# ---- block 1 ----
Fig. 1: block 1, clock nets
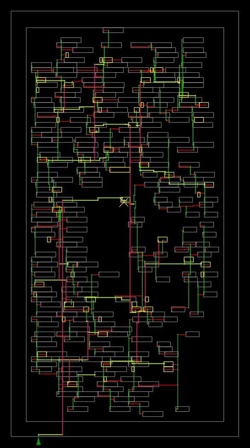
===== src/rtl/board_line_clear.sv =====
// Board line clear: snapshots the board, counts full rows, then rewrites
// every row bottom-up with the full rows squeezed out and zeros on top.
module board_line_clear #(
  parameter int unsigned BLOCKS_IN_ROW = 20,
  parameter int unsigned BLOCKS_IN_COL = 10,
  localparam int unsigned CNT_W = $clog2(BLOCKS_IN_ROW + 1),
  localparam int unsigned IDX_W = 6
) (
  input  logic                                   clk,
  input  logic                                   rst,
  input  logic                                   start,
  input  logic [BLOCKS_IN_ROW*BLOCKS_IN_COL-1:0] board,
  input  logic                                   ready_from_board,
  input  logic                                   resp_from_board,
  output logic                                   req_save_to_board,
  output logic [IDX_W-1:0]                       row_idx,
  output logic [BLOCKS_IN_COL-1:0]               row_info,
  output logic                                   busy,
  output logic                                   done,
  output logic [CNT_W-1:0]                       lines_cleared
);

  localparam int unsigned PTR_W = $clog2(BLOCKS_IN_ROW);
  localparam logic [PTR_W-1:0] LAST_ROW = PTR_W'(BLOCKS_IN_ROW - 1);

  typedef enum logic [2:0] {
    IDLE,
    SCAN,
    ISSUE,
    WAIT_RESP,
    WAIT_READY,
    DONE
  } state_t;

  state_t                   state;
  logic [BLOCKS_IN_COL-1:0] snap [BLOCKS_IN_ROW];
  logic [BLOCKS_IN_ROW-1:0] full_rows;
  logic [CNT_W-1:0]         full_cnt;
  logic [PTR_W-1:0]         rd;
  logic [PTR_W-1:0]         wr;
  logic                     rd_valid;

  // Snapshot of the board, taken only when a request is accepted
  always_ff @(posedge clk) begin
    if (state == IDLE && start && !rst) begin
      for (int r = 0; r < BLOCKS_IN_ROW; r++) begin
        snap[r] <= board[r*BLOCKS_IN_COL +: BLOCKS_IN_COL];
      end
    end
  end

  // Per-row full flags and their population count
  always_comb begin
    full_cnt = '0;
    for (int r = 0; r < BLOCKS_IN_ROW; r++) begin
      full_rows[r] = &snap[r];
      full_cnt     = full_cnt + CNT_W'(full_rows[r]);
    end
  end

  // Control FSM with registered outputs; rd stays at 0 once exhausted
  always_ff @(posedge clk) begin
    if (rst) begin
      state             <= IDLE;
      req_save_to_board <= 1'b0;
      row_idx           <= '0;
      row_info          <= '0;
      busy              <= 1'b0;
      done              <= 1'b0;
      lines_cleared     <= '0;
      rd                <= '0;
      wr                <= '0;
      rd_valid          <= 1'b0;
    end else begin
      done <= 1'b0;
      case (state)
        IDLE: begin
          if (start) begin
            busy  <= 1'b1;
            state <= SCAN;
          end
        end

        SCAN: begin
          lines_cleared <= full_cnt;
          rd            <= LAST_ROW;
          wr            <= LAST_ROW;
          rd_valid      <= 1'b1;
          if (full_cnt == '0) begin
            done  <= 1'b1;
            busy  <= 1'b0;
            state <= DONE;
          end else begin
            state <= ISSUE;
          end
        end

        ISSUE: begin
          if (rd_valid && full_rows[rd]) begin
            rd_valid <= (rd != '0);
            if (rd != '0) rd <= rd - PTR_W'(1);
          end else if (ready_from_board) begin
            req_save_to_board <= 1'b1;
            row_idx           <= IDX_W'(wr);
            row_info          <= rd_valid ? snap[rd] : '0;
            state             <= WAIT_RESP;
          end
        end

        WAIT_RESP: begin
          if (resp_from_board) begin
            req_save_to_board <= 1'b0;
            if (wr == '0) begin
              done  <= 1'b1;
              busy  <= 1'b0;
              state <= DONE;
            end else begin
              wr <= wr - PTR_W'(1);
              if (rd_valid) begin
                rd_valid <= (rd != '0);
                if (rd != '0) rd <= rd - PTR_W'(1);
              end
              state <= WAIT_READY;
            end
          end
        end

        WAIT_READY: begin
          if (ready_from_board) state <= ISSUE;
        end

        DONE: begin
          state <= IDLE;
        end

        default: begin
          state <= IDLE;
        end
      endcase
    end
  end

endmodule


===== config.mk =====
export PLATFORM = sky130hd
export DESIGN_NAME = board_line_clear
export DESIGN_NICKNAME = d
export VERILOG_FILES = /design/src/rtl/board_line_clear.sv
export SDC_FILE = /design/constraint.sdc
export NUM_CORES = 1
export LEC_CHECK = 0
export ABC_AREA = 1
export CAP_MARGIN = 20
export CORE_ASPECT_RATIO = 2
export CORE_MARGIN = 8
export CORE_UTILIZATION = 48
export CTS_BUF_LIST = sky130_fd_sc_hd__clkbuf_8
export DETAILED_ROUTE_END_ITERATION = 6
export PLACE_DENSITY_LB_ADDON = 0.25
export SLEW_MARGIN = 0
export SYNTH_ARGS = -nofsm -noshare
export SYNTH_HDL_FRONTEND = slang
export SYNTH_SLANG_ARGS = --single-unit

===== constraint.sdc =====
create_clock -name clk -period 17.2 [get_ports clk]
set_input_delay 3.44 -clock clk [delete_from_list [all_inputs] [get_ports clk]]
set_output_delay 3.44 -clock clk [all_outputs]
set_load 0.05 [all_outputs]

==> results.txt <==
impl run done, here's what came out: cell-internal power=1.304 mW, met3 Usage GRT=0.03921, die width=between 100 and 150 um, DP Cell Count=1558, detailed-route DRC error count=2, RSZ-0062 raised after global routing=false, violated checks=design-rule violations, share of total power in combinational logic=0.334, Non-Clock Inverter Count=between 80 and 90, worst slew pin tran=roughly 1.0 ns, mux cell area share after synthesis=0.01161, Top cell area share=0.5358, TritonRoute pass-1 iters=7, Setup WS pre-CTS=between 10 and 15 ns, I/O Buffers=227, FP Util=0.4846, status=complete, but fails checks, Initial DRC Count=631, Crit path depth=23, Die ar.=28790 sq um, top cells by count, synth=edfxtp_1, nor2_1, nand2_1, Global Route met2 Usage=0.4186, Peak VDD IR=between 100 and 150 uV
About Fig. 1:
registers: 242
clock sinks: 242
total CTS buffers: 35
clk latency late pin: 0.53 ns


# ---- block 2 ----
===== src/rtl/gin_issue_fifo.sv =====
// -----------------------------------------------------------------------------
// gin_issue_fifo
//   Issue stage feeding one GIN X-bus. (tag, value) packets arrive from the
//   global-buffer side over a valid/ready handshake and wait in a DEPTH-entry
//   FIFO. The head entry is presented on the bus as {enable, tag, value}. It is
//   popped in any cycle where the bus reports ready, which is the AND of all PE
//   ready lines. Two saturating counters record issued packets and stalled
//   cycles for performance debug.
//
// Ports
//   clk                   rising-edge clock for all state
//   rst                   synchronous, active-high reset
//   in_valid / in_ready   producer handshake; a push happens when both are 1
//   in_tag / in_value     packet multicast tag and payload
//   bus_ready             X-bus ready; pops the head when enable=1
//   bus_enable_tag_value  {enable, tag, value}; all zeros while the FIFO is empty
//   flush                 synchronous queue clear; the debug counters are kept
//   count / empty         current occupancy
//   issued_cnt            packets accepted by the bus (saturating)
//   stall_cnt             cycles with enable=1 and bus_ready=0 (saturating)
// -----------------------------------------------------------------------------
module gin_issue_fifo #(
    parameter int ID_LEN    = 5,
    parameter int VALUE_LEN = 32,
    parameter int DEPTH     = 4,
    parameter int CNT_W     = 16
) (
    input  logic                          clk,
    input  logic                          rst,
    input  logic                          in_valid,
    output logic                          in_ready,
    input  logic [ID_LEN-1:0]             in_tag,
    input  logic [VALUE_LEN-1:0]          in_value,
    input  logic                          bus_ready,
    output logic [VALUE_LEN+ID_LEN:0]     bus_enable_tag_value,
    input  logic                          flush,
    output logic [$clog2(DEPTH+1)-1:0]    count,
    output logic                          empty,
    output logic [CNT_W-1:0]              issued_cnt,
    output logic [CNT_W-1:0]              stall_cnt
);

    localparam int PTR_W   = $clog2(DEPTH);
    localparam int OCC_W   = $clog2(DEPTH+1);
    localparam int ENTRY_W = ID_LEN + VALUE_LEN;

    localparam logic [OCC_W-1:0] OCC_FULL = OCC_W'(DEPTH);
    localparam logic [CNT_W-1:0] CNT_MAX  = '1;

    // Storage: one {tag, value} word per entry.
    logic [ENTRY_W-1:0] mem_q [DEPTH];

    logic [PTR_W-1:0] wr_ptr_q, wr_ptr_d;
    logic [PTR_W-1:0] rd_ptr_q, rd_ptr_d;
    logic [OCC_W-1:0] count_q,  count_d;
    logic [CNT_W-1:0] issued_q, issued_d;
    logic [CNT_W-1:0] stall_q,  stall_d;

    logic is_empty;
    logic is_full;
    logic enable;
    logic push;
    logic pop;
    logic stall;

    // Full and empty come from the occupancy count. The pointers are plain
    // wrapping indices and cannot tell full from empty by themselves.
    assign is_empty = (count_q == '0);
    assign is_full  = (count_q == OCC_FULL);
    assign enable   = !is_empty;

    // in_ready does not depend on bus_ready. A full FIFO refuses a push even
    // when a pop happens in the same cycle. This keeps the ready path short.
    assign in_ready = !rst && !flush && !is_full;

    assign push  = in_valid && in_ready;
    assign pop   = enable && bus_ready;
    assign stall = enable && !bus_ready && !flush;

    // The bus word is built from registered state only. There is no
    // write-through bypass, so a packet pushed into an empty FIFO is first
    // seen on the bus in the next cycle.
    always_comb begin
        bus_enable_tag_value = '0;
        if (enable) begin
            bus_enable_tag_value = {1'b1, mem_q[rd_ptr_q]};
        end
    end

    assign count      = count_q;
    assign empty      = is_empty;
    assign issued_cnt = issued_q;
    assign stall_cnt  = stall_q;

    // Next-state logic for the pointers, occupancy and debug counters.
    always_comb begin
        wr_ptr_d = wr_ptr_q;
        rd_ptr_d = rd_ptr_q;
        count_d  = count_q;
        issued_d = issued_q;
        stall_d  = stall_q;

        if (flush) begin
            // Drop every queued entry. A pop in this cycle is not counted,
            // and the history counters are left as they are.
            wr_ptr_d = '0;
            rd_ptr_d = '0;
            count_d  = '0;
        end else begin
            if (push) begin
                wr_ptr_d = wr_ptr_q + PTR_W'(1);
            end
            if (pop) begin
                rd_ptr_d = rd_ptr_q + PTR_W'(1);
            end

            unique case ({push, pop})
                2'b10:   count_d = count_q + OCC_W'(1);
                2'b01:   count_d = count_q - OCC_W'(1);
                default: count_d = count_q;
            endcase

            if (pop && (issued_q != CNT_MAX)) begin
                issued_d = issued_q + CNT_W'(1);
            end
            if (stall && (stall_q != CNT_MAX)) begin
                stall_d = stall_q + CNT_W'(1);
            end
        end
    end

    always_ff @(posedge clk) begin
        if (rst) begin
            wr_ptr_q <= '0;
            rd_ptr_q <= '0;
            count_q  <= '0;
            issued_q <= '0;
            stall_q  <= '0;
        end else begin
            wr_ptr_q <= wr_ptr_d;
            rd_ptr_q <= rd_ptr_d;
            count_q  <= count_d;
            issued_q <= issued_d;
            stall_q  <= stall_d;
        end
    end

    // Entry storage is not reset. An entry is only read after a push has
    // written it. push already excludes rst and flush through in_ready.
    always_ff @(posedge clk) begin
        if (push) begin
            mem_q[wr_ptr_q] <= {in_tag, in_value};
        end
    end

endmodule


===== config.mk =====
export PLATFORM = sky130hd
export DESIGN_NAME = gin_issue_fifo
export DESIGN_NICKNAME = d
export VERILOG_FILES = /design/src/rtl/gin_issue_fifo.sv
export SDC_FILE = /design/constraint.sdc
export NUM_CORES = 1
export LEC_CHECK = 0
export CELL_PAD_IN_SITES_DETAIL_PLACEMENT = 1
export CELL_PAD_IN_SITES_GLOBAL_PLACEMENT = 1
export CORE_MARGIN = 2
export CORE_UTILIZATION = 36
export DETAILED_ROUTE_END_ITERATION = 6
export PLACE_DENSITY = 0.75
export SYNTH_ARGS = -nofsm -noshare
export SYNTH_HDL_FRONTEND = slang
export SYNTH_SLANG_ARGS = --single-unit
export TNS_END_PERCENT = 50

===== constraint.sdc =====
create_clock -name clk -period 9.2 [get_ports clk]
set_clock_uncertainty 0.2 [all_clocks]
set_input_delay 1.84 -clock clk [delete_from_list [all_inputs] [get_ports clk]]
set_output_delay 1.84 -clock clk [all_outputs]
set_load 0.02 [all_outputs]

Fig. 2: block 2, the metal 3 layer
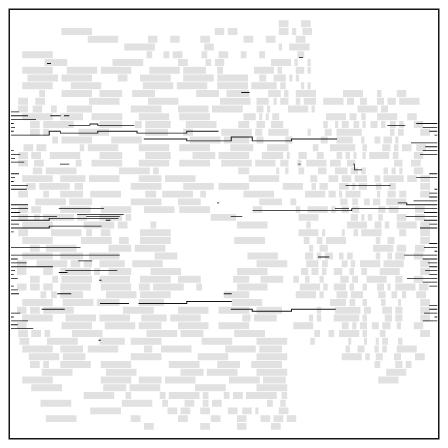
main direction = horizontal
nets with wire on the layer = 94
share of all routed wire = 5.1%
longest straight run = 37.9 um
wire length on this layer = 888 um
routed wire length: 17320 um
via count: 4768
met3 Usage GRT: 0.04212

==> results.txt <==
impl run done, here's what came out: Synth top cell by count=edfxtp_1, Global Route met2 Usage=0.2775, fraction of layout cells with a size suffix above 1=0.1452, Synth Seq Share=0.6827, met3 wire length=between 800 and 900 um, Die Ht=roughly 150 um, R2R Setup Slk=a little over 6 ns, final-layout clock-cell area share=0.06050, status=finished, final reports clean, Post-DP Area=a little over 9000 sq um, max reg flops=148, logic area=~2300 sq um, synth unique cells=around 46, Logic power comb=0.0653 mW, cell-internal power=~1.3 mW, Top class by area=flip-flops and latches, # diodes=1, Log Warnings=29, comb area leader=simple AND/OR/NAND/NOR gates, Setup WS pre-CTS=3.451 ns, asr flop ratio synth=0, XORs/XNORs by Area=0.005678

# ---- block 3 ----
**src/rtl/cpu_sequencer.sv**
```systemverilog
// Multi-cycle FETCH/DECODE/EXEC/MEM/WB sequencer for the Subarashii core.
// Owns the memory handshake, the memory-wait watchdog and the retired-instruction counter.
module cpu_sequencer #(
   parameter int MEM_TIMEOUT = 15
) (
   input  logic        clk,
   input  logic        rst,
   input  logic [3:0]  opcode,
   input  logic        memReadCtl,
   input  logic        memWriteCtl,
   input  logic        regWriteCtl,
   input  logic        branchCtl,
   input  logic        jumpCtl,
   input  logic        zero,
   input  logic        memAck,
   output logic        memReq,
   output logic        memWe,
   output logic        memAddrSel,
   output logic        irWrite,
   output logic        mdrWrite,
   output logic        regWe,
   output logic        pcWrite,
   output logic [1:0]  pcSrc,
   output logic [2:0]  state,
   output logic        halted,
   output logic        fault,
   output logic [15:0] instret
);

   typedef enum logic [2:0] {
      S_FETCH  = 3'b000,
      S_DECODE = 3'b001,
      S_EXEC   = 3'b010,
      S_MEM    = 3'b011,
      S_WB     = 3'b100,
      S_HALT   = 3'b111
   } state_t;

   state_t      state_q, state_d;
   logic [7:0]  wait_cnt;
   logic        gap_q, gap_d;
   logic        fault_q, fault_set;
   logic [15:0] instret_q;
   logic        timeout;
   logic        req_c, we_c, addr_sel_c, ir_wr_c, mdr_wr_c, reg_we_c, pc_wr_c;
   logic [1:0]  pc_src_c;

   assign timeout = (wait_cnt == 8'(MEM_TIMEOUT - 1));

   always_comb begin
      state_d    = state_q;
      gap_d      = gap_q;
      fault_set  = 1'b0;
      req_c      = 1'b0;
      we_c       = 1'b0;
      addr_sel_c = 1'b0;
      ir_wr_c    = 1'b0;
      mdr_wr_c   = 1'b0;
      reg_we_c   = 1'b0;
      pc_wr_c    = 1'b0;
      pc_src_c   = 2'b00;
      case (state_q)
         S_FETCH: begin
            // A store ack leads straight here; hold memReq low one cycle so accesses never abut.
            if (gap_q) begin
               gap_d = 1'b0;
            end else begin
               req_c = 1'b1;
               if (memAck) begin
                  ir_wr_c = 1'b1;
                  state_d = S_DECODE;
               end else if (timeout) begin
                  fault_set = 1'b1;
                  state_d   = S_HALT;
               end
            end
         end
         S_DECODE: begin
            if (opcode == 4'hE || opcode == 4'hF) state_d = S_HALT;
            else                                  state_d = S_EXEC;
         end
         S_EXEC: begin
            if (branchCtl) begin
               pc_wr_c  = 1'b1;
               pc_src_c = zero ? 2'b01 : 2'b00;
               state_d  = S_FETCH;
            end else if (memReadCtl || memWriteCtl) begin
               state_d = S_MEM;
            end else if (regWriteCtl) begin
               state_d = S_WB;
            end else begin
               pc_wr_c = 1'b1;
               state_d = S_FETCH;
            end
         end
         S_MEM: begin
            req_c      = 1'b1;
            addr_sel_c = 1'b1;
            we_c       = memWriteCtl;
            if (memAck) begin
               if (memWriteCtl) begin
                  pc_wr_c = 1'b1;
                  gap_d   = 1'b1;
                  state_d = S_FETCH;
               end else begin
                  mdr_wr_c = 1'b1;
                  state_d  = S_WB;
               end
            end else if (timeout) begin
               fault_set = 1'b1;
               state_d   = S_HALT;
            end
         end
         S_WB: begin
            reg_we_c = 1'b1;
            pc_wr_c  = 1'b1;
            pc_src_c = jumpCtl ? 2'b10 : 2'b00;
            state_d  = S_FETCH;
         end
         S_HALT:  state_d = S_HALT;
         default: state_d = S_HALT;
      endcase
   end

   // Everything visible is forced to zero while reset is held, independent of the registers.
   always_comb begin
      memReq     = rst & req_c;
      memWe      = rst & we_c;
      memAddrSel = rst & addr_sel_c;
      irWrite    = rst & ir_wr_c;
      mdrWrite   = rst & mdr_wr_c;
      regWe      = rst & reg_we_c;
      pcWrite    = rst & pc_wr_c;
      pcSrc      = rst ? pc_src_c : 2'b00;
      state      = rst ? state_q : 3'b000;
      halted     = rst && (state_q == S_HALT);
      fault      = rst & fault_q;
      instret    = rst ? instret_q : 16'h0000;
   end

   always_ff @(posedge clk) begin
      if (!rst) begin
         state_q   <= S_FETCH;
         gap_q     <= 1'b0;
         wait_cnt  <= 8'd0;
         fault_q   <= 1'b0;
         instret_q <= 16'h0000;
      end else begin
         state_q <= state_d;
         gap_q   <= gap_d;
         if (fault_set) fault_q <= 1'b1;
         if (pc_wr_c) instret_q <= instret_q + 16'd1;
         if (state_d != state_q && (state_d == S_FETCH || state_d == S_MEM))
            wait_cnt <= 8'd0;
         else if (req_c && !memAck)
            wait_cnt <= wait_cnt + 8'd1;
      end
   end

endmodule

```
**config.mk**
```make
export PLATFORM = sky130hd
export DESIGN_NAME = cpu_sequencer
export DESIGN_NICKNAME = d
export VERILOG_FILES = /design/src/rtl/cpu_sequencer.sv
export SDC_FILE = /design/constraint.sdc
export NUM_CORES = 1
export LEC_CHECK = 0
export CORE_MARGIN = 2
export CORE_UTILIZATION = 64
export DETAILED_ROUTE_END_ITERATION = 8
export DONT_BUFFER_PORTS = 1
export HOLD_SLACK_MARGIN = 0.03
export PLACE_DENSITY = 0.78
export SYNTH_ARGS = -nofsm -noshare
export SYNTH_HDL_FRONTEND = slang
export SYNTH_SLANG_ARGS = --single-unit
```
**constraint.sdc**
```tcl
create_clock -name clk -period 3 [get_ports clk]
set_clock_uncertainty 0.1 [all_clocks]
set_input_delay 0.6 -clock clk [delete_from_list [all_inputs] [get_ports clk]]
set_output_delay 0.6 -clock clk [all_outputs]
set_load 0.1 [all_outputs]
```
Fig. 3: block 3, the metal 3 layer
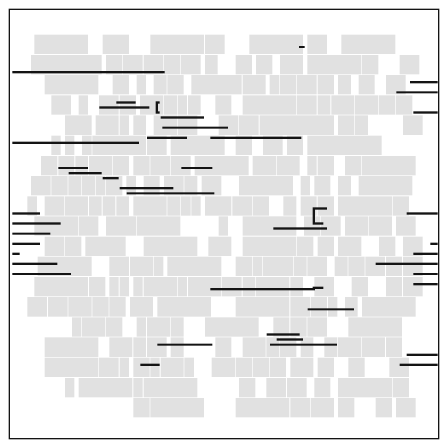
main direction = horizontal
wire length on this layer = 243 um
routed wire length: 4003 um
met3 Usage GRT: 0.07813
via count: 1640

Fig. 4: block 3, clock nets
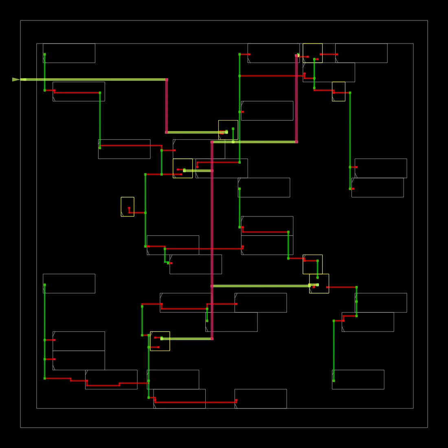
total CTS buffers: 5
clk_buf instances: 5
registers: 29
clk latency late pin: 0.33 ns

==> results.txt <==
impl run done, here's what came out: detailed-route DRC error count=0, Clock group=between 0.2 and 0.25 mW, post-route antenna net violation count=0, Max Slew Vio Count=0, comb area leader=simple AND/OR/NAND/NOR gates, critical path endpoint category=output pin, Max FO, Critical Path=15, status=finished, final reports clean, Setup WS pre-CTS=around 0.53 ns, Post-DP Area=between 2000 and 2500 sq um, WS Path Type=flip-flop to output pin, post-synthesis area per instance=between 8 and 9 sq um, Tmin final=around 2.8 ns, All-Layer GR Usage=0.2545, Clk pin slew, worst setup/hold paths=0.10 ns, ys cells=between 200 and 250, synth unique cells=between 40 and 50, average routed wire per standard cell=14.50 um, Biggest consumer=registers, Post-Syn Area=~1800 sq um, # diodes=0, antenna violations before repair=0, Synth Seq Share=0.3148, # hold bufs at CTS=0

# ---- block 4 ----
Fig. 5: block 4, the metal 3 layer
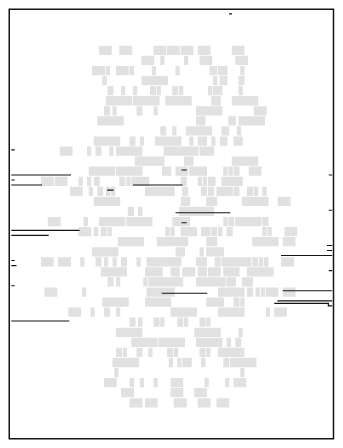
Fig. 6: block 4, a small window of the routed layout
Region (24, 38) to (64, 78) um. Cells in gray, sequential cells in the stronger gray; small squares are vias.
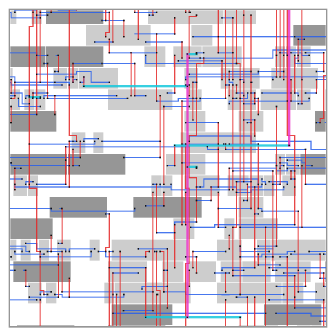
Fig. 7: block 4, clock nets
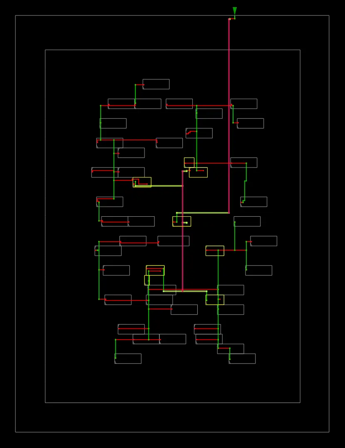
$ cat config.mk
export PLATFORM = sky130hd
export DESIGN_NAME = lt_int_serial_ctrl
export DESIGN_NICKNAME = d
export VERILOG_FILES = /design/src/rtl/lt_int_serial_ctrl.sv
export SDC_FILE = /design/constraint.sdc
export NUM_CORES = 1
export LEC_CHECK = 0
export ABC_AREA = 0
export ABC_CLOCK_PERIOD_IN_PS = 2200
export CORE_ASPECT_RATIO = 1.4
export CORE_MARGIN = 8
export CORE_UTILIZATION = 25
export CTS_CLUSTER_DIAMETER = 60
export DETAILED_ROUTE_END_ITERATION = 8
export GPL_ROUTABILITY_DRIVEN = 0
export PLACE_DENSITY = 0.48
export SYNTH_ARGS = -nofsm -noshare
export SYNTH_HDL_FRONTEND = slang
export SYNTH_SLANG_ARGS = --single-unit
$ cat constraint.sdc
create_clock -name clk -period 2.2 [get_ports clk]
set_input_delay 0.44 -clock clk [delete_from_list [all_inputs] [get_ports clk]]
set_output_delay 0.44 -clock clk [all_outputs]
set_load 0.01 [all_outputs]
$ cat src/rtl/lt_int_serial_ctrl.sv
// Bit-serial integer less-than sequencer.
// LSB-first borrow chain, one operand bit per clock.
module lt_int_serial_ctrl #(
  parameter int WIDTH  = 16,
  parameter bit SIGNED = 1'b1
) (
  input  logic                     clk,
  input  logic                     rst,
  input  logic                     in_valid,
  output logic                     in_ready,
  input  logic [WIDTH-1:0]         A,
  input  logic [WIDTH-1:0]         B,
  output logic                     out_valid,
  input  logic                     out_ready,
  output logic                     Y,
  output logic                     busy,
  output logic [$clog2(WIDTH)-1:0] bit_idx
);

  localparam int IW = $clog2(WIDTH);
  localparam logic [IW-1:0] LAST = IW'(WIDTH - 1);

  typedef enum logic [1:0] {
    S_IDLE,
    S_RUN,
    S_DONE
  } state_t;

  state_t          r_state;
  state_t          w_state_nx;
  logic [WIDTH-1:0] r_a;
  logic [WIDTH-1:0] r_b;
  logic            r_borrow;
  logic            r_y;
  logic [IW-1:0]   r_idx;

  logic w_last;
  logic w_flip;
  logic w_a;
  logic w_b;
  logic w_bn;

  assign w_last = (r_idx == LAST);

  // Flipping both sign bits maps signed order onto unsigned order.
  assign w_flip = SIGNED ? w_last : 1'b0;
  assign w_a    = r_a[r_idx] ^ w_flip;
  assign w_b    = r_b[r_idx] ^ w_flip;
  assign w_bn   = (~w_a & w_b) | (~(w_a ^ w_b) & r_borrow);

  always_comb begin
    w_state_nx = r_state;
    unique case (r_state)
      S_IDLE: if (in_valid)  w_state_nx = S_RUN;
      S_RUN:  if (w_last)    w_state_nx = S_DONE;
      S_DONE: if (out_ready) w_state_nx = S_IDLE;
      default:               w_state_nx = S_IDLE;
    endcase
  end

  always_ff @(posedge clk) begin
    if (rst) begin
      r_state  <= S_IDLE;
      r_a      <= '0;
      r_b      <= '0;
      r_borrow <= 1'b0;
      r_y      <= 1'b0;
      r_idx    <= '0;
    end else begin
      r_state <= w_state_nx;
      unique case (r_state)
        S_IDLE: begin
          if (in_valid) begin
            r_a      <= A;
            r_b      <= B;
            r_borrow <= 1'b0;
            r_idx    <= '0;
          end
        end
        S_RUN: begin
          if (w_last) begin
            r_y   <= w_bn;
            r_idx <= '0;
          end else begin
            r_borrow <= w_bn;
            r_idx    <= r_idx + 1'b1;
          end
        end
        default: begin
        end
      endcase
    end
  end

  assign in_ready  = (r_state == S_IDLE);
  assign out_valid = (r_state == S_DONE);
  assign busy      = (r_state != S_IDLE);
  assign Y         = r_y;
  assign bit_idx   = r_idx;

endmodule

==> results.txt <==
impl run done, here's what came out: top cells by count, synth=nand2_1, a21oi_1, dfxtp_1, clk latency late pin=between 0.2 and 0.3 ns, Worst Reg-to-Reg Cells=7, Core ar.=around 7000 sq um, Seq. pwr=roughly 0.8 mW, area leader, netlist=dfxtp_1, Synth top cell by count=nand2_1, cell-internal power=around 1.1 mW, final worst clock skew=roughly 0.0067 ns, Synth-to-Final Area Change=36.84%, status=finished, final reports clean, XORs/XNORs by Area=0.009880, biggest area cells=dfxtp_1, nand2_1, a21oi_1, mux4_1, mux4_2, critical path startpoint category=flip-flop, crit path DRT=between 2 and 2.5 ns, NonClk Buf Share=0.2022, fin util=0.3497, final-layout clock-cell area share=0.03868, mux cell area share after synthesis=0.1277, Post-CTS Setup Repair Bufs=0, critical path's most frequent cell=a21oi_1
## Picture notes: Fig. 5
share of all routed wire = 4.0%
wire length on this layer = 176 um
nets with wire on the layer = 22
main direction = horizontal

## Picture notes: Fig. 6
met3 -> cyan
met1 -> blue
met2 -> red
met4 -> magenta
netlist names of flops here include = r_a (6), r_b (4), bit_idx (2)
sequential cells in the window = 13
most frequent = nand2_1 (13), a21oi_1 (13), dfxtp_1 (11)
cells with their middle in the window = 82

## Picture notes: Fig. 7
total CTS buffers: 5
clock sinks: 40


# ---- block 5 ----
Fig. 8: block 5, a small window of the routed layout
Region (22, 22) to (62, 62) um. Cells in gray, sequential cells in the stronger gray; small squares are vias.
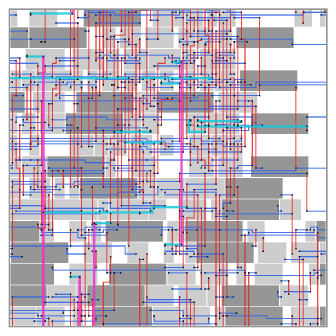
Fig. 9: block 5, the metal 3 layer
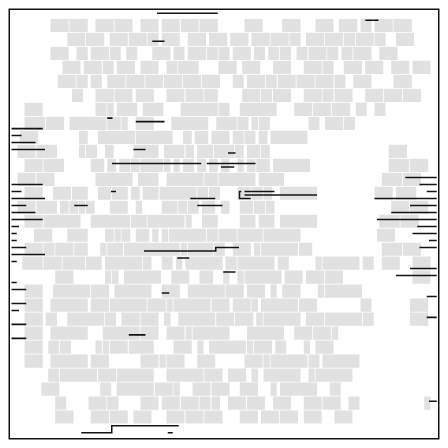
### src/rtl/vid_fb_arbiter.sv
// Frame-buffer arbiter: display fetch > clear engine > generic writer on one single-port RAM.
// Define VID_FB_CLEAR_EN to build the clear engine; without it the writer owns every free slot.
module vid_fb_arbiter #(
    parameter int H_ACTIVE = 640,
    parameter int V_ACTIVE = 480,
    parameter int PIX_W    = 8,
    parameter int ADDR_W   = 17
) (
    input  logic                  pll_clk,
    input  logic                  reset_P,
    input  logic [11:0]           horz_count,
    input  logic [11:0]           vert_count,
    input  logic                  v_on,
    input  logic                  wr_valid,
    input  logic [ADDR_W-1:0]     wr_addr,
    input  logic [4*PIX_W-1:0]    wr_data,
    output logic                  wr_ready,
    input  logic                  clr_start,
    input  logic [PIX_W-1:0]      clr_color,
    output logic                  clr_busy,
    output logic [ADDR_W-1:0]     mem_addr,
    output logic                  mem_we,
    output logic [4*PIX_W-1:0]    mem_wdata,
    input  logic [4*PIX_W-1:0]    mem_rdata,
    output logic [PIX_W-1:0]      pix_data,
    output logic                  pix_de
);

    localparam int WORD_W = 4 * PIX_W;
    localparam logic [ADDR_W-1:0] LAST_WORD = ADDR_W'(H_ACTIVE * V_ACTIVE / 4 - 1);

    logic              display_slot;
    logic [ADDR_W-1:0] rd_ptr;
    logic              load_d;
    logic [WORD_W-1:0] shreg;
    logic              de_d1;
    logic              clearing;
    logic [ADDR_W-1:0] clr_ptr;
    logic [PIX_W-1:0]  fill;
    logic              unused_inputs;

    // One word feeds four pixels, so the display needs every fourth active cycle.
    assign display_slot = v_on && (horz_count[1:0] == 2'b00);

    // NOTE: state registers use non-blocking assignments so every flop samples pre-edge values.
    always_ff @(posedge pll_clk) begin
        if (reset_P) begin
            rd_ptr <= '0;
        end else if (display_slot) begin
            rd_ptr <= rd_ptr + ADDR_W'(1);
        end else if (!v_on && vert_count >= 12'(V_ACTIVE)) begin
            rd_ptr <= '0;
        end
    end

    // RAM data arrives one cycle after the slot; load it then, otherwise shift LSB-first.
    always_ff @(posedge pll_clk) begin
        if (reset_P) begin
            load_d <= 1'b0;
            shreg  <= '0;
            de_d1  <= 1'b0;
            pix_de <= 1'b0;
        end else begin
            load_d <= display_slot;
            shreg  <= load_d ? mem_rdata : (shreg >> PIX_W);
            de_d1  <= v_on;
            pix_de <= de_d1;
        end
    end

    assign pix_data = pix_de ? shreg[PIX_W-1:0] : '0;

`ifdef VID_FB_CLEAR_EN
    typedef enum logic {
        IDLE,
        CLEAR
    } state_t;

    state_t state;
    logic   busy_q;

    always_ff @(posedge pll_clk) begin
        if (reset_P) begin
            state   <= IDLE;
            clr_ptr <= '0;
            fill    <= '0;
            busy_q  <= 1'b0;
        end else begin
            case (state)
                IDLE: begin
                    if (clr_start) begin
                        state   <= CLEAR;
                        clr_ptr <= '0;
                        fill    <= clr_color;
                        busy_q  <= 1'b1;
                    end
                end
                CLEAR: begin
                    // clr_start is deliberately not looked at here: a clear never restarts.
                    if (!display_slot) begin
                        if (clr_ptr == LAST_WORD) begin
                            state   <= IDLE;
                            clr_ptr <= '0;
                            busy_q  <= 1'b0;
                        end else begin
                            clr_ptr <= clr_ptr + ADDR_W'(1);
                        end
                    end
                end
            endcase
        end
    end

    assign clearing      = (state == CLEAR);
    assign clr_busy      = busy_q;
    assign unused_inputs = ^horz_count[11:2];
`else
    assign clearing      = 1'b0;
    assign clr_ptr       = '0;
    assign fill          = '0;
    assign clr_busy      = 1'b0;
    assign unused_inputs = ^{horz_count[11:2], clr_start, clr_color};
`endif

    // NOTE: every output gets a default before the branches, so no path can infer a latch.
    always_comb begin
        wr_ready  = 1'b0;
        mem_we    = 1'b0;
        mem_addr  = rd_ptr;
        mem_wdata = '0;
        if (!reset_P && !display_slot) begin
            if (clearing) begin
                mem_we    = 1'b1;
                mem_addr  = clr_ptr;
                mem_wdata = {4{fill}};
            end else begin
                wr_ready = 1'b1;
                if (wr_valid) begin
                    mem_we    = 1'b1;
                    mem_addr  = wr_addr;
                    mem_wdata = wr_data;
                end
            end
        end
    end

endmodule

### config.mk
export PLATFORM = sky130hd
export DESIGN_NAME = vid_fb_arbiter
export DESIGN_NICKNAME = d
export VERILOG_FILES = /design/src/rtl/vid_fb_arbiter.sv
export SDC_FILE = /design/constraint.sdc
export NUM_CORES = 1
export LEC_CHECK = 0
export ABC_CLOCK_PERIOD_IN_PS = 4400
export CAP_MARGIN = 20
export CORE_MARGIN = 1
export CORE_UTILIZATION = 38
export DETAILED_ROUTE_END_ITERATION = 10
export PLACE_DENSITY = 0.87
export RECOVER_POWER = 50
export SETUP_SLACK_MARGIN = 0.5
export SLEW_MARGIN = 10
export SYNTH_ARGS = -nofsm -noshare
export SYNTH_HDL_FRONTEND = slang
export SYNTH_SLANG_ARGS = --single-unit
### constraint.sdc
create_clock -name pll_clk -period 4.4 [get_ports pll_clk]
set_input_delay 0.44 -clock pll_clk [delete_from_list [all_inputs] [get_ports pll_clk]]
set_output_delay 0.44 -clock pll_clk [all_outputs]
set_load 0.01 [all_outputs]
==> results.txt <==
impl run done, here's what came out: status=complete, but fails checks, violated checks=max-capacitance violations, max-slew violations, global-route wire length before repair=approximately 12000 um, fin util=0.6605, cell-internal power=between 0.7 and 0.8 mW, Net Sw Frac=0.2212, PnR worst setup slack=between 0.9 and 1 ns, Buf+Inv Stages, Crit Path=3, Clk pin slew, worst setup/hold paths=approximately 0.090 ns, Max Slew Vio Count=roughly 41, detailed-route DRC error count=0, Synth top cell by count=dfxtp_1, Tmin final=about 3.4 ns, H-tree Lvls=2, Top class by area=non-clock buffers, PostCTS Resize Cnt=0, Max Cap Violations=1, synthesized net count=393
About Fig. 8:
met1 -> blue
met3 -> cyan
met2 -> red
met4 -> magenta
netlist names of flops here include = rd_ptr (11), shreg (11)
cells with their middle in the window = 127
most frequent = dfxtp_1 (25), nor2_1 (12), clkdlybuf4s50_1 (10)
sequential cells in the window = 25

About Fig. 9:
nets with wire on the layer = 55
longest straight run = 17.0 um
routed wire length: 7212 um
via count: 2473
met3 Usage GRT: 0.02783


# ---- block 6 ----
## src/rtl/lc4_dx_if.sv

```systemverilog
// lc4_dx_if: signal bundle for the LC4 D->X pipeline register.
//   gwe              global write enable
//   i_d_*            decode-stage instruction, register indices and read data
//   i_m_*, i_w_*     M/W destination info and results used for bypassing
//   i_flush          mispredict kill from X
//   o_d_stall        hold F and D
//   o_x_*            execute-stage instruction and bypassed operands
//   o_perf_*         performance counters (only when LC4_DX_PERF_EN is defined)
// Modports: slave = the stage itself, master = whoever drives it.
interface lc4_dx_if;
  logic        gwe;
  logic        i_d_valid;
  logic [15:0] i_d_insn;
  logic [15:0] i_d_pc;
  logic [2:0]  i_d_rs;
  logic [2:0]  i_d_rt;
  logic        i_d_rs_re;
  logic        i_d_rt_re;
  logic [2:0]  i_d_rd;
  logic        i_d_we;
  logic        i_d_is_load;
  logic        i_d_is_store;
  logic [15:0] i_d_r1data;
  logic [15:0] i_d_r2data;
  logic [2:0]  i_m_rd;
  logic        i_m_we;
  logic [15:0] i_m_result;
  logic [2:0]  i_w_rd;
  logic        i_w_we;
  logic [15:0] i_w_result;
  logic        i_flush;
  logic        o_d_stall;
  logic        o_x_valid;
  logic [15:0] o_x_insn;
  logic [15:0] o_x_pc;
  logic [15:0] o_x_r1data;
  logic [15:0] o_x_r2data;
  logic [2:0]  o_x_rd;
  logic        o_x_we;
  logic        o_x_is_load;
`ifdef LC4_DX_PERF_EN
  logic [15:0] o_perf_lu_cnt;
  logic [15:0] o_perf_div_cnt;
`endif

  modport slave (
    input  gwe, i_d_valid, i_d_insn, i_d_pc, i_d_rs, i_d_rt, i_d_rs_re, i_d_rt_re,
           i_d_rd, i_d_we, i_d_is_load, i_d_is_store, i_d_r1data, i_d_r2data,
           i_m_rd, i_m_we, i_m_result, i_w_rd, i_w_we, i_w_result, i_flush,
    output o_d_stall, o_x_valid, o_x_insn, o_x_pc, o_x_r1data, o_x_r2data,
           o_x_rd, o_x_we, o_x_is_load
`ifdef LC4_DX_PERF_EN
    , output o_perf_lu_cnt, o_perf_div_cnt
`endif
  );

  modport master (
    output gwe, i_d_valid, i_d_insn, i_d_pc, i_d_rs, i_d_rt, i_d_rs_re, i_d_rt_re,
           i_d_rd, i_d_we, i_d_is_load, i_d_is_store, i_d_r1data, i_d_r2data,
           i_m_rd, i_m_we, i_m_result, i_w_rd, i_w_we, i_w_result, i_flush,
    input  o_d_stall, o_x_valid, o_x_insn, o_x_pc, o_x_r1data, o_x_r2data,
           o_x_rd, o_x_we, o_x_is_load
`ifdef LC4_DX_PERF_EN
    , input o_perf_lu_cnt, o_perf_div_cnt
`endif
  );
endinterface

```

## src/rtl/lc4_dx_stage.sv

```systemverilog
// lc4_dx_stage: D->X pipeline register of the LC4 pipeline.
// Handles load-use stalls, multi-cycle DIV/MOD occupancy of X, mispredict
// flush and MX/WX operand bypass. Bubbles are insn 16'h0000 with valid=0.
// Ports:
//   clk   clock
//   rst   asynchronous active-high reset
//   dx    lc4_dx_if.slave (D inputs, M/W bypass, flush, X outputs)
// Parameter DIV_LAT: cycles a DIV/MOD occupies X (1 = no extra occupancy).
// Optional: define LC4_DX_PERF_EN to add load-use and BUSY cycle counters.
//
// state | meaning
// IDLE  | X advances normally each gwe edge
// BUSY  | DIV/MOD held in X, cnt_q cycles remaining before it completes
module lc4_dx_stage #(
  parameter int DIV_LAT = 4
) (
  input logic    clk,
  input logic    rst,
  lc4_dx_if.slave dx
);

  localparam int CW = (DIV_LAT > 1) ? $clog2(DIV_LAT) : 1;

  typedef enum logic {IDLE, BUSY} state_t;

  state_t        state_q, state_d;
  logic [CW-1:0] cnt_q, cnt_d;
  logic          valid_q, valid_d;
  logic [15:0]   insn_q, insn_d;
  logic [15:0]   pc_q, pc_d;
  logic [2:0]    rs_q, rs_d;
  logic [2:0]    rt_q, rt_d;
  logic [15:0]   r1_q, r1_d;
  logic [15:0]   r2_q, r2_d;
  logic [2:0]    rd_q, rd_d;
  logic          we_q, we_d;
  logic          is_load_q, is_load_d;

  logic [15:0]   r1_byp, r2_byp;
  logic          load_use;
  logic          enter_busy;
  logic          lu_bubble;
  logic          busy_cycle;

  function automatic logic is_div_mod(input logic [15:0] insn);
    return ((insn[15:12] == 4'b0001) && (insn[5:3] == 3'b011)) ||
           ((insn[15:12] == 4'b1010) && (insn[5:4] == 2'b11));
  endfunction

  always_comb begin
    r1_byp = r1_q;
    if (dx.i_m_we && (dx.i_m_rd == rs_q))      r1_byp = dx.i_m_result;
    else if (dx.i_w_we && (dx.i_w_rd == rs_q)) r1_byp = dx.i_w_result;
    r2_byp = r2_q;
    if (dx.i_m_we && (dx.i_m_rd == rt_q))      r2_byp = dx.i_m_result;
    else if (dx.i_w_we && (dx.i_w_rd == rt_q)) r2_byp = dx.i_w_result;
  end

  // Stores read rt as data, which can still be bypassed in X, so rt only
  // causes a load-use stall for non-store consumers.
  assign load_use = valid_q && is_load_q &&
                    ((dx.i_d_rs_re && (dx.i_d_rs == rd_q)) ||
                     (dx.i_d_rt_re && !dx.i_d_is_store && (dx.i_d_rt == rd_q)));

  assign enter_busy = (DIV_LAT > 1) && dx.i_d_valid && is_div_mod(dx.i_d_insn);

  always_comb begin
    state_d    = state_q;
    cnt_d      = cnt_q;
    valid_d    = valid_q;
    insn_d     = insn_q;
    pc_d       = pc_q;
    rs_d       = rs_q;
    rt_d       = rt_q;
    r1_d       = r1_q;
    r2_d       = r2_q;
    rd_d       = rd_q;
    we_d       = we_q;
    is_load_d  = is_load_q;
    lu_bubble  = 1'b0;
    busy_cycle = 1'b0;
    if (dx.gwe) begin
      if (dx.i_flush || (state_q == IDLE && load_use)) begin
        lu_bubble = !dx.i_flush;
        state_d   = IDLE;
        cnt_d     = '0;
        valid_d   = 1'b0;
        insn_d    = '0;
        pc_d      = '0;
        rs_d      = '0;
        rt_d      = '0;
        r1_d      = '0;
        r2_d      = '0;
        rd_d      = '0;
        we_d      = 1'b0;
        is_load_d = 1'b0;
      end else if (state_q == BUSY) begin
        // Operands track late M/W producers while the divide is held.
        busy_cycle = 1'b1;
        r1_d       = r1_byp;
        r2_d       = r2_byp;
        cnt_d      = cnt_q - CW'(1);
        if (cnt_q == CW'(1)) state_d = IDLE;
      end else begin
        valid_d   = dx.i_d_valid;
        insn_d    = dx.i_d_insn;
        pc_d      = dx.i_d_pc;
        rs_d      = dx.i_d_rs;
        rt_d      = dx.i_d_rt;
        r1_d      = dx.i_d_r1data;
        r2_d      = dx.i_d_r2data;
        rd_d      = dx.i_d_rd;
        we_d      = dx.i_d_we && dx.i_d_valid;
        is_load_d = dx.i_d_is_load && dx.i_d_valid;
        if (enter_busy) begin
          state_d = BUSY;
          cnt_d   = CW'(DIV_LAT - 1);
        end
      end
    end
  end

  always_ff @(posedge clk or posedge rst) begin
    if (rst) begin
      state_q   <= IDLE;
      cnt_q     <= '0;
      valid_q   <= 1'b0;
      insn_q    <= '0;
      pc_q      <= '0;
      rs_q      <= '0;
      rt_q      <= '0;
      r1_q      <= '0;
      r2_q      <= '0;
      rd_q      <= '0;
      we_q      <= 1'b0;
      is_load_q <= 1'b0;
    end else begin
      state_q   <= state_d;
      cnt_q     <= cnt_d;
      valid_q   <= valid_d;
      insn_q    <= insn_d;
      pc_q      <= pc_d;
      rs_q      <= rs_d;
      rt_q      <= rt_d;
      r1_q      <= r1_d;
      r2_q      <= r2_d;
      rd_q      <= rd_d;
      we_q      <= we_d;
      is_load_q <= is_load_d;
    end
  end

  // Bypass muxes are combinational, so they are forced low during reset.
  assign dx.o_d_stall   = !rst && !dx.i_flush && (load_use || state_q == BUSY);
  assign dx.o_x_valid   = valid_q && (state_q == IDLE);
  assign dx.o_x_insn    = insn_q;
  assign dx.o_x_pc      = pc_q;
  assign dx.o_x_r1data  = rst ? 16'h0000 : r1_byp;
  assign dx.o_x_r2data  = rst ? 16'h0000 : r2_byp;
  assign dx.o_x_rd      = rd_q;
  assign dx.o_x_we      = we_q && (state_q == IDLE);
  assign dx.o_x_is_load = is_load_q;

`ifdef LC4_DX_PERF_EN
  logic [15:0] lu_cnt_q, lu_cnt_d;
  logic [15:0] div_cnt_q, div_cnt_d;

  always_comb begin
    lu_cnt_d  = lu_cnt_q;
    div_cnt_d = div_cnt_q;
    if (lu_bubble && lu_cnt_q != 16'hFFFF)    lu_cnt_d  = lu_cnt_q + 16'd1;
    if (busy_cycle && div_cnt_q != 16'hFFFF)  div_cnt_d = div_cnt_q + 16'd1;
  end

  always_ff @(posedge clk or posedge rst) begin
    if (rst) begin
      lu_cnt_q  <= '0;
      div_cnt_q <= '0;
    end else begin
      lu_cnt_q  <= lu_cnt_d;
      div_cnt_q <= div_cnt_d;
    end
  end

  assign dx.o_perf_lu_cnt  = lu_cnt_q;
  assign dx.o_perf_div_cnt = div_cnt_q;
`else
  logic unused_perf;
  assign unused_perf = lu_bubble ^ busy_cycle;
`endif

endmodule
```

## src/flat_wrapper.sv

```systemverilog
// flat-port wrapper written by rule: the top's interface ports become plain ports
module lc4_dx_stage_flat 
#(
  parameter int DIV_LAT = 4
)
  (clk, rst, dx_gwe, dx_i_d_valid, dx_i_d_insn, dx_i_d_pc, dx_i_d_rs, dx_i_d_rt, dx_i_d_rs_re, dx_i_d_rt_re, dx_i_d_rd, dx_i_d_we, dx_i_d_is_load, dx_i_d_is_store, dx_i_d_r1data, dx_i_d_r2data, dx_i_m_rd, dx_i_m_we, dx_i_m_result, dx_i_w_rd, dx_i_w_we, dx_i_w_result, dx_i_flush, dx_o_d_stall, dx_o_x_valid, dx_o_x_insn, dx_o_x_pc, dx_o_x_r1data, dx_o_x_r2data, dx_o_x_rd, dx_o_x_we, dx_o_x_is_load);
  lc4_dx_if dx_i ();
  input logic clk;
  input logic rst;
  input wire logic [$bits(dx_i.gwe)-1:0] dx_gwe;
  input wire logic [$bits(dx_i.i_d_valid)-1:0] dx_i_d_valid;
  input wire logic [$bits(dx_i.i_d_insn)-1:0] dx_i_d_insn;
  input wire logic [$bits(dx_i.i_d_pc)-1:0] dx_i_d_pc;
  input wire logic [$bits(dx_i.i_d_rs)-1:0] dx_i_d_rs;
  input wire logic [$bits(dx_i.i_d_rt)-1:0] dx_i_d_rt;
  input wire logic [$bits(dx_i.i_d_rs_re)-1:0] dx_i_d_rs_re;
  input wire logic [$bits(dx_i.i_d_rt_re)-1:0] dx_i_d_rt_re;
  input wire logic [$bits(dx_i.i_d_rd)-1:0] dx_i_d_rd;
  input wire logic [$bits(dx_i.i_d_we)-1:0] dx_i_d_we;
  input wire logic [$bits(dx_i.i_d_is_load)-1:0] dx_i_d_is_load;
  input wire logic [$bits(dx_i.i_d_is_store)-1:0] dx_i_d_is_store;
  input wire logic [$bits(dx_i.i_d_r1data)-1:0] dx_i_d_r1data;
  input wire logic [$bits(dx_i.i_d_r2data)-1:0] dx_i_d_r2data;
  input wire logic [$bits(dx_i.i_m_rd)-1:0] dx_i_m_rd;
  input wire logic [$bits(dx_i.i_m_we)-1:0] dx_i_m_we;
  input wire logic [$bits(dx_i.i_m_result)-1:0] dx_i_m_result;
  input wire logic [$bits(dx_i.i_w_rd)-1:0] dx_i_w_rd;
  input wire logic [$bits(dx_i.i_w_we)-1:0] dx_i_w_we;
  input wire logic [$bits(dx_i.i_w_result)-1:0] dx_i_w_result;
  input wire logic [$bits(dx_i.i_flush)-1:0] dx_i_flush;
  output wire logic [$bits(dx_i.o_d_stall)-1:0] dx_o_d_stall;
  output wire logic [$bits(dx_i.o_x_valid)-1:0] dx_o_x_valid;
  output wire logic [$bits(dx_i.o_x_insn)-1:0] dx_o_x_insn;
  output wire logic [$bits(dx_i.o_x_pc)-1:0] dx_o_x_pc;
  output wire logic [$bits(dx_i.o_x_r1data)-1:0] dx_o_x_r1data;
  output wire logic [$bits(dx_i.o_x_r2data)-1:0] dx_o_x_r2data;
  output wire logic [$bits(dx_i.o_x_rd)-1:0] dx_o_x_rd;
  output wire logic [$bits(dx_i.o_x_we)-1:0] dx_o_x_we;
  output wire logic [$bits(dx_i.o_x_is_load)-1:0] dx_o_x_is_load;
  assign dx_i.gwe = dx_gwe;
  assign dx_i.i_d_valid = dx_i_d_valid;
  assign dx_i.i_d_insn = dx_i_d_insn;
  assign dx_i.i_d_pc = dx_i_d_pc;
  assign dx_i.i_d_rs = dx_i_d_rs;
  assign dx_i.i_d_rt = dx_i_d_rt;
  assign dx_i.i_d_rs_re = dx_i_d_rs_re;
  assign dx_i.i_d_rt_re = dx_i_d_rt_re;
  assign dx_i.i_d_rd = dx_i_d_rd;
  assign dx_i.i_d_we = dx_i_d_we;
  assign dx_i.i_d_is_load = dx_i_d_is_load;
  assign dx_i.i_d_is_store = dx_i_d_is_store;
  assign dx_i.i_d_r1data = dx_i_d_r1data;
  assign dx_i.i_d_r2data = dx_i_d_r2data;
  assign dx_i.i_m_rd = dx_i_m_rd;
  assign dx_i.i_m_we = dx_i_m_we;
  assign dx_i.i_m_result = dx_i_m_result;
  assign dx_i.i_w_rd = dx_i_w_rd;
  assign dx_i.i_w_we = dx_i_w_we;
  assign dx_i.i_w_result = dx_i_w_result;
  assign dx_i.i_flush = dx_i_flush;
  assign dx_o_d_stall = dx_i.o_d_stall;
  assign dx_o_x_valid = dx_i.o_x_valid;
  assign dx_o_x_insn = dx_i.o_x_insn;
  assign dx_o_x_pc = dx_i.o_x_pc;
  assign dx_o_x_r1data = dx_i.o_x_r1data;
  assign dx_o_x_r2data = dx_i.o_x_r2data;
  assign dx_o_x_rd = dx_i.o_x_rd;
  assign dx_o_x_we = dx_i.o_x_we;
  assign dx_o_x_is_load = dx_i.o_x_is_load;
  lc4_dx_stage #(.DIV_LAT(DIV_LAT)) u_core (.clk(clk), .rst(rst), .dx(dx_i));
endmodule
```

## config.mk

```make
export PLATFORM = sky130hd
export DESIGN_NAME = lc4_dx_stage_flat
export DESIGN_NICKNAME = d
export VERILOG_FILES = /design/src/rtl/lc4_dx_if.sv /design/src/rtl/lc4_dx_stage.sv /design/src/flat_wrapper.sv
export SDC_FILE = /design/constraint.sdc
export NUM_CORES = 1
export LEC_CHECK = 0
export ABC_CLOCK_PERIOD_IN_PS = 5400
export CELL_PAD_IN_SITES_DETAIL_PLACEMENT = 1
export CELL_PAD_IN_SITES_GLOBAL_PLACEMENT = 1
export CORE_MARGIN = 2
export CORE_UTILIZATION = 43
export CTS_BUF_LIST = sky130_fd_sc_hd__clkbuf_2 sky130_fd_sc_hd__clkbuf_4 sky130_fd_sc_hd__clkbuf_8
export CTS_CLUSTER_DIAMETER = 100
export DETAILED_ROUTE_END_ITERATION = 10
export DONT_BUFFER_PORTS = 1
export PLACE_DENSITY = 0.79
export SLEW_MARGIN = 20
export SYNTH_ARGS = -nofsm -noshare
export SYNTH_HDL_FRONTEND = slang
export SYNTH_SLANG_ARGS = --single-unit
```

## constraint.sdc

```tcl
create_clock -name clk -period 5.4 [get_ports clk]
set_input_delay 1.08 -clock clk [delete_from_list [all_inputs] [get_ports clk]]
set_output_delay 1.08 -clock clk [all_outputs]
set_load 0.05 [all_outputs]
```

Fig. 10: block 6, signal metal coverage by tile
The bar under the picture is 20 um long. 21 x 21 tiles, from white (low) to dark blue (high), scaled to the fullest tile. Values are wire area over tile area, all layers added.
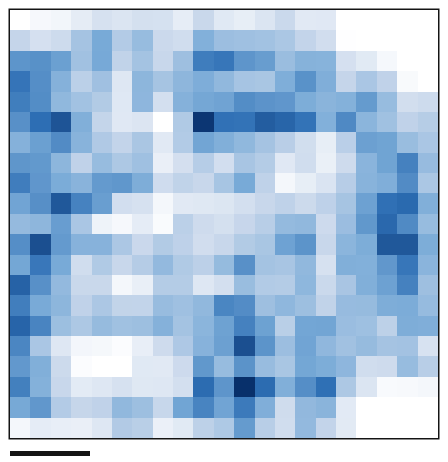
mean over tiles = 0.20
tiles over half the peak = 24%
fullest tile = 0.56
nearly empty tiles = 6.1%
average routed wire per standard cell: 23.27 um
routed wire length: 14430 um
All-Layer GR Usage: 0.2489
via count: 3979

==> results.txt <==
impl run done, here's what came out: status=finished, final reports clean, min-delay worst type=flip-flop to flip-flop, Peak VDD IR=approximately 160 uV, Tmin final=between 4 and 5 ns, PD cells=307.9 nW/um^2, Max-slew headroom=0.3061, worst setup path endpoint=dx_o_x_r1data[10], WS Path Type=input port to output pin, # nets final=~600, mux cell area share after synthesis=0, Critical Path Start=dx_i_w_rd[0], fraction of area in multi-input gates=0.4723, Syn. warnings=0, met3 wire length=~1300 um, fin util=0.4793, share of total power in combinational logic=0.228, Arr. time, crit path=between 3 and 4 ns, largest net degree at the start of global routing=just under 60, final worst clock skew=around 0.01 ns, Crit path max-delay family=simple AND/OR/NAND/NOR gates, Fill cells=between 1k and 1.5k, Post-DP Area=about 4700 sq um, biggest area cells=dfrtp_1, a22o_1, a221o_1, o22ai_1, nand2b_1, fin area=between 4000 and 5000 sq um, XORs/XNORs by Area=0.03446
Fig. 11: block 6, the metal 3 layer
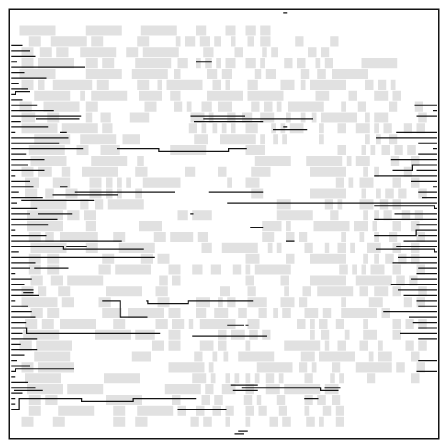
wire length on this layer = 1260 um
nets with wire on the layer = 128
longest straight run = 52.2 um
met3 Usage GRT: 0.07052


# ---- block 7 ----
Fig. 12: block 7, clock nets
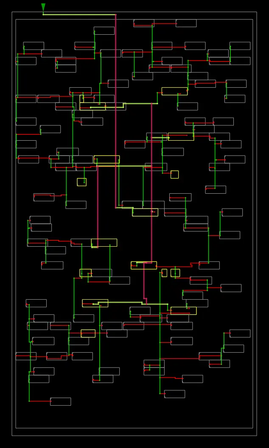
Fig. 13: block 7, a small window of the routed layout
Region (24, 56) to (64, 96) um. Cells in gray, sequential cells in the stronger gray; small squares are vias.
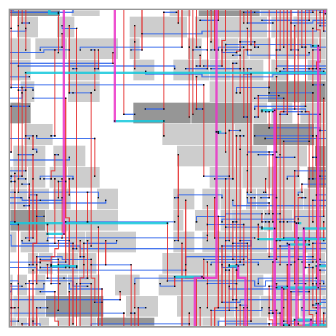
Fig. 14: block 7, signal metal coverage by tile
The bar under the picture is 20 um long. 18 x 30 tiles, from white (low) to dark blue (high), scaled to the fullest tile. Values are wire area over tile area, all layers added.
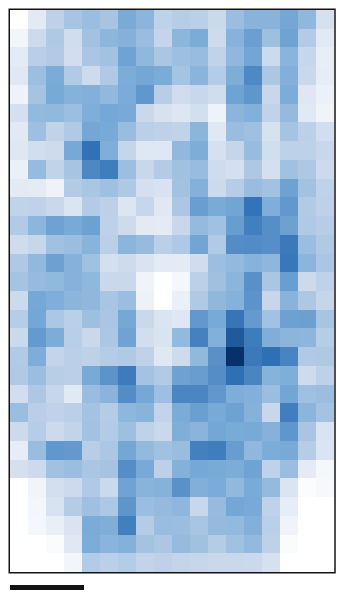
--- config.mk ---
export PLATFORM = sky130hd
export DESIGN_NAME = mips_fetch_unit
export DESIGN_NICKNAME = d
export VERILOG_FILES = /design/src/rtl/mips_fetch_unit.sv
export SDC_FILE = /design/constraint.sdc
export NUM_CORES = 1
export LEC_CHECK = 0
export ABC_AREA = 1
export CAP_MARGIN = 30
export CORE_ASPECT_RATIO = 1.75
export CORE_UTILIZATION = 42
export CTS_CLUSTER_DIAMETER = 50
export DETAILED_ROUTE_END_ITERATION = 7
export PLACE_DENSITY = 0.82
export SLEW_MARGIN = 5
export SYNTH_ARGS = -nofsm -noshare
export SYNTH_HDL_FRONTEND = slang
export SYNTH_SLANG_ARGS = --single-unit
--- constraint.sdc ---
create_clock -name clk -period 1.75 [get_ports clk]
set_clock_uncertainty 0.15 [all_clocks]
set_input_delay 0.175 -clock clk [delete_from_list [all_inputs] [get_ports clk]]
set_output_delay 0.175 -clock clk [all_outputs]
set_load 0.01 [all_outputs]
--- src/rtl/mips_fetch_unit.sv ---
// mips_fetch_unit: MIPS fetch FSM (FETCH/DELIVER/ERROR) with PC sequencing, jump/branch select and retire count.
// Define FETCH_ALIGN_CHECK_EN to trap a misaligned next PC into a sticky ERROR state.
module mips_fetch_unit #(
    parameter logic [31:0] RESET_PC = 32'h0000_0000
) (
    input  logic        clk,
    input  logic        rst_n,
    input  logic        stall,
    input  logic        Branch,
    input  logic [31:0] branch_target,
    input  logic        Jump,
    input  logic [25:0] jump_index,
    output logic        imem_req,
    output logic [31:0] imem_addr,
    input  logic        imem_ack,
    input  logic [31:0] imem_rdata,
    output logic [31:0] instr,
    output logic [5:0]  opcode,
    output logic [5:0]  funct,
    output logic        instr_valid,
    output logic [31:0] pc_out,
    output logic [31:0] pc_plus4,
    output logic [15:0] instr_count,
    output logic        misalign_err
);
    typedef enum logic [1:0] {FETCH, DELIVER, ERROR} state_t;
    state_t      r_state;
    logic [31:0] r_pc, r_pc_out, r_instr;
    logic        r_valid, r_req, r_err;
    logic [15:0] r_count;
    logic [31:0] w_next, w_next_pc;
    logic        w_misalign;
    assign pc_plus4     = r_pc_out + 32'd4;
    assign w_next       = Jump ? {pc_plus4[31:28], jump_index, 2'b00} : Branch ? branch_target : pc_plus4;
`ifdef FETCH_ALIGN_CHECK_EN
    assign w_misalign   = |w_next[1:0];
    assign w_next_pc    = w_next;
`else
    assign w_misalign   = 1'b0;
    assign w_next_pc    = w_next & ~32'd3;
`endif
    assign imem_req     = r_req;
    assign imem_addr    = r_pc;
    assign instr        = r_instr;
    assign opcode       = r_instr[31:26];
    assign funct        = r_instr[5:0];
    assign instr_valid  = r_valid;
    assign pc_out       = r_pc_out;
    assign instr_count  = r_count;
    assign misalign_err = r_err;
    always_ff @(posedge clk) begin
        if (!rst_n) begin
            r_state  <= FETCH;
            r_pc     <= RESET_PC;
            r_pc_out <= RESET_PC;
            r_instr  <= '0;
            r_valid  <= 1'b0;
            r_req    <= 1'b0;
            r_count  <= '0;
            r_err    <= 1'b0;
        end else begin
            case (r_state)
                FETCH: begin
                    // An ack only counts against a request we are actually driving
                    if (r_req && imem_ack) begin
                        r_instr  <= imem_rdata;
                        r_pc_out <= r_pc;
                        r_valid  <= 1'b1;
                        r_req    <= 1'b0;
                        r_state  <= DELIVER;
                    end else begin
                        r_req    <= 1'b1;
                    end
                end
                DELIVER: begin
                    if (!stall) begin
                        r_valid <= 1'b0;
                        if (w_misalign) begin
                            r_err   <= 1'b1;
                            r_state <= ERROR;
                        end else begin
                            r_pc    <= w_next_pc;
                            r_count <= r_count + 16'd1;
                            r_req   <= 1'b1;
                            r_state <= FETCH;
                        end
                    end
                end
                default: begin
                    r_req   <= 1'b0;
                    r_valid <= 1'b0;
                    r_err   <= 1'b1;
                end
            endcase
        end
    end
endmodule

==> results.txt <==
impl run done, here's what came out: status=complete, but fails checks, violated checks=negative setup slack, # hold bufs at CTS=0, WHS Path Cells=4, Crit path max-delay family=simple AND/OR/NAND/NOR gates, post-synthesis area per instance=approximately 7.2 sq um, Most common reg cell=dfxtp_1, bufs w/o clock=about 370, register area=about 2200 sq um, DP Wirelength=between 10000 and 15000 um, Lkg Pwr=~4 nW, Non-Clock Inverter Count=roughly 42, endpoints failing setup=roughly 40, wl on met1=between 7000 and 8000 um, most common cell after layout, fill and taps aside=clkdlybuf4s50_1, FP Util=0.4337, XORs/XNORs by Area=0.03577, PnR worst setup slack=-0.5292 ns, endpoints failing hold=0, Basic Gates by Area=0.2883, antenna violations before repair=0, max reg flops=32, Top class by area=non-clock buffers, # diodes=0, mux cell area share after synthesis=0, final worst-path cycle share=1.302, Synth-to-Final Area Change=76.90%, Max-slew headroom=0.6642, Syn. warnings=0, comb area leader=simple AND/OR/NAND/NOR gates, CTS tree=built, detailed-route DRC error count=0, Log Warnings=31
About Fig. 12:
total CTS buffers: 9
Clock group: 2.02 mW
clk_buf instances: 11
registers: 110

About Fig. 13:
met2 -> red
met3 -> cyan
met4 -> magenta
met1 -> blue
sequential cells in the window = 6
netlist names of flops here include = pc_out (5), imem_addr (1)
most frequent = buf_4 (18), buf_6 (16), nand2_2 (11)
cells with their middle in the window = 106

About Fig. 14:
emptiest ninth of the die = south-west
fullest tile = 0.75
densest ninth of the die = east
mean over tiles = 0.26
tiles over half the peak = 17%
nearly empty tiles = 3.9%


# ---- block 8 ----
===== config.mk =====
export PLATFORM = sky130hd
export DESIGN_NAME = cf_spi_target_wb_flat
export DESIGN_NICKNAME = d
export VERILOG_FILES = /design/src/rtl/cf_spi_target_wb_if.sv /design/src/rtl/cf_spi_target_wb.sv /design/src/flat_wrapper.sv
export SDC_FILE = /design/constraint.sdc
export NUM_CORES = 1
export LEC_CHECK = 0
export CAP_MARGIN = 20
export CORE_MARGIN = 10
export CORE_UTILIZATION = 50
export CTS_CLUSTER_DIAMETER = 100
export DETAILED_ROUTE_END_ITERATION = 16
export PLACE_DENSITY_LB_ADDON = 0.12
export SKIP_LAST_GASP = 1
export SLEW_MARGIN = 20
export SYNTH_ARGS = -nofsm -noshare
export SYNTH_HDL_FRONTEND = slang
export SYNTH_SLANG_ARGS = --single-unit

===== constraint.sdc =====
create_clock -name clk -period 8.3 [get_ports clk]
set_input_delay 1.66 -clock clk [delete_from_list [all_inputs] [get_ports clk]]
set_output_delay 1.66 -clock clk [all_outputs]
set_load 0.005 [all_outputs]

===== src/rtl/cf_spi_target_wb_if.sv =====
// cf_spi_target_wb_if: Wishbone B4 classic bus bundle for the SPI target register slave
interface cf_spi_target_wb_if;
  logic [31:0] adr_i;
  logic [31:0] dat_i;
  logic [31:0] dat_o;
  logic [3:0]  sel_i;
  logic        cyc_i;
  logic        stb_i;
  logic        we_i;
  logic        ack_o;
  modport master(output adr_i, dat_i, sel_i, cyc_i, stb_i, we_i, input dat_o, ack_o);
  modport slave(input adr_i, dat_i, sel_i, cyc_i, stb_i, we_i, output dat_o, ack_o);
endinterface


===== src/rtl/cf_spi_target_wb.sv =====
// cf_spi_target_wb: oversampled SPI target with RX/TX FIFOs behind a Wishbone register slave
module cf_spi_target_wb #(
  parameter int FAW = 4
) (
  input  logic                     clk,
  input  logic                     rst_i,
  cf_spi_target_wb_if.slave        bus,
  output logic                     IRQ,
  input  logic                     sclk,
  input  logic                     csb,
  input  logic                     mosi,
  output logic                     miso,
  output logic                     miso_oe
);
  localparam int DEPTH = 1 << FAW;
  typedef enum logic {IDLE, ACTIVE} state_t;
  state_t state;
  logic [2:0] sclk_q, csb_q;
  logic [1:0] mosi_q;
  logic en, cpol, cpha, done, ovr, udr;
  logic [4:0] im, ris, ic;
  logic [7:0] rx_mem [DEPTH];
  logic [7:0] tx_mem [DEPTH];
  logic [FAW-1:0] rx_wp, rx_rp, tx_wp, tx_rp;
  logic [FAW:0] rx_cnt, tx_cnt;
  logic [2:0] bit_cnt;
  logic [7:0] rx_shift, tx_shift, rx_byte, tx_next;
  logic [15:0] a;
  logic [31:0] rdata;
  logic acc, wr, rd, rx_empty, rx_full, tx_empty, tx_full;
  logic rx_pop, tx_push, rx_flush, tx_flush;
  logic sclk_rise, sclk_fall, lead, trail, samp_e, drv_e, csb_fall, csb_rise;
  logic act, start, stop, samp, last, load, drv;
  logic spi_rx_push, spi_tx_pop, udr_set, ovr_set, done_set;
  logic unused;
  assign unused = ^{bus.sel_i, bus.adr_i[31:16], bus.dat_i[31:8]};
  assign a = bus.adr_i[15:0];
  assign acc = bus.cyc_i & bus.stb_i & ~bus.ack_o;
  assign wr = acc & bus.we_i;
  assign rd = acc & ~bus.we_i;
  assign rx_empty = rx_cnt == '0;
  assign rx_full = rx_cnt == (FAW+1)'(DEPTH);
  assign tx_empty = tx_cnt == '0;
  assign tx_full = tx_cnt == (FAW+1)'(DEPTH);
  assign rx_pop = rd & (a == 16'h0000) & ~rx_empty;
  assign tx_push = wr & (a == 16'h0004) & ~tx_full;
  assign rx_flush = wr & (a == 16'h000C) & bus.dat_i[1];
  assign tx_flush = wr & (a == 16'h000C) & bus.dat_i[2];
  assign ic = (wr & (a == 16'hFF0C)) ? bus.dat_i[4:0] : 5'h0;
  assign sclk_rise = sclk_q[1] & ~sclk_q[2];
  assign sclk_fall = ~sclk_q[1] & sclk_q[2];
  assign lead = cpol ? sclk_fall : sclk_rise;
  assign trail = cpol ? sclk_rise : sclk_fall;
  assign samp_e = cpha ? trail : lead;
  assign drv_e = cpha ? lead : trail;
  assign csb_fall = ~csb_q[1] & csb_q[2];
  assign csb_rise = csb_q[1] & ~csb_q[2];
  assign act = (state == ACTIVE) & en;
  assign start = (state == IDLE) & en & csb_fall;
  assign stop = (state == ACTIVE) & (~en | csb_rise);
  assign samp = act & ~csb_rise & samp_e;
  assign last = samp & (bit_cnt == 3'd7);
  assign load = start | last;
  assign drv = act & ~csb_rise & drv_e & (bit_cnt != 3'd0);
  assign rx_byte = {rx_shift[6:0], mosi_q[1]};
  assign tx_next = tx_empty ? 8'hFF : tx_mem[tx_rp];
  // a completed byte may enter a full RX FIFO only when the bus pops in the same cycle
  assign spi_rx_push = last & (~rx_full | rx_pop);
  assign ovr_set = last & rx_full & ~rx_pop;
  assign spi_tx_pop = load & ~tx_empty;
  assign udr_set = load & tx_empty;
  assign done_set = act & csb_rise;
  assign ris = {udr, ovr, done, tx_empty, ~rx_empty};
  assign IRQ = |(ris & im);
  assign miso = tx_shift[7];
  assign miso_oe = en & ~csb_q[1];
  // two-flop synchronizers; the third sclk/csb flop exposes edges
  always_ff @(posedge clk or posedge rst_i)
    if (rst_i) begin
      sclk_q <= 3'b000;
      csb_q <= 3'b111;
      mosi_q <= 2'b00;
    end else begin
      sclk_q <= {sclk_q[1:0], sclk};
      csb_q <= {csb_q[1:0], csb};
      mosi_q <= {mosi_q[0], mosi};
    end
  // frame FSM and shift registers
  always_ff @(posedge clk or posedge rst_i)
    if (rst_i) begin
      state <= IDLE;
      bit_cnt <= 3'd0;
      rx_shift <= 8'h00;
      tx_shift <= 8'hFF;
    end else begin
      state <= start ? ACTIVE : stop ? IDLE : state;
      bit_cnt <= (start | stop) ? 3'd0 : samp ? bit_cnt + 3'd1 : bit_cnt;
      if (samp) rx_shift <= rx_byte;
      tx_shift <= load ? tx_next : drv ? {tx_shift[6:0], 1'b0} : tx_shift;
    end
  // RX FIFO pointers; flush overrides any same-cycle push or pop
  always_ff @(posedge clk or posedge rst_i)
    if (rst_i) begin
      rx_wp <= '0;
      rx_rp <= '0;
      rx_cnt <= '0;
    end else if (rx_flush) begin
      rx_wp <= '0;
      rx_rp <= '0;
      rx_cnt <= '0;
    end else begin
      if (spi_rx_push) rx_wp <= rx_wp + 1'b1;
      if (rx_pop) rx_rp <= rx_rp + 1'b1;
      rx_cnt <= rx_cnt + (FAW+1)'(spi_rx_push) - (FAW+1)'(rx_pop);
    end
  // TX FIFO pointers; flush overrides any same-cycle push or pop
  always_ff @(posedge clk or posedge rst_i)
    if (rst_i) begin
      tx_wp <= '0;
      tx_rp <= '0;
      tx_cnt <= '0;
    end else if (tx_flush) begin
      tx_wp <= '0;
      tx_rp <= '0;
      tx_cnt <= '0;
    end else begin
      if (tx_push) tx_wp <= tx_wp + 1'b1;
      if (spi_tx_pop) tx_rp <= tx_rp + 1'b1;
      tx_cnt <= tx_cnt + (FAW+1)'(tx_push) - (FAW+1)'(spi_tx_pop);
    end
  // FIFO storage
  always_ff @(posedge clk) begin
    if (spi_rx_push) rx_mem[rx_wp] <= rx_byte;
    if (tx_push) tx_mem[tx_wp] <= bus.dat_i[7:0];
  end
  // control registers and sticky interrupt flags; a new event beats a same-cycle clear
  always_ff @(posedge clk or posedge rst_i)
    if (rst_i) begin
      en <= 1'b0;
      cpol <= 1'b0;
      cpha <= 1'b0;
      im <= 5'h0;
      done <= 1'b0;
      ovr <= 1'b0;
      udr <= 1'b0;
    end else begin
      if (wr & (a == 16'h0008)) {cpha, cpol} <= bus.dat_i[1:0];
      if (wr & (a == 16'h000C)) en <= bus.dat_i[0];
      if (wr & (a == 16'hFF00)) im <= bus.dat_i[4:0];
      done <= (done & ~ic[2]) | done_set;
      ovr <= (ovr & ~ic[3]) | ovr_set;
      udr <= (udr & ~ic[4]) | udr_set;
    end
  // read mux
  always_comb begin
    rdata = '0;
    case (a)
      16'h0000: rdata = {24'h0, rx_empty ? 8'h00 : rx_mem[rx_rp]};
      16'h0008: rdata = {30'h0, cpha, cpol};
      16'h000C: rdata = {31'h0, en};
      16'h0014: rdata = {27'h0, ~csb_q[1], tx_full, tx_empty, rx_full, rx_empty};
      16'hFE00: rdata = {{(31-FAW){1'b0}}, rx_cnt};
      16'hFE10: rdata = {{(31-FAW){1'b0}}, tx_cnt};
      16'hFF00: rdata = {27'h0, im};
      16'hFF04: rdata = {27'h0, ris & im};
      16'hFF08: rdata = {27'h0, ris};
      default: rdata = '0;
    endcase
  end
  // one-cycle acknowledge with read data captured at accept
  always_ff @(posedge clk or posedge rst_i)
    if (rst_i) begin
      bus.ack_o <= 1'b0;
      bus.dat_o <= '0;
    end else begin
      bus.ack_o <= acc;
      bus.dat_o <= rd ? rdata : '0;
    end
endmodule


===== src/flat_wrapper.sv =====
// flat-port wrapper written by rule: the top's interface ports become plain ports
module cf_spi_target_wb_flat 
#(
  parameter int FAW = 4
)
  (clk, rst_i, IRQ, sclk, csb, mosi, miso, miso_oe, bus_adr_i, bus_dat_i, bus_sel_i, bus_cyc_i, bus_stb_i, bus_we_i, bus_dat_o, bus_ack_o);
  cf_spi_target_wb_if bus_i ();
  input  logic clk;
  input  logic rst_i;
  output logic IRQ;
  input  logic sclk;
  input  logic csb;
  input  logic mosi;
  output logic miso;
  output logic miso_oe;
  input wire logic [$bits(bus_i.adr_i)-1:0] bus_adr_i;
  input wire logic [$bits(bus_i.dat_i)-1:0] bus_dat_i;
  input wire logic [$bits(bus_i.sel_i)-1:0] bus_sel_i;
  input wire logic [$bits(bus_i.cyc_i)-1:0] bus_cyc_i;
  input wire logic [$bits(bus_i.stb_i)-1:0] bus_stb_i;
  input wire logic [$bits(bus_i.we_i)-1:0] bus_we_i;
  output wire logic [$bits(bus_i.dat_o)-1:0] bus_dat_o;
  output wire logic [$bits(bus_i.ack_o)-1:0] bus_ack_o;
  assign bus_i.adr_i = bus_adr_i;
  assign bus_i.dat_i = bus_dat_i;
  assign bus_i.sel_i = bus_sel_i;
  assign bus_i.cyc_i = bus_cyc_i;
  assign bus_i.stb_i = bus_stb_i;
  assign bus_i.we_i = bus_we_i;
  assign bus_dat_o = bus_i.dat_o;
  assign bus_ack_o = bus_i.ack_o;
  cf_spi_target_wb #(.FAW(FAW)) u_core (.clk(clk), .rst_i(rst_i), .bus(bus_i), .IRQ(IRQ), .sclk(sclk), .csb(csb), .mosi(mosi), .miso(miso), .miso_oe(miso_oe));
endmodule

==> results.txt <==
impl run done, here's what came out: bufs w/o clock=approximately 57, Biggest consumer=registers, status=finished, final reports clean, yosys adder share=0.02569, H-tree Lvls=2, endpoints failing setup=0, busiest layer in global routing=met2, logic area=about 4200 sq um, Buf+Inv Stages, Crit Path=5, Initial DRC Count=~640, NonClk Buf Share=0.03342, Crit path max-delay family=simple AND/OR/NAND/NOR gates, Non-Clock Inverter Count=39, Core ar.=about 28000 sq um, RSZ-0062 raised after global routing=false
Fig. 15: block 8, the metal 3 layer
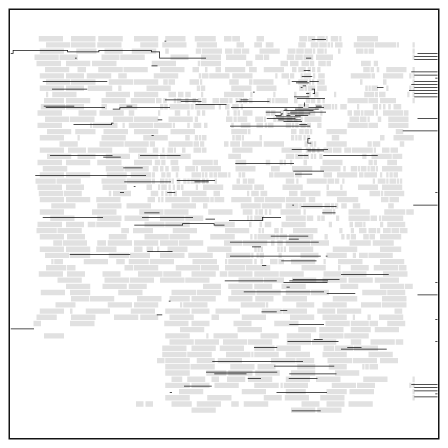
wire length on this layer = 1720 um
main direction = horizontal
longest straight run = 48.3 um
nets with wire on the layer = 103
via count: 7581
routed wire length: 28920 um
met3 Usage GRT: 0.02876


# ---- block 9 ----
Fig. 16: block 9, a small window of the routed layout
Region (39, 39) to (79, 79) um. Cells in gray, sequential cells in the stronger gray; small squares are vias.
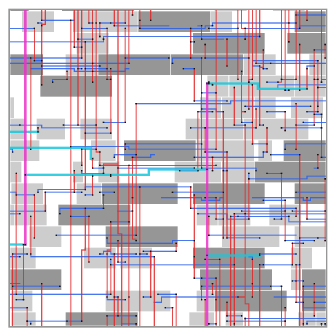
Fig. 17: block 9, the metal 3 layer
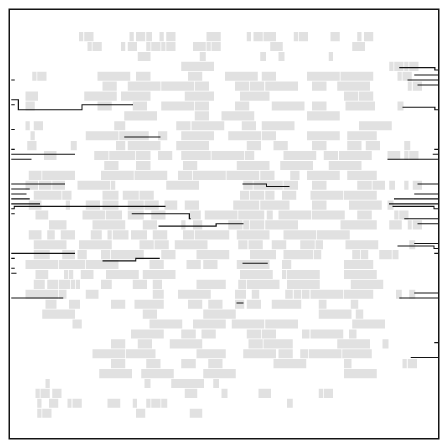
Fig. 18: block 9, signal metal coverage by tile
The bar under the picture is 20 um long. 23 x 23 tiles, from white (low) to dark blue (high), scaled to the fullest tile. Values are wire area over tile area, all layers added.
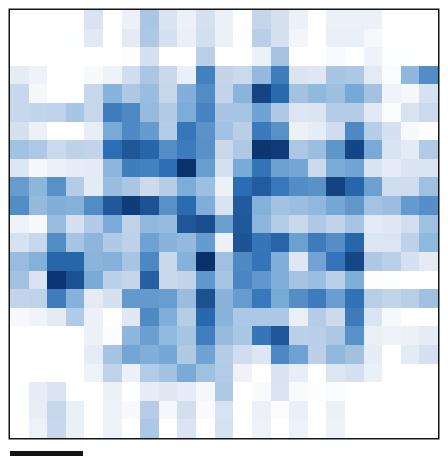
[config.mk]
export PLATFORM = sky130hd
export DESIGN_NAME = noc_eject_if
export DESIGN_NICKNAME = d
export VERILOG_FILES = /design/src/rtl/noc_pkg.sv /design/src/rtl/noc_flit_fifo.sv /design/src/rtl/noc_eject_if.sv
export SDC_FILE = /design/constraint.sdc
export NUM_CORES = 1
export LEC_CHECK = 0
export CAP_MARGIN = 20
export CORE_MARGIN = 4
export CORE_UTILIZATION = 35
export CTS_BUF_LIST = sky130_fd_sc_hd__clkbuf_4
export DETAILED_ROUTE_END_ITERATION = 10
export GPL_TIMING_DRIVEN = 0
export SLEW_MARGIN = 20
export SYNTH_ARGS = -nofsm -noshare
export SYNTH_HDL_FRONTEND = slang
export SYNTH_SLANG_ARGS = --single-unit
[constraint.sdc]
create_clock -name clk -period 2.5 [get_ports clk]
set_clock_uncertainty 0.15 [all_clocks]
set_input_delay 0.5 -clock clk [delete_from_list [all_inputs] [get_ports clk]]
set_output_delay 0.5 -clock clk [all_outputs]
set_load 0.005 [all_outputs]
[src/rtl/noc_pkg.sv]
// rtl/noc_pkg.sv - shared flit geometry and counter width for the NoC ejection path
package noc_pkg;

    localparam int unsigned FLIT_W      = 20;
    localparam int unsigned PAYLOAD_W   = 16;
    localparam int unsigned DEST_W      = 4;
    localparam int unsigned PAYLOAD_LSB = 4;
    localparam int unsigned DEST_LSB    = 0;
    localparam int unsigned CNT_W       = 16;

    function automatic logic [DEST_W-1:0] flit_dest(input logic [FLIT_W-1:0] flit);
        return flit[DEST_LSB +: DEST_W];
    endfunction

endpackage

[src/rtl/noc_flit_fifo.sv]
// rtl/noc_flit_fifo.sv - show-ahead circular flit FIFO with push/pop/full/empty/count
module noc_flit_fifo
    import noc_pkg::*;
#(
    parameter int unsigned DEPTH = 4
) (
    input  logic                     clk,
    input  logic                     rst,
    input  logic                     push,
    input  logic                     pop,
    input  logic [FLIT_W-1:0]        din,
    output logic [FLIT_W-1:0]        dout,
    output logic                     full,
    output logic                     empty,
    output logic [$clog2(DEPTH):0]   count
);

    localparam int unsigned AW = $clog2(DEPTH);
    localparam int unsigned CW = AW + 1;

    logic [FLIT_W-1:0] mem [DEPTH];
    logic [AW-1:0]     rd_ptr;
    logic [AW-1:0]     wr_ptr;

    assign full  = (count == CW'(DEPTH));
    assign empty = (count == '0);
    assign dout  = mem[rd_ptr];

    // Storage is cleared on reset so the head reads zero until the first push.
    always_ff @(posedge clk or negedge rst) begin
        if (!rst) begin
            for (int i = 0; i < DEPTH; i++) begin
                mem[i] <= '0;
            end
        end else if (push) begin
            mem[wr_ptr] <= din;
        end
    end

    // DEPTH is a power of two, so natural pointer overflow is the modulo wrap.
    always_ff @(posedge clk or negedge rst) begin
        if (!rst) begin
            rd_ptr <= '0;
            wr_ptr <= '0;
            count  <= '0;
        end else begin
            if (push) wr_ptr <= wr_ptr + AW'(1);
            if (pop)  rd_ptr <= rd_ptr + AW'(1);
            case ({push, pop})
                2'b10:   count <= count + CW'(1);
                2'b01:   count <= count - CW'(1);
                default: count <= count;
            endcase
        end
    end

endmodule

[src/rtl/noc_eject_if.sv]
// rtl/noc_eject_if.sv - NoC ejection stage: dest check, FIFO, credits, stats (NOC_EJECT_STATS_EN)
module noc_eject_if
    import noc_pkg::*;
#(
    parameter int unsigned NODE_ID    = 0,
    parameter int unsigned FIFO_DEPTH = 4
) (
    input  logic                 clk,
    input  logic                 rst,
    input  logic                 flit_valid,
    input  logic [FLIT_W-1:0]    flit_in,
    output logic [1:0]           credit_ret,
    output logic                 out_valid,
    output logic [FLIT_W-1:0]    out_data,
    input  logic                 out_ready,
    output logic [CNT_W-1:0]     rx_cnt,
    output logic [CNT_W-1:0]     misroute_cnt,
    output logic                 overflow
);

    localparam int unsigned CW = $clog2(FIFO_DEPTH) + 1;

    logic          match;
    logic          mis;
    logic          pop;
    logic          push;
    logic          fifo_full;
    logic          fifo_empty;
    logic [CW-1:0] fifo_count;
    logic          ovf_event;

    assign match = flit_valid && (flit_dest(flit_in) == DEST_W'(NODE_ID));
    assign mis   = flit_valid && (flit_dest(flit_in) != DEST_W'(NODE_ID));

    assign out_valid = !fifo_empty;
    assign pop       = out_valid && out_ready;
    // A full FIFO still accepts when its head leaves on the same edge.
    assign push      = match && (!fifo_full || pop);
    assign ovf_event = match && (fifo_count == CW'(FIFO_DEPTH)) && !pop;

    noc_flit_fifo #(
        .DEPTH (FIFO_DEPTH)
    ) u_fifo (
        .clk   (clk),
        .rst   (rst),
        .push  (push),
        .pop   (pop),
        .din   (flit_in),
        .dout  (out_data),
        .full  (fifo_full),
        .empty (fifo_empty),
        .count (fifo_count)
    );

    // Misrouted flits still consumed a router credit, so they return one.
    always_ff @(posedge clk or negedge rst) begin
        if (!rst) begin
            credit_ret <= 2'd0;
        end else begin
            credit_ret <= {1'b0, pop} + {1'b0, mis};
        end
    end

    always_ff @(posedge clk or negedge rst) begin
        if (!rst) begin
            overflow <= 1'b0;
        end else if (ovf_event) begin
            overflow <= 1'b1;
        end
    end

`ifdef NOC_EJECT_STATS_EN
    always_ff @(posedge clk or negedge rst) begin
        if (!rst) begin
            rx_cnt       <= '0;
            misroute_cnt <= '0;
        end else begin
            if (push && (rx_cnt != '1))
                rx_cnt <= rx_cnt + CNT_W'(1);
            if (mis && (misroute_cnt != '1))
                misroute_cnt <= misroute_cnt + CNT_W'(1);
        end
    end
`else
    assign rx_cnt       = '0;
    assign misroute_cnt = '0;
`endif

endmodule
==> results.txt <==
impl run done, here's what came out: top sig layer=met4, All-Layer GR Usage=0.1205, Crit-path slowest cell=or4b_4, endpoints failing hold=0, Critical Path Start=out_ready, endpoints failing setup=0, met3 Usage GRT=0.03748, fin cells=between 500 and 600, largest registers=u_fifo.mem: 80 flops, u_fifo.count: 3 flops, busiest layer in global routing=met2, post-synthesis area per instance=~16 sq um, Worst R2R Start=u_fifo.count[0], routed wire length=between 8000 and 9000 um, status=finished, final reports clean, wl on met1=3501 um, Top cell area share=0.5370, area leader, netlist=dfrtp_1, Top class by area=flip-flops and latches, Seq. pwr=about 2 mW, Fill cells=around 1.1k, CTS tree=built, critical path startpoint category=input port, overall power=between 4 and 5 mW, Clock power frac=0.167, Top reg by flops=u_fifo.mem, GP Congestion=between 0.7 and 0.8, switching power=between 1 and 1.5 mW, post-synthesis chip area from yosys=4194 sq um, Max FO, Critical Path=6, share of total power in combinational logic=0.378, FF-to-FF End=u_fifo.count[2], Tapcell Cnt=around 140, Syn. warnings=0, most common cell after layout, fill and taps aside=dfrtp_1, setup TNS=0 ns, most instantiated logic cells after routing=dfrtp_1, mux2_2, buf_4, conb_1, clkdlybuf4s50_1, Buf+Inv Stages, Crit Path=3, final hold slack=between 0.3 and 0.4 ns, comb area leader=multiplexers, aoi share=0.003878, # diodes=0, Global Route met2 Usage=0.2020
About Fig. 16:
met4 -> magenta
met2 -> red
met1 -> blue
met3 -> cyan
cells with their middle in the window = 66
sequential cells in the window = 18
netlist names of flops here include = u_fifo.mem (16), u_fifo.rd_ptr (2)
most frequent = dfrtp_1 (17), mux2_2 (11), buf_6 (6)

About Fig. 17:
wire length on this layer = 426 um
nets with wire on the layer = 42
longest straight run = 41.4 um
main direction = horizontal

About Fig. 18:
mean over tiles = 0.091
nearly empty tiles = 20%
fullest tile = 0.31
densest ninth of the die = center
tiles over half the peak = 21%


# ---- block 10 ----
==> config.mk <==
export PLATFORM = sky130hd
export DESIGN_NAME = cc_noise_encoder
export DESIGN_NICKNAME = d
export VERILOG_FILES = /design/src/rtl/cc_noise_encoder.sv
export SDC_FILE = /design/constraint.sdc
export NUM_CORES = 1
export LEC_CHECK = 0
export CORE_AREA = 2 2 39 41
export DETAILED_ROUTE_END_ITERATION = 16
export DIE_AREA = 0 0 41 43
export GPL_ROUTABILITY_DRIVEN = 0
export SYNTH_ARGS = -nofsm -noshare
export SYNTH_HDL_FRONTEND = slang
export SYNTH_SLANG_ARGS = --single-unit
==> constraint.sdc <==
create_clock -name clock -period 1.1 [get_ports clock]
set_input_delay 0.165 -clock clock [delete_from_list [all_inputs] [get_ports clock]]
set_output_delay 0.165 -clock clock [all_outputs]
set_load 0.005 [all_outputs]
==> src/rtl/cc_noise_encoder.sv <==
// cc_noise_encoder
//   Parametrised rate-1/2 convolutional encoder with a rate-limited
//   channel-noise injector. Each valid input bit produces one registered
//   symbol (out1, out2). On request, one of the two coded bits is inverted,
//   and at most one error is injected per MIN_GAP+1 valid symbols.
//
// Configuration macro: CC_NOISE_INJECT_EN
//   defined   -> noise injector, guard counter and error counter are built
//   undefined -> pure encoder; noise0/noise1 ignored, noise_ready = 0,
//                noise_cnt = 0
//
// Parameters
//   K        constraint length, 2..16
//   G0, G1   generators for out1 / out2; bit 0 taps the current input,
//            bit K-1 taps the oldest retained bit
//   MIN_GAP  valid symbols that must separate two injected errors, 1..255
//   CNT_W    width of the saturating injected-error counter
//
// Ports
//   clock        sole clock, all state updates on posedge
//   reset        synchronous, active-high
//   in           data bit, qualified by in_valid
//   in_valid     qualifies in, noise0 and noise1
//   noise0       request to flip out1 of this symbol (has priority)
//   noise1       request to flip out2 of this symbol
//   out1, out2   registered coded bits (G0 / G1 parity)
//   out_valid    out1/out2 hold a new symbol this cycle
//   noise_ready  an injection would be accepted this cycle
//   noise_cnt    number of injected errors, saturating at all-ones
module cc_noise_encoder #(
  parameter int           K       = 3,
  parameter logic [K-1:0] G0      = 3'b101,
  parameter logic [K-1:0] G1      = 3'b111,
  parameter int           MIN_GAP = 3,
  parameter int           CNT_W   = 8
) (
  input  logic             clock,
  input  logic             reset,
  input  logic             in,
  input  logic             in_valid,
  input  logic             noise0,
  input  logic             noise1,
  output logic             out1,
  output logic             out2,
  output logic             out_valid,
  output logic             noise_ready,
  output logic [CNT_W-1:0] noise_cnt
);

  // Elaboration-time parameter checks.
  if (K < 2 || K > 16) begin : g_bad_k
    $error("cc_noise_encoder: K must be in 2..16");
  end
  if (G0[0] == 1'b0 || G0[K-1] == 1'b0 || G1[0] == 1'b0 || G1[K-1] == 1'b0) begin : g_bad_g
    $error("cc_noise_encoder: generators must tap both the current and the oldest bit");
  end
  if (MIN_GAP < 1 || MIN_GAP > 255) begin : g_bad_gap
    $error("cc_noise_encoder: MIN_GAP must be in 1..255");
  end

  // Encoder state: sr[0] is the newest retained bit, sr[K-2] the oldest.
  logic [K-2:0] sr_q, sr_d, sr_next;
  logic         out1_q, out1_d;
  logic         out2_q, out2_d;
  logic         out_valid_q, out_valid_d;

  logic [K-1:0] w;
  logic         f0, f1;

  assign w = {sr_q, in};

  // A two-bit window keeps a single history bit, so there is nothing to shift.
  if (K == 2) begin : g_sr_k2
    assign sr_next = in;
  end else begin : g_sr_kn
    assign sr_next = {sr_q[K-3:0], in};
  end

`ifdef CC_NOISE_INJECT_EN
  localparam int GAP_W = $clog2(MIN_GAP + 1);

  logic [GAP_W-1:0] gap_q, gap_d;
  logic [CNT_W-1:0] noise_cnt_q, noise_cnt_d;
  logic             ready;
  logic             inj;

  assign ready = (gap_q == '0);
  assign inj   = in_valid & ready & (noise0 | noise1);
  // noise0 wins when both are requested, so at most one bit flips per symbol.
  assign f0    = inj & noise0;
  assign f1    = inj & noise1 & ~noise0;

  // The guard counts valid symbols, not cycles; idle cycles freeze it.
  always_comb begin
    gap_d       = gap_q;
    noise_cnt_d = noise_cnt_q;
    if (in_valid) begin
      if (inj) begin
        gap_d = GAP_W'(MIN_GAP);
        if (noise_cnt_q != '1) begin
          noise_cnt_d = noise_cnt_q + 1'b1;
        end
      end else if (gap_q != '0) begin
        gap_d = gap_q - 1'b1;
      end
    end
  end

  // Starting the guard at MIN_GAP keeps the channel clean for the first
  // MIN_GAP symbols after reset.
  always_ff @(posedge clock) begin
    if (reset) begin
      gap_q       <= GAP_W'(MIN_GAP);
      noise_cnt_q <= '0;
    end else begin
      gap_q       <= gap_d;
      noise_cnt_q <= noise_cnt_d;
    end
  end

  assign noise_ready = ready;
  assign noise_cnt   = noise_cnt_q;
`else
  logic unused_noise;
  assign unused_noise = noise0 ^ noise1;

  assign f0          = 1'b0;
  assign f1          = 1'b0;
  assign noise_ready = 1'b0;
  assign noise_cnt   = '0;
`endif

  // NOTE: every signal written here gets a default first; a path that left
  // one unassigned would infer a latch instead of plain combinational logic.
  always_comb begin
    sr_d        = sr_q;
    out1_d      = out1_q;
    out2_d      = out2_q;
    out_valid_d = 1'b0;
    if (in_valid) begin
      sr_d        = sr_next;
      out1_d      = (^(G0 & w)) ^ f0;
      out2_d      = (^(G1 & w)) ^ f1;
      out_valid_d = 1'b1;
    end
  end

  // NOTE: state registers use non-blocking assignments so every flop samples
  // the pre-edge values regardless of statement order.
  // Reset has priority, so a symbol presented during reset is discarded.
  always_ff @(posedge clock) begin
    if (reset) begin
      sr_q        <= '0;
      out1_q      <= 1'b0;
      out2_q      <= 1'b0;
      out_valid_q <= 1'b0;
    end else begin
      sr_q        <= sr_d;
      out1_q      <= out1_d;
      out2_q      <= out2_d;
      out_valid_q <= out_valid_d;
    end
  end

  assign out1      = out1_q;
  assign out2      = out2_q;
  assign out_valid = out_valid_q;

endmodule

Fig. 19: block 10, signal metal coverage by tile
The bar under the picture is 10 um long. 8 x 9 tiles, from white (low) to dark blue (high), scaled to the fullest tile. Values are wire area over tile area, all layers added.
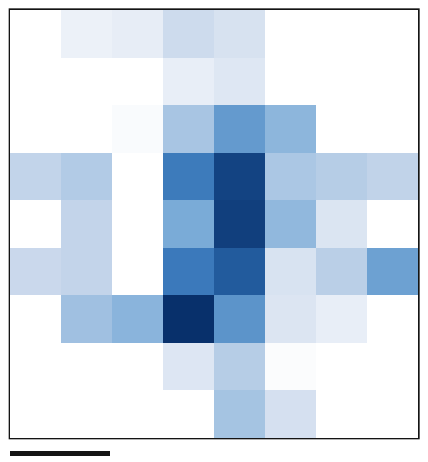
mean over tiles = 0.044
densest ninth of the die = center
tiles over half the peak = 13%
routed wire length: 438 um
All-Layer GR Usage: 0.06219
via count: 196
average routed wire per standard cell: 7.964 um

==> results.txt <==
impl run done, here's what came out: Syn. warnings=0, overall power=a little under 0.5 mW, CTS tree=built, asr flop ratio synth=0, Crit path depth=3, endpoints failing setup=1, busiest layer in global routing=met4, Logic power comb=0.0710 mW, Clock power frac=0.442, FF-to-FF End=out2, # hold bufs at CTS=0, Crit-path slowest cell=or4b_4, PnR worst setup slack=-0.03776 ns, violated checks=negative setup slack, flip-flops with a built-in enable=0, met2 WL=between 200 and 250 um, status=complete, but fails checks

# ---- block 11 ----
==> src/rtl/binary_addsub_pipe.sv <==
// ---------------------------------------------------------------------------
// binary_addsub_pipe
//   Pipelined WIDTH-bit adder/subtractor. The add is split into STAGES
//   carry-chained chunks of CHUNK bits, one chunk per pipeline stage, so each
//   stage contains only a CHUNK-bit ripple. Operands for the upper chunks are
//   skew-forwarded down the pipe alongside the completed lower sum chunks.
//   A global stall (out_valid & ~out_ready) freezes every stage.
//
// Ports
//   clk        in   rising-edge clock
//   rst_n      in   asynchronous active-low reset
//   in_valid   in   operand beat valid
//   in_ready   out  operand beat accepted this cycle (combinational from out_ready)
//   a, b       in   WIDTH-bit operands
//   cin        in   carry-in (add) / borrow-in (sub)
//   sub        in   0: a+b+cin, 1: a-b-cin
//   out_valid  out  result beat valid
//   out_ready  in   consumer accepts result beat
//   sum        out  WIDTH-bit result modulo 2^WIDTH
//   cout       out  carry out of MSB (sub: 1 = no borrow)
//   ovf        out  two's-complement signed overflow
// ---------------------------------------------------------------------------
module binary_addsub_pipe #(
  parameter int WIDTH  = 16,
  parameter int STAGES = 4
) (
  input  logic             clk,
  input  logic             rst_n,
  input  logic             in_valid,
  output logic             in_ready,
  input  logic [WIDTH-1:0] a,
  input  logic [WIDTH-1:0] b,
  input  logic             cin,
  input  logic             sub,
  output logic             out_valid,
  input  logic             out_ready,
  output logic [WIDTH-1:0] sum,
  output logic             cout,
  output logic             ovf
);

  localparam int CHUNK = WIDTH / STAGES;
  localparam int LAST  = STAGES - 1;

  // Register k holds the state leaving stage k: operands (only the chunks
  // above k are still meaningful), the partial sum (chunks 0..k) and carry.
  logic [STAGES-1:0][WIDTH-1:0] a_q, b_q, s_q;
  logic [STAGES-1:0]            c_q, v_q;
  logic                         ovf_q;

  logic [STAGES-1:0][WIDTH-1:0] a_in, b_in, s_in, s_nx;
  logic [STAGES-1:0]            c_in, v_in, c_nx;
  logic [STAGES-1:0][CHUNK:0]   ck;
  logic                         ovf_nx;
  logic                         stall;

  always_comb begin
    a_in = '0;
    b_in = '0;
    s_in = '0;
    c_in = '0;
    v_in = '0;
    s_nx = '0;
    c_nx = '0;
    ck   = '0;

    // Subtract is a + ~b + ~cin: inverting the borrow-in turns the usual
    // "+1" of two's complement into "+1 - cin".
    a_in[0] = a;
    b_in[0] = sub ? ~b : b;
    c_in[0] = sub ? ~cin : cin;
    v_in[0] = in_valid;
    for (int k = 1; k < STAGES; k++) begin
      a_in[k] = a_q[k-1];
      b_in[k] = b_q[k-1];
      s_in[k] = s_q[k-1];
      c_in[k] = c_q[k-1];
      v_in[k] = v_q[k-1];
    end

    for (int k = 0; k < STAGES; k++) begin
      ck[k] = {1'b0, a_in[k][k*CHUNK +: CHUNK]}
            + {1'b0, b_in[k][k*CHUNK +: CHUNK]}
            + {{CHUNK{1'b0}}, c_in[k]};
      s_nx[k]                    = s_in[k];
      s_nx[k][k*CHUNK +: CHUNK]  = ck[k][CHUNK-1:0];
      c_nx[k]                    = ck[k][CHUNK];
    end

    // Carry into the MSB is recovered as a ^ b' ^ sum at that bit.
    ovf_nx = a_in[LAST][WIDTH-1] ^ b_in[LAST][WIDTH-1]
           ^ s_nx[LAST][WIDTH-1] ^ c_nx[LAST];
  end

  assign stall     = v_q[LAST] & ~out_ready;
  assign in_ready  = ~stall;
  assign out_valid = v_q[LAST];
  assign sum       = s_q[LAST];
  assign cout      = c_q[LAST];
  assign ovf       = ovf_q;

  always_ff @(posedge clk or negedge rst_n) begin
    if (!rst_n) begin
      a_q   <= '0;
      b_q   <= '0;
      s_q   <= '0;
      c_q   <= '0;
      v_q   <= '0;
      ovf_q <= 1'b0;
    end else if (!stall) begin
      a_q   <= a_in;
      b_q   <= b_in;
      s_q   <= s_nx;
      c_q   <= c_nx;
      v_q   <= v_in;
      ovf_q <= ovf_nx;
    end
  end

  // Already-consumed low operand chunks and the last stage's operand copy
  // are never read; synthesis trims them.
  logic unused_fwd;
  assign unused_fwd = ^{a_q, b_q};

endmodule

==> config.mk <==
export PLATFORM = sky130hd
export DESIGN_NAME = binary_addsub_pipe
export DESIGN_NICKNAME = d
export VERILOG_FILES = /design/src/rtl/binary_addsub_pipe.sv
export SDC_FILE = /design/constraint.sdc
export NUM_CORES = 1
export LEC_CHECK = 0
export CAP_MARGIN = 20
export CELL_PAD_IN_SITES_DETAIL_PLACEMENT = 2
export CELL_PAD_IN_SITES_GLOBAL_PLACEMENT = 2
export CORE_ASPECT_RATIO = 0.75
export CORE_UTILIZATION = 34
export DETAILED_ROUTE_END_ITERATION = 16
export PLACE_DENSITY = 0.85
export SETUP_SLACK_MARGIN = 0.2
export SYNTH_ARGS = -nofsm -noshare
export SYNTH_HDL_FRONTEND = slang
export SYNTH_SLANG_ARGS = --single-unit
export TNS_END_PERCENT = 5
==> constraint.sdc <==
create_clock -name clk -period 2.6 [get_ports clk]
set_input_delay 0.65 -clock clk [delete_from_list [all_inputs] [get_ports clk]]
set_output_delay 0.65 -clock clk [all_outputs]
set_load 0.05 [all_outputs]
Fig. 20: block 11, routed clock nets over the placement
The bar under the picture is 50 um long.
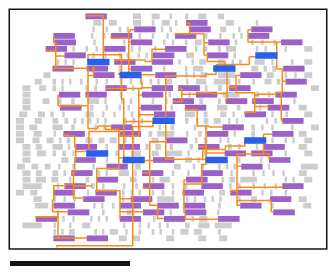
flip-flops -> purple  # count 97
cells driving clock nets -> blue  # count 9
clock wires -> orange  # length 1250 um
flops lie = spread over the die
routed clock nets = 10
Clock power frac: 0.188
Clock group: 1.25 mW
final worst clock skew: 0.005637 ns
clk latency late pin: 0.35 ns

Fig. 21: block 11, a small window of the routed layout
Region (46, 30) to (86, 70) um. Cells in gray, sequential cells in the stronger gray; small squares are vias.
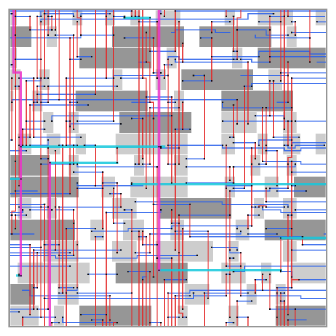
met3 -> cyan
met1 -> blue
met4 -> magenta
met2 -> red
netlist names of flops here include = b_in (7), a_in (3), s_in (3)
most frequent = nand2_1 (33), dfrtp_1 (16), o21ai_0 (9)
cells with their middle in the window = 81
sequential cells in the window = 16

==> results.txt <==
impl run done, here's what came out: switching power=2.756 mW, Worst R2R Start=a_in[60], Most common reg cell=dfrtp_1, antenna violations before repair=0, critical path startpoint category=input port, comb area leader=simple AND/OR/NAND/NOR gates, Post-CTS Setup Repair Bufs=0, Fill cells=1327, status=finished, final reports clean, Cells after Synth=between 400 and 500, flip-flops with a built-in enable=0, Crit path max-delay family=buffers and inverters, wl on met1=~4800 um, post-route antenna net violation count=0, Basic Gates by Area=0.2105, Comb gates=325, gr ovfl total=0, worst slew pin tran=between 0.6 and 0.7 ns, min-delay worst type=input port to asynchronous set/reset pin, global-route wire length before repair=between 15000 and 20000 um, Non-Clock Inverter Count=4, CTS tree=built, routed wire length=10910 um, Global Route met2 Usage=0.3337, DP Wirelength=7262 um, detailed-route DRC error count=0, Reg power frac=0.394, GP Congestion=between 0.7 and 0.8, met3 Usage GRT=0.04842, met3 wire length=approximately 390 um, synth unique cells=21, critical path endpoint category=flip-flop, clk_buf instances=11, bufs w/o clock=66, Worst Reg-to-Reg Cells=6
Fig. 22: block 11, signal metal coverage by tile
The bar under the picture is 50 um long. 26 x 20 tiles, from white (low) to dark blue (high), scaled to the fullest tile. Values are wire area over tile area, all layers added.
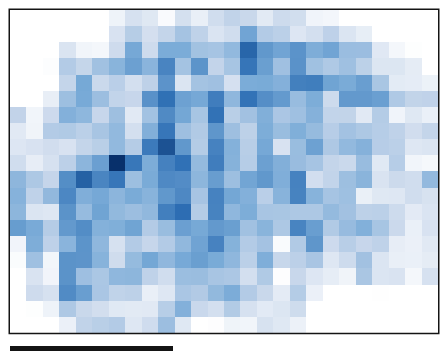
tiles over half the peak = 18%
mean over tiles = 0.13
fullest tile = 0.42
emptiest ninth of the die = south-east


# ---- block 12 ----
Fig. 23: block 12, routed clock nets over the placement
The bar under the picture is 100 um long.
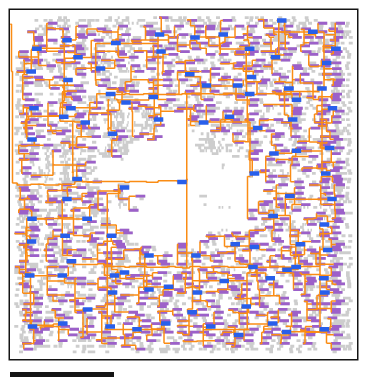
Fig. 24: block 12, the metal 3 layer
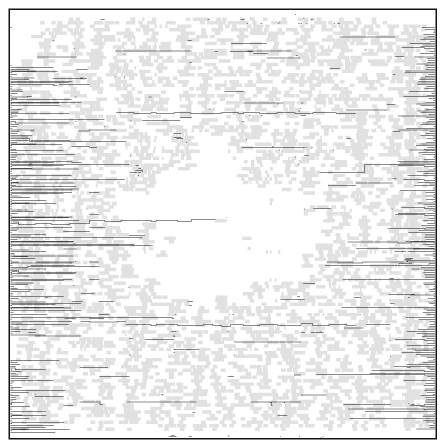
`src/rtl/mod_add_seq.sv`:
```
// Word-serial command sequencer around e_mod_add: loads two operands as WW-bit
// words, fires start_add, waits for done_add and streams the sum back out.
module mod_add_seq #(
   parameter int WIDTH = 256,
   parameter int WW    = 32,
   parameter int TMO   = 1023
) (
   input  logic             clk,
   input  logic             reset_n,
   input  logic             cmd_valid,
   input  logic [1:0]       cmd_sel,
   output logic             cmd_ready,
   input  logic             in_valid,
   input  logic [WW-1:0]    in_data,
   output logic             in_ready,
   output logic             out_valid,
   output logic [WW-1:0]    out_data,
   output logic             out_last,
   input  logic             out_ready,
   output logic             err_tmo,
   output logic [1:0]       sel,
   output logic             start_add,
   output logic [WIDTH-1:0] nu_1,
   output logic [WIDTH-1:0] nu_2,
   input  logic [WIDTH-1:0] add_nu,
   input  logic             done_add
);

   localparam int N  = WIDTH / WW;
   localparam int CW = (N > 1) ? $clog2(N) : 1;
   localparam int TW = $clog2(TMO + 1);

   localparam logic [CW-1:0] LAST_W   = CW'(N - 1);
   localparam logic [TW-1:0] TMO_LAST = TW'(TMO - 1);

   localparam logic [2:0] S_IDLE   = 3'd0;
   localparam logic [2:0] S_LOAD_A = 3'd1;
   localparam logic [2:0] S_LOAD_B = 3'd2;
   localparam logic [2:0] S_START  = 3'd3;
   localparam logic [2:0] S_WAIT   = 3'd4;
   localparam logic [2:0] S_UNLOAD = 3'd5;

   logic [2:0]       state_q, state_d;
   logic [CW-1:0]    cnt_q, cnt_d;
   logic [TW-1:0]    tmo_q, tmo_d;
   logic [1:0]       sel_q, sel_d;
   logic             err_q, err_d;
   logic [WIDTH-1:0] nu1_q, nu1_d;
   logic [WIDTH-1:0] nu2_q, nu2_d;
   logic [WIDTH-1:0] res_q, res_d;

   always_comb begin
      state_d = state_q;
      cnt_d   = cnt_q;
      tmo_d   = tmo_q;
      sel_d   = sel_q;
      err_d   = err_q;
      nu1_d   = nu1_q;
      nu2_d   = nu2_q;
      res_d   = res_q;
      case (state_q)
         S_IDLE: begin
            if (cmd_valid) begin
               sel_d   = cmd_sel;
               err_d   = 1'b0;
               cnt_d   = '0;
               state_d = S_LOAD_A;
            end
         end
         S_LOAD_A: begin
            if (in_valid) begin
               nu1_d[cnt_q*WW +: WW] = in_data;
               if (cnt_q == LAST_W) begin
                  cnt_d   = '0;
                  state_d = S_LOAD_B;
               end else begin
                  cnt_d = cnt_q + 1'b1;
               end
            end
         end
         S_LOAD_B: begin
            if (in_valid) begin
               nu2_d[cnt_q*WW +: WW] = in_data;
               if (cnt_q == LAST_W) begin
                  cnt_d   = '0;
                  state_d = S_START;
               end else begin
                  cnt_d = cnt_q + 1'b1;
               end
            end
         end
         S_START: begin
            tmo_d   = '0;
            state_d = S_WAIT;
         end
         S_WAIT: begin
            tmo_d = tmo_q + 1'b1;
            // A done_add arriving on the timeout cycle still delivers its result.
            if (done_add) begin
               res_d   = add_nu;
               cnt_d   = '0;
               state_d = S_UNLOAD;
            end else if (tmo_q == TMO_LAST) begin
               err_d   = 1'b1;
               state_d = S_IDLE;
            end
         end
         S_UNLOAD: begin
            if (out_ready) begin
               if (cnt_q == LAST_W) begin
                  cnt_d   = '0;
                  state_d = S_IDLE;
               end else begin
                  cnt_d = cnt_q + 1'b1;
               end
            end
         end
         default: state_d = S_IDLE;
      endcase
   end

   always_ff @(posedge clk or negedge reset_n) begin
      if (!reset_n) begin
         state_q <= S_IDLE;
         cnt_q   <= '0;
         tmo_q   <= '0;
         sel_q   <= '0;
         err_q   <= 1'b0;
         nu1_q   <= '0;
         nu2_q   <= '0;
         res_q   <= '0;
      end else begin
         state_q <= state_d;
         cnt_q   <= cnt_d;
         tmo_q   <= tmo_d;
         sel_q   <= sel_d;
         err_q   <= err_d;
         nu1_q   <= nu1_d;
         nu2_q   <= nu2_d;
         res_q   <= res_d;
      end
   end

   // Every output is a decode of registered state, never of an input.
   assign cmd_ready = (state_q == S_IDLE);
   assign in_ready  = (state_q == S_LOAD_A) || (state_q == S_LOAD_B);
   assign start_add = (state_q == S_START);
   assign out_valid = (state_q == S_UNLOAD);
   assign out_data  = (state_q == S_UNLOAD) ? res_q[cnt_q*WW +: WW] : '0;
   assign out_last  = (state_q == S_UNLOAD) && (cnt_q == LAST_W);
   assign err_tmo   = err_q;
   assign sel       = sel_q;
   assign nu_1      = nu1_q;
   assign nu_2      = nu2_q;

endmodule

```
`config.mk`:
```
export PLATFORM = sky130hd
export DESIGN_NAME = mod_add_seq
export DESIGN_NICKNAME = d
export VERILOG_FILES = /design/src/rtl/mod_add_seq.sv
export SDC_FILE = /design/constraint.sdc
export NUM_CORES = 1
export LEC_CHECK = 0
export CAP_MARGIN = 20
export CORE_AREA = 4 4 329 331
export DETAILED_ROUTE_END_ITERATION = 12
export DIE_AREA = 0 0 333 335
export GPL_TIMING_DRIVEN = 0
export PLACE_DENSITY_LB_ADDON = 0.08
export SETUP_SLACK_MARGIN = 0.3
export SLEW_MARGIN = 20
export SYNTH_ARGS = -nofsm -noshare
export SYNTH_HDL_FRONTEND = slang
export SYNTH_SLANG_ARGS = --single-unit
```
`constraint.sdc`:
```
create_clock -name clk -period 3.4 [get_ports clk]
set_input_delay 0.68 -clock clk [delete_from_list [all_inputs] [get_ports clk]]
set_output_delay 0.68 -clock clk [all_outputs]
set_load 0.01 [all_outputs]
```
==> results.txt <==
impl run done, here's what came out: status=finished, final reports clean, top sig layer=met5, Seq. pwr=~15 mW, Hold Path End=tmo_q[7], PnR worst setup slack=between 0.2 and 0.25 ns, crit path DRT=around 2.7 ns, critical path endpoint category=output pin, Max Slew Vio Count=0, FP Util=0.3034, die width=333 um, WHS Path Cells=1, average routed wire per standard cell=about 27 um, # IOs=roughly 850, DP Cell Count=4233, worst-path cell chain=buf_12, buf_16, buf_12, buf_16, mux4_2, nand2_2, a21oi_2, buf_2, Buf+Inv Stages, Crit Path=5, TritonRoute pass-1 iters=6, GRT met1 Usage=0.2226, Crit path max-delay family=buffers and inverters, Tapcell Cnt=~1.4k, post-route antenna net violation count=0, Synth Seq Share=0.6175, I/O Buffers=about 850, DP Wirelength=approximately 93000 um, slowest stage delay, CP=~0.6 ns, most instantiated logic cells after routing=clkdlybuf4s50_1, dfrtp_1, mux2_2, clkbuf_16, mux4_2, min-delay src=tmo_q[7], Worst Reg-to-Reg Cells=10, post-synthesis chip area from yosys=roughly 32000 sq um, Top cell area share=0.6175, fraction of layout cells with a size suffix above 1=0.4036, registers=just under 800, Synth-to-Final Area Change=45.88%, Yosys reg bits=787, NonClk Buf Share=0.2216, PostCTS Resize Cnt=about 270, Fill cells=9588
About Fig. 23:
clock wires -> orange  # length 11200 um
flip-flops -> purple  # count 787
cells driving clock nets -> blue  # count 93
routed clock nets = 94
flops lie = spread over the die
Clock power frac: 0.258
final worst clock skew: 0.02338 ns
clk latency late pin: 0.67 ns
Clock group: 10.4 mW

About Fig. 24:
main direction = horizontal
wire length on this layer = 9590 um


# ---- block 13 ----
Fig. 25: block 13, routed clock nets over the placement
The bar under the picture is 20 um long.
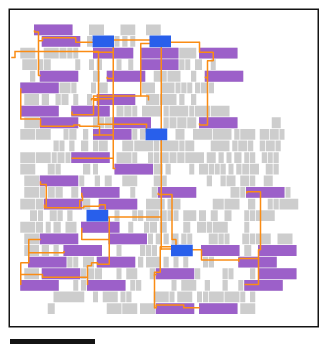
Fig. 26: block 13, the metal 3 layer
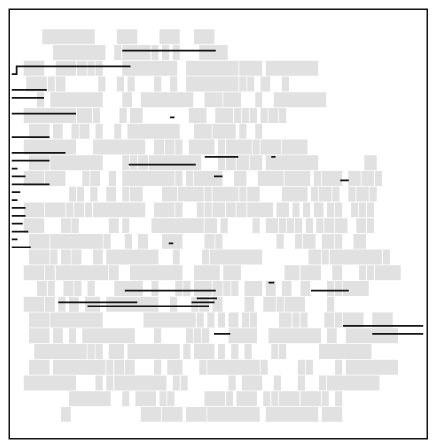
## config.mk

```make
export PLATFORM = sky130hd
export DESIGN_NAME = logic_unit_serial
export DESIGN_NICKNAME = d
export VERILOG_FILES = /design/src/rtl/logic_unit_serial.sv
export SDC_FILE = /design/constraint.sdc
export NUM_CORES = 1
export LEC_CHECK = 0
export ABC_AREA = 1
export CAP_MARGIN = 40
export CORE_AREA = 2 2 70 72
export DETAILED_ROUTE_END_ITERATION = 7
export DIE_AREA = 0 0 72 74
export PLACE_DENSITY = 0.76
export SETUP_SLACK_MARGIN = 0.3
export SYNTH_ARGS = -nofsm -noshare
export SYNTH_HDL_FRONTEND = slang
export SYNTH_SLANG_ARGS = --single-unit
export TNS_END_PERCENT = 50
```

## constraint.sdc

```tcl
create_clock -name CLK -period 4.1 [get_ports CLK]
set_input_delay 0.82 -clock CLK [delete_from_list [all_inputs] [get_ports CLK]]
set_output_delay 0.82 -clock CLK [all_outputs]
set_load 0.01 [all_outputs]
```

## src/rtl/logic_unit_serial.sv

```systemverilog
// Bit-serial logic unit: applies one of eight bitwise ops to W-bit operands, S bits per
// clock, behind a START/BUSY/DONE handshake, with registered OUT/N/Z and accumulate mode.
module logic_unit_serial #(
  parameter int W = 8,
  parameter int S = 2
) (
  input  logic         CLK,
  input  logic         RST_N,
  input  logic         START,
  input  logic [2:0]   OP,
  input  logic         ACC_MODE,
  input  logic [W-1:0] DATA_A,
  input  logic [W-1:0] DATA_B,
  output logic         BUSY,
  output logic         DONE,
  output logic [W-1:0] OUT,
  output logic         N,
  output logic         Z
);
  localparam int L  = W / S;
  localparam int CW = (L > 1) ? $clog2(L) : 1;

  if (W < 2 || (W % S) != 0) begin : g_param_check
    $error("logic_unit_serial: W must be >= 2 and S must divide W");
  end

  typedef enum logic [1:0] {ST_IDLE, ST_RUN, ST_DONE} state_t;

  state_t         state_q;
  logic [CW-1:0]  cnt_q;
  logic [W-1:0]   a_q, b_q, res_q, out_q;
  logic [2:0]     op_q;
  logic           n_q, z_q, busy_q, done_q;
  logic [S-1:0]   slice_d;
  logic [W-1:0]   res_d;

  function automatic logic [S-1:0] op_fn(input logic [2:0] op,
                                         input logic [S-1:0] a, input logic [S-1:0] b);
    case (op)
      3'b000:  op_fn = a & b;
      3'b001:  op_fn = a | b;
      3'b010:  op_fn = a ^ b;
      3'b011:  op_fn = ~(a & b);
      3'b100:  op_fn = ~(a | b);
      3'b101:  op_fn = ~(a ^ b);
      3'b110:  op_fn = a;
      default: op_fn = ~a;
    endcase
  endfunction

  // res_d is the shift register with the current slice merged in; on the last slice it is
  // the complete result, so OUT loads straight from it.
  always_comb begin
    slice_d = op_fn(op_q, a_q[cnt_q*S +: S], b_q[cnt_q*S +: S]);
    res_d   = res_q;
    res_d[cnt_q*S +: S] = slice_d;
  end

  always_ff @(posedge CLK or negedge RST_N) begin
    if (!RST_N) begin
      state_q <= ST_IDLE;
      cnt_q   <= '0;
      a_q     <= '0;
      b_q     <= '0;
      op_q    <= '0;
      res_q   <= '0;
      out_q   <= '0;
      n_q     <= 1'b0;
      z_q     <= 1'b1;
      busy_q  <= 1'b0;
      done_q  <= 1'b0;
    end else begin
      case (state_q)
        ST_IDLE: begin
          if (START) begin
            a_q     <= DATA_A;
            b_q     <= ACC_MODE ? out_q : DATA_B;
            op_q    <= OP;
            cnt_q   <= '0;
            res_q   <= '0;
            busy_q  <= 1'b1;
            state_q <= ST_RUN;
          end
        end
        ST_RUN: begin
          res_q <= res_d;
          cnt_q <= cnt_q + 1'b1;
          if (cnt_q == CW'(L - 1)) begin
            out_q   <= res_d;
            n_q     <= res_d[W-1];
            z_q     <= (res_d == '0);
            done_q  <= 1'b1;
            state_q <= ST_DONE;
          end
        end
        default: begin
          done_q  <= 1'b0;
          busy_q  <= 1'b0;
          state_q <= ST_IDLE;
        end
      endcase
    end
  end

  assign BUSY = busy_q;
  assign DONE = done_q;
  assign OUT  = out_q;
  assign N    = n_q;
  assign Z    = z_q;
endmodule

```

==> results.txt <==
impl run done, here's what came out: Log Warnings=33, Arr. time, crit path=around 2.9 ns, Biggest consumer=combinational logic, Die Ht=about 74 um, GRT met1 Usage=0.3030, registers=~42, PostCTS Resize Cnt=0, Tapcell Cnt=roughly 54, TritonRoute pass-1 iters=4, Logic power comb=~1.1 mW, top cells by count, synth=nand2_1, dfrtp_1, inv_1, Lkg Pwr=between 1 and 1.5 nW, Global Route met2 Usage=0.3745, fin cells=between 300 and 400, min-delay worst type=input port to asynchronous set/reset pin, die width=between 70 and 80 um, placement row count=25, # diodes=0, Non-Clock Inverter Count=approximately 40, post-route antenna net violation count=0, Crit-path slowest cell=dfrtp_1, logic area=between 1000 and 1500 sq um, Worst R2R Start=cnt_q[0], global-route wire length before repair=roughly 9300 um, Die ar.=~5300 sq um, busiest layer in global routing=met2, status=finished, final reports clean, worst slew pin tran=just under 0.7 ns, final hold slack=around 0.43 ns, clock sinks=42, switching power=0.9783 mW, average routed wire per standard cell=approximately 14 um, flip-flops with a built-in enable=0
Notes on Fig. 25 above:
flip-flops -> purple  # count 42
clock wires -> orange  # length 537 um
cells driving clock nets -> blue  # count 5
flops lie = spread over the die
routed clock nets = 6
Clock power frac: 0.126
Clock group: 0.268 mW

Notes on Fig. 26 above:
nets with wire on the layer = 29
longest straight run = 20.7 um
share of all routed wire = 4.0%


# ---- block 14 ----
Fig. 27: block 14, routed clock nets over the placement
The bar under the picture is 20 um long.
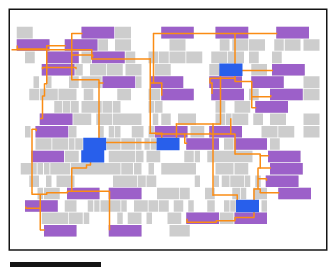
Fig. 28: block 14, signal wires by layer
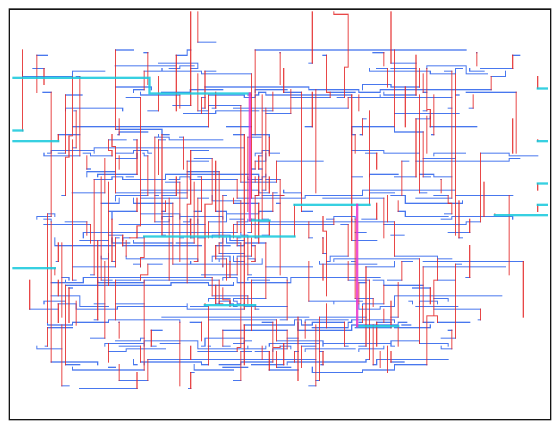
Fig. 29: block 14, the metal 3 layer
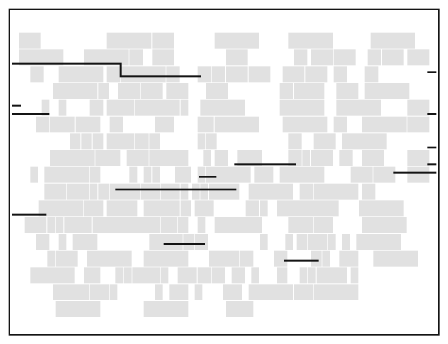
**config.mk**
```make
export PLATFORM = sky130hd
export DESIGN_NAME = uart_byte_rx_flat
export DESIGN_NICKNAME = d
export VERILOG_FILES = /design/src/rtl/uart_pkg.sv /design/src/rtl/uart_byte_rx_if.sv /design/src/rtl/uart_byte_rx_sync_2ff.sv /design/src/rtl/uart_byte_rx.sv /design/src/flat_wrapper.sv
export SDC_FILE = /design/constraint.sdc
export NUM_CORES = 1
export LEC_CHECK = 0
export CAP_MARGIN = 25
export CORE_ASPECT_RATIO = 0.75
export CORE_MARGIN = 1
export CORE_UTILIZATION = 50
export DETAILED_ROUTE_END_ITERATION = 16
export GPL_TIMING_DRIVEN = 0
export PLACE_DENSITY = 0.7
export SLEW_MARGIN = 20
export SYNTH_ARGS = -nofsm -noshare
export SYNTH_HDL_FRONTEND = slang
export SYNTH_SLANG_ARGS = --single-unit
```
**constraint.sdc**
```tcl
create_clock -name clk -period 4.3 [get_ports clk]
set_input_delay 0.645 -clock clk [delete_from_list [all_inputs] [get_ports clk]]
set_output_delay 0.645 -clock clk [all_outputs]
set_load 0.03 [all_outputs]
```
**src/rtl/uart_pkg.sv**
```systemverilog
// Shared types and helpers for the 8N1 UART byte receiver.
package uart_pkg;

   typedef enum logic [2:0] {
      IDLE,
      START,
      DATA,
      STOP,
      BREAK
   } uart_rx_state_t;

   // Whole clock cycles per serial bit; the remainder is deliberately dropped.
   function automatic int clks_per_bit(input int clk_hz, input int baud);
      return clk_hz / baud;
   endfunction

endpackage

```
**src/rtl/uart_byte_rx_if.sv**
```systemverilog
// Byte-stream interface between the UART receiver and its consumer (parseUart).
interface uart_byte_rx_if;

   logic [7:0] data_in;
   logic       data_rdy;
   logic       frame_err;
   logic       busy;

   modport master (
      output data_in,
      output data_rdy,
      output frame_err,
      output busy
   );

   modport slave (
      input data_in,
      input data_rdy,
      input frame_err,
      input busy
   );

endinterface

```
**src/rtl/uart_byte_rx_sync_2ff.sv**
```systemverilog
// Two-flop synchroniser for a single asynchronous input bit.
module sync_2ff #(
   parameter logic RESET_VAL = 1'b1
) (
   input  logic clk,
   input  logic rst,
   input  logic d,
   output logic q
);

   logic meta;

   // Resample the asynchronous input twice; reset parks both flops at the idle level.
   always_ff @(posedge clk) begin
      if (!rst) begin
         meta <= RESET_VAL;
         q    <= RESET_VAL;
      end else begin
         meta <= d;
         q    <= meta;
      end
   end

endmodule

```
**src/rtl/uart_byte_rx.sv**
```systemverilog
// 8N1 UART receiver: recovers bytes from rx and strobes them out one cycle at a time.
module uart_byte_rx
   import uart_pkg::*;
#(
   parameter int CLK_HZ = 100_000_000,
   parameter int BAUD   = 115_200
) (
   input  logic           clk,
   input  logic           rst,
   input  logic           rx,
   uart_byte_rx_if.master bus
);

   localparam int CLKS_PER_BIT = clks_per_bit(CLK_HZ, BAUD);
   localparam int CNT_W        = $clog2(CLKS_PER_BIT);
   localparam int MID          = CLKS_PER_BIT / 2;

   localparam logic [CNT_W-1:0] CNT_LAST = CNT_W'(CLKS_PER_BIT - 1);
   localparam logic [CNT_W-1:0] CNT_MID  = CNT_W'(MID - 1);

   if (CLKS_PER_BIT < 4) begin : g_bad_rate
      $error("uart_byte_rx: CLKS_PER_BIT must be at least 4");
   end

   uart_rx_state_t   state;
   logic [CNT_W-1:0] cnt;
   logic [2:0]       bit_idx;
   logic [7:0]       shreg;
   logic [7:0]       data_reg;
   logic             rdy_reg;
   logic             err_reg;
   logic             rx_s;

   sync_2ff #(
      .RESET_VAL (1'b1)
   ) u_rx_sync (
      .clk (clk),
      .rst (rst),
      .d   (rx),
      .q   (rx_s)
   );

   // Frame FSM: find the start edge, confirm it at half a bit, then sample each bit at its centre.
   always_ff @(posedge clk) begin
      if (!rst) begin
         state    <= IDLE;
         cnt      <= '0;
         bit_idx  <= '0;
         shreg    <= '0;
         data_reg <= '0;
         rdy_reg  <= 1'b0;
         err_reg  <= 1'b0;
      end else begin
         rdy_reg <= 1'b0;
         err_reg <= 1'b0;
         case (state)
            IDLE: begin
               cnt <= '0;
               if (!rx_s) begin
                  state <= START;
               end
            end
            START: begin
               if (cnt == CNT_MID) begin
                  cnt     <= '0;
                  bit_idx <= '0;
                  state   <= rx_s ? IDLE : DATA;
               end else begin
                  cnt <= cnt + 1'b1;
               end
            end
            DATA: begin
               if (cnt == CNT_LAST) begin
                  cnt   <= '0;
                  shreg <= {rx_s, shreg[7:1]};
                  if (bit_idx == 3'd7) begin
                     state <= STOP;
                  end else begin
                     bit_idx <= bit_idx + 1'b1;
                  end
               end else begin
                  cnt <= cnt + 1'b1;
               end
            end
            STOP: begin
               if (cnt == CNT_LAST) begin
                  cnt <= '0;
                  if (rx_s) begin
                     data_reg <= shreg;
                     rdy_reg  <= 1'b1;
                     state    <= IDLE;
                  end else begin
                     err_reg <= 1'b1;
                     state   <= BREAK;
                  end
               end else begin
                  cnt <= cnt + 1'b1;
               end
            end
            BREAK: begin
               cnt <= '0;
               if (rx_s) begin
                  state <= IDLE;
               end
            end
            default: begin
               state <= IDLE;
            end
         endcase
      end
   end

   assign bus.data_in   = data_reg;
   assign bus.data_rdy  = rdy_reg;
   assign bus.frame_err = err_reg;
   assign bus.busy      = (state != IDLE);

endmodule

```
**src/flat_wrapper.sv**
```systemverilog
// flat-port wrapper written by rule: the top's interface ports become plain ports
module uart_byte_rx_flat import uart_pkg::*;
#(
   parameter int CLK_HZ = 100_000_000,
   parameter int BAUD   = 115_200
)
  (clk, rst, rx, bus_data_in, bus_data_rdy, bus_frame_err, bus_busy);
  uart_byte_rx_if bus_i ();
  input  logic clk;
  input  logic rst;
  input  logic rx;
  output wire logic [$bits(bus_i.data_in)-1:0] bus_data_in;
  output wire logic [$bits(bus_i.data_rdy)-1:0] bus_data_rdy;
  output wire logic [$bits(bus_i.frame_err)-1:0] bus_frame_err;
  output wire logic [$bits(bus_i.busy)-1:0] bus_busy;
  assign bus_data_in = bus_i.data_in;
  assign bus_data_rdy = bus_i.data_rdy;
  assign bus_frame_err = bus_i.frame_err;
  assign bus_busy = bus_i.busy;
  uart_byte_rx #(.CLK_HZ(CLK_HZ), .BAUD(BAUD)) u_core (.clk(clk), .rst(rst), .rx(rx), .bus(bus_i));
endmodule
```
==> results.txt <==
impl run done, here's what came out: busiest layer in global routing=met2, Fill cells=roughly 250, post-synthesis area per instance=approximately 10 sq um, Crit path max-delay family=buffers and inverters, post-route antenna net violation count=0, # hold bufs at CTS=0, Tapcell Cnt=38, Max-slew headroom=0.6593, register area=roughly 700 sq um, met3 Usage GRT=0.05192, Yosys reg bits=36, NonClk Buf Share=0.08275, final worst-path cycle share=0.5630, met2 WL=around 1300 um, status=finished, final reports clean, Critical Path Start=u_core.state[2], clk_buf instances=6, synth unique cells=just over 40, PnR worst setup slack=1.879 ns, PostCTS Resize Cnt=0, Lkg Pwr=about 0.7 nW, worst slew pin tran=0.5110 ns, switching power=roughly 0.18 mW, Top cell area share=0.4226, wl on met1=approximately 1700 um, placement row count=17, # IOs=14, Post-DP Area=between 1500 and 2000 sq um, bufs w/o clock=19, Crit path depth=3
## Picture notes: Fig. 27
cells driving clock nets -> blue  # count 5
clock wires -> orange  # length 435 um
flip-flops -> purple  # count 36
routed clock nets = 6
flops lie = spread over the die
Clock group: 0.288 mW
Clock power frac: 0.386
final worst clock skew: 0.003736 ns

## Picture notes: Fig. 28
met2 -> red  # wire length 1330 um
met3 -> cyan  # wire length 99.3 um
met1 -> blue  # wire length 1680 um
met4 -> magenta  # wire length 32.0 um
via count: 1209
routed wire length: 3141 um
All-Layer GR Usage: 0.1963

## Picture notes: Fig. 29
share of all routed wire = 3.2%
wire length on this layer = 99.3 um
main direction = horizontal
longest straight run = 19.3 um
nets with wire on the layer = 11



==> layout pictures side by side <==
Routed clock nets over the placement.
Plate I
The bar under the picture is 20 um long.
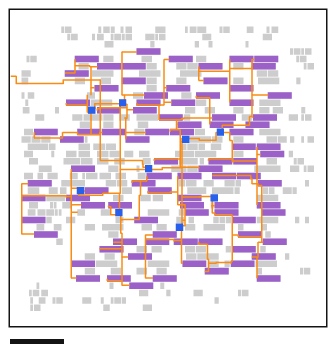
Plate II
The bar under the picture is 20 um long.
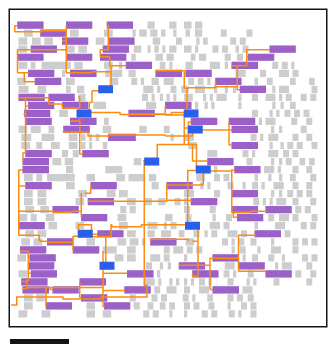
Plate III
The bar under the picture is 50 um long.
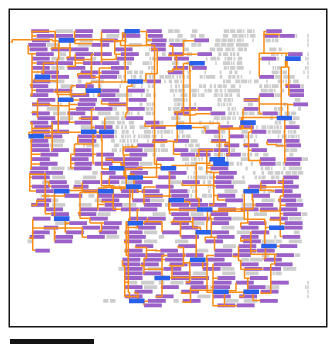
Plate IV
The bar under the picture is 50 um long.
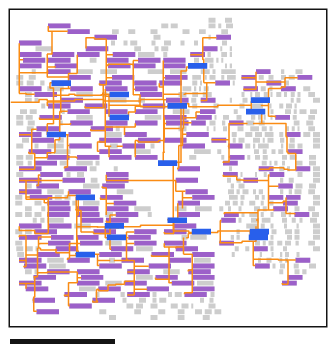
Plate V
The bar under the picture is 20 um long.
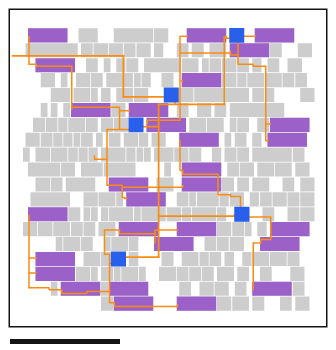
Plate VI
The bar under the picture is 10 um long.
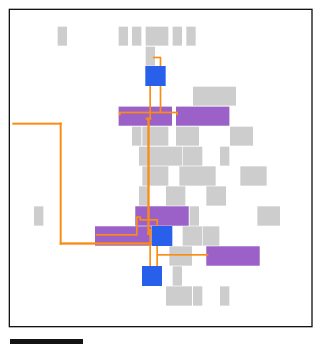
- smallest die: Plate VI
Plate III -> block 8
Plate VI -> block 10
Plate II -> block 6
Plate I -> block 9
Plate IV -> block 2
Plate V -> block 3

Key to Plate VI:
flip-flops -> purple  # count 5
cells driving clock nets -> blue  # count 3
clock wires -> orange  # length 111 um
routed clock nets = 4


==> layout pictures side by side <==
Routed clock nets over the placement.
The bar under the picture is 20 um long.
panel A
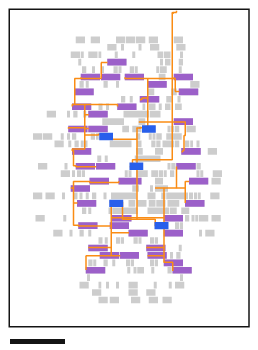
panel B
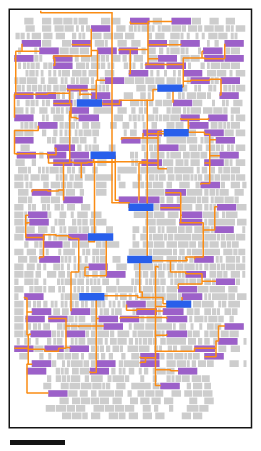
panel C
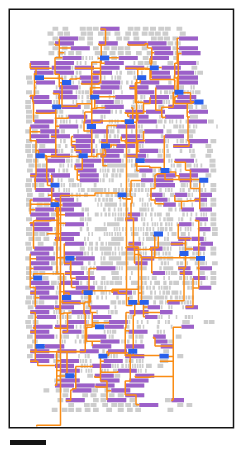
panel D
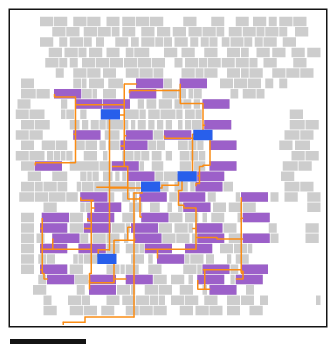
block 4 -> panel A
block 7 -> panel B
block 1 -> panel C
block 5 -> panel D
Of these, largest die: panel C
Of these, smallest die: panel D

Power and IR drop assume default switching activity.
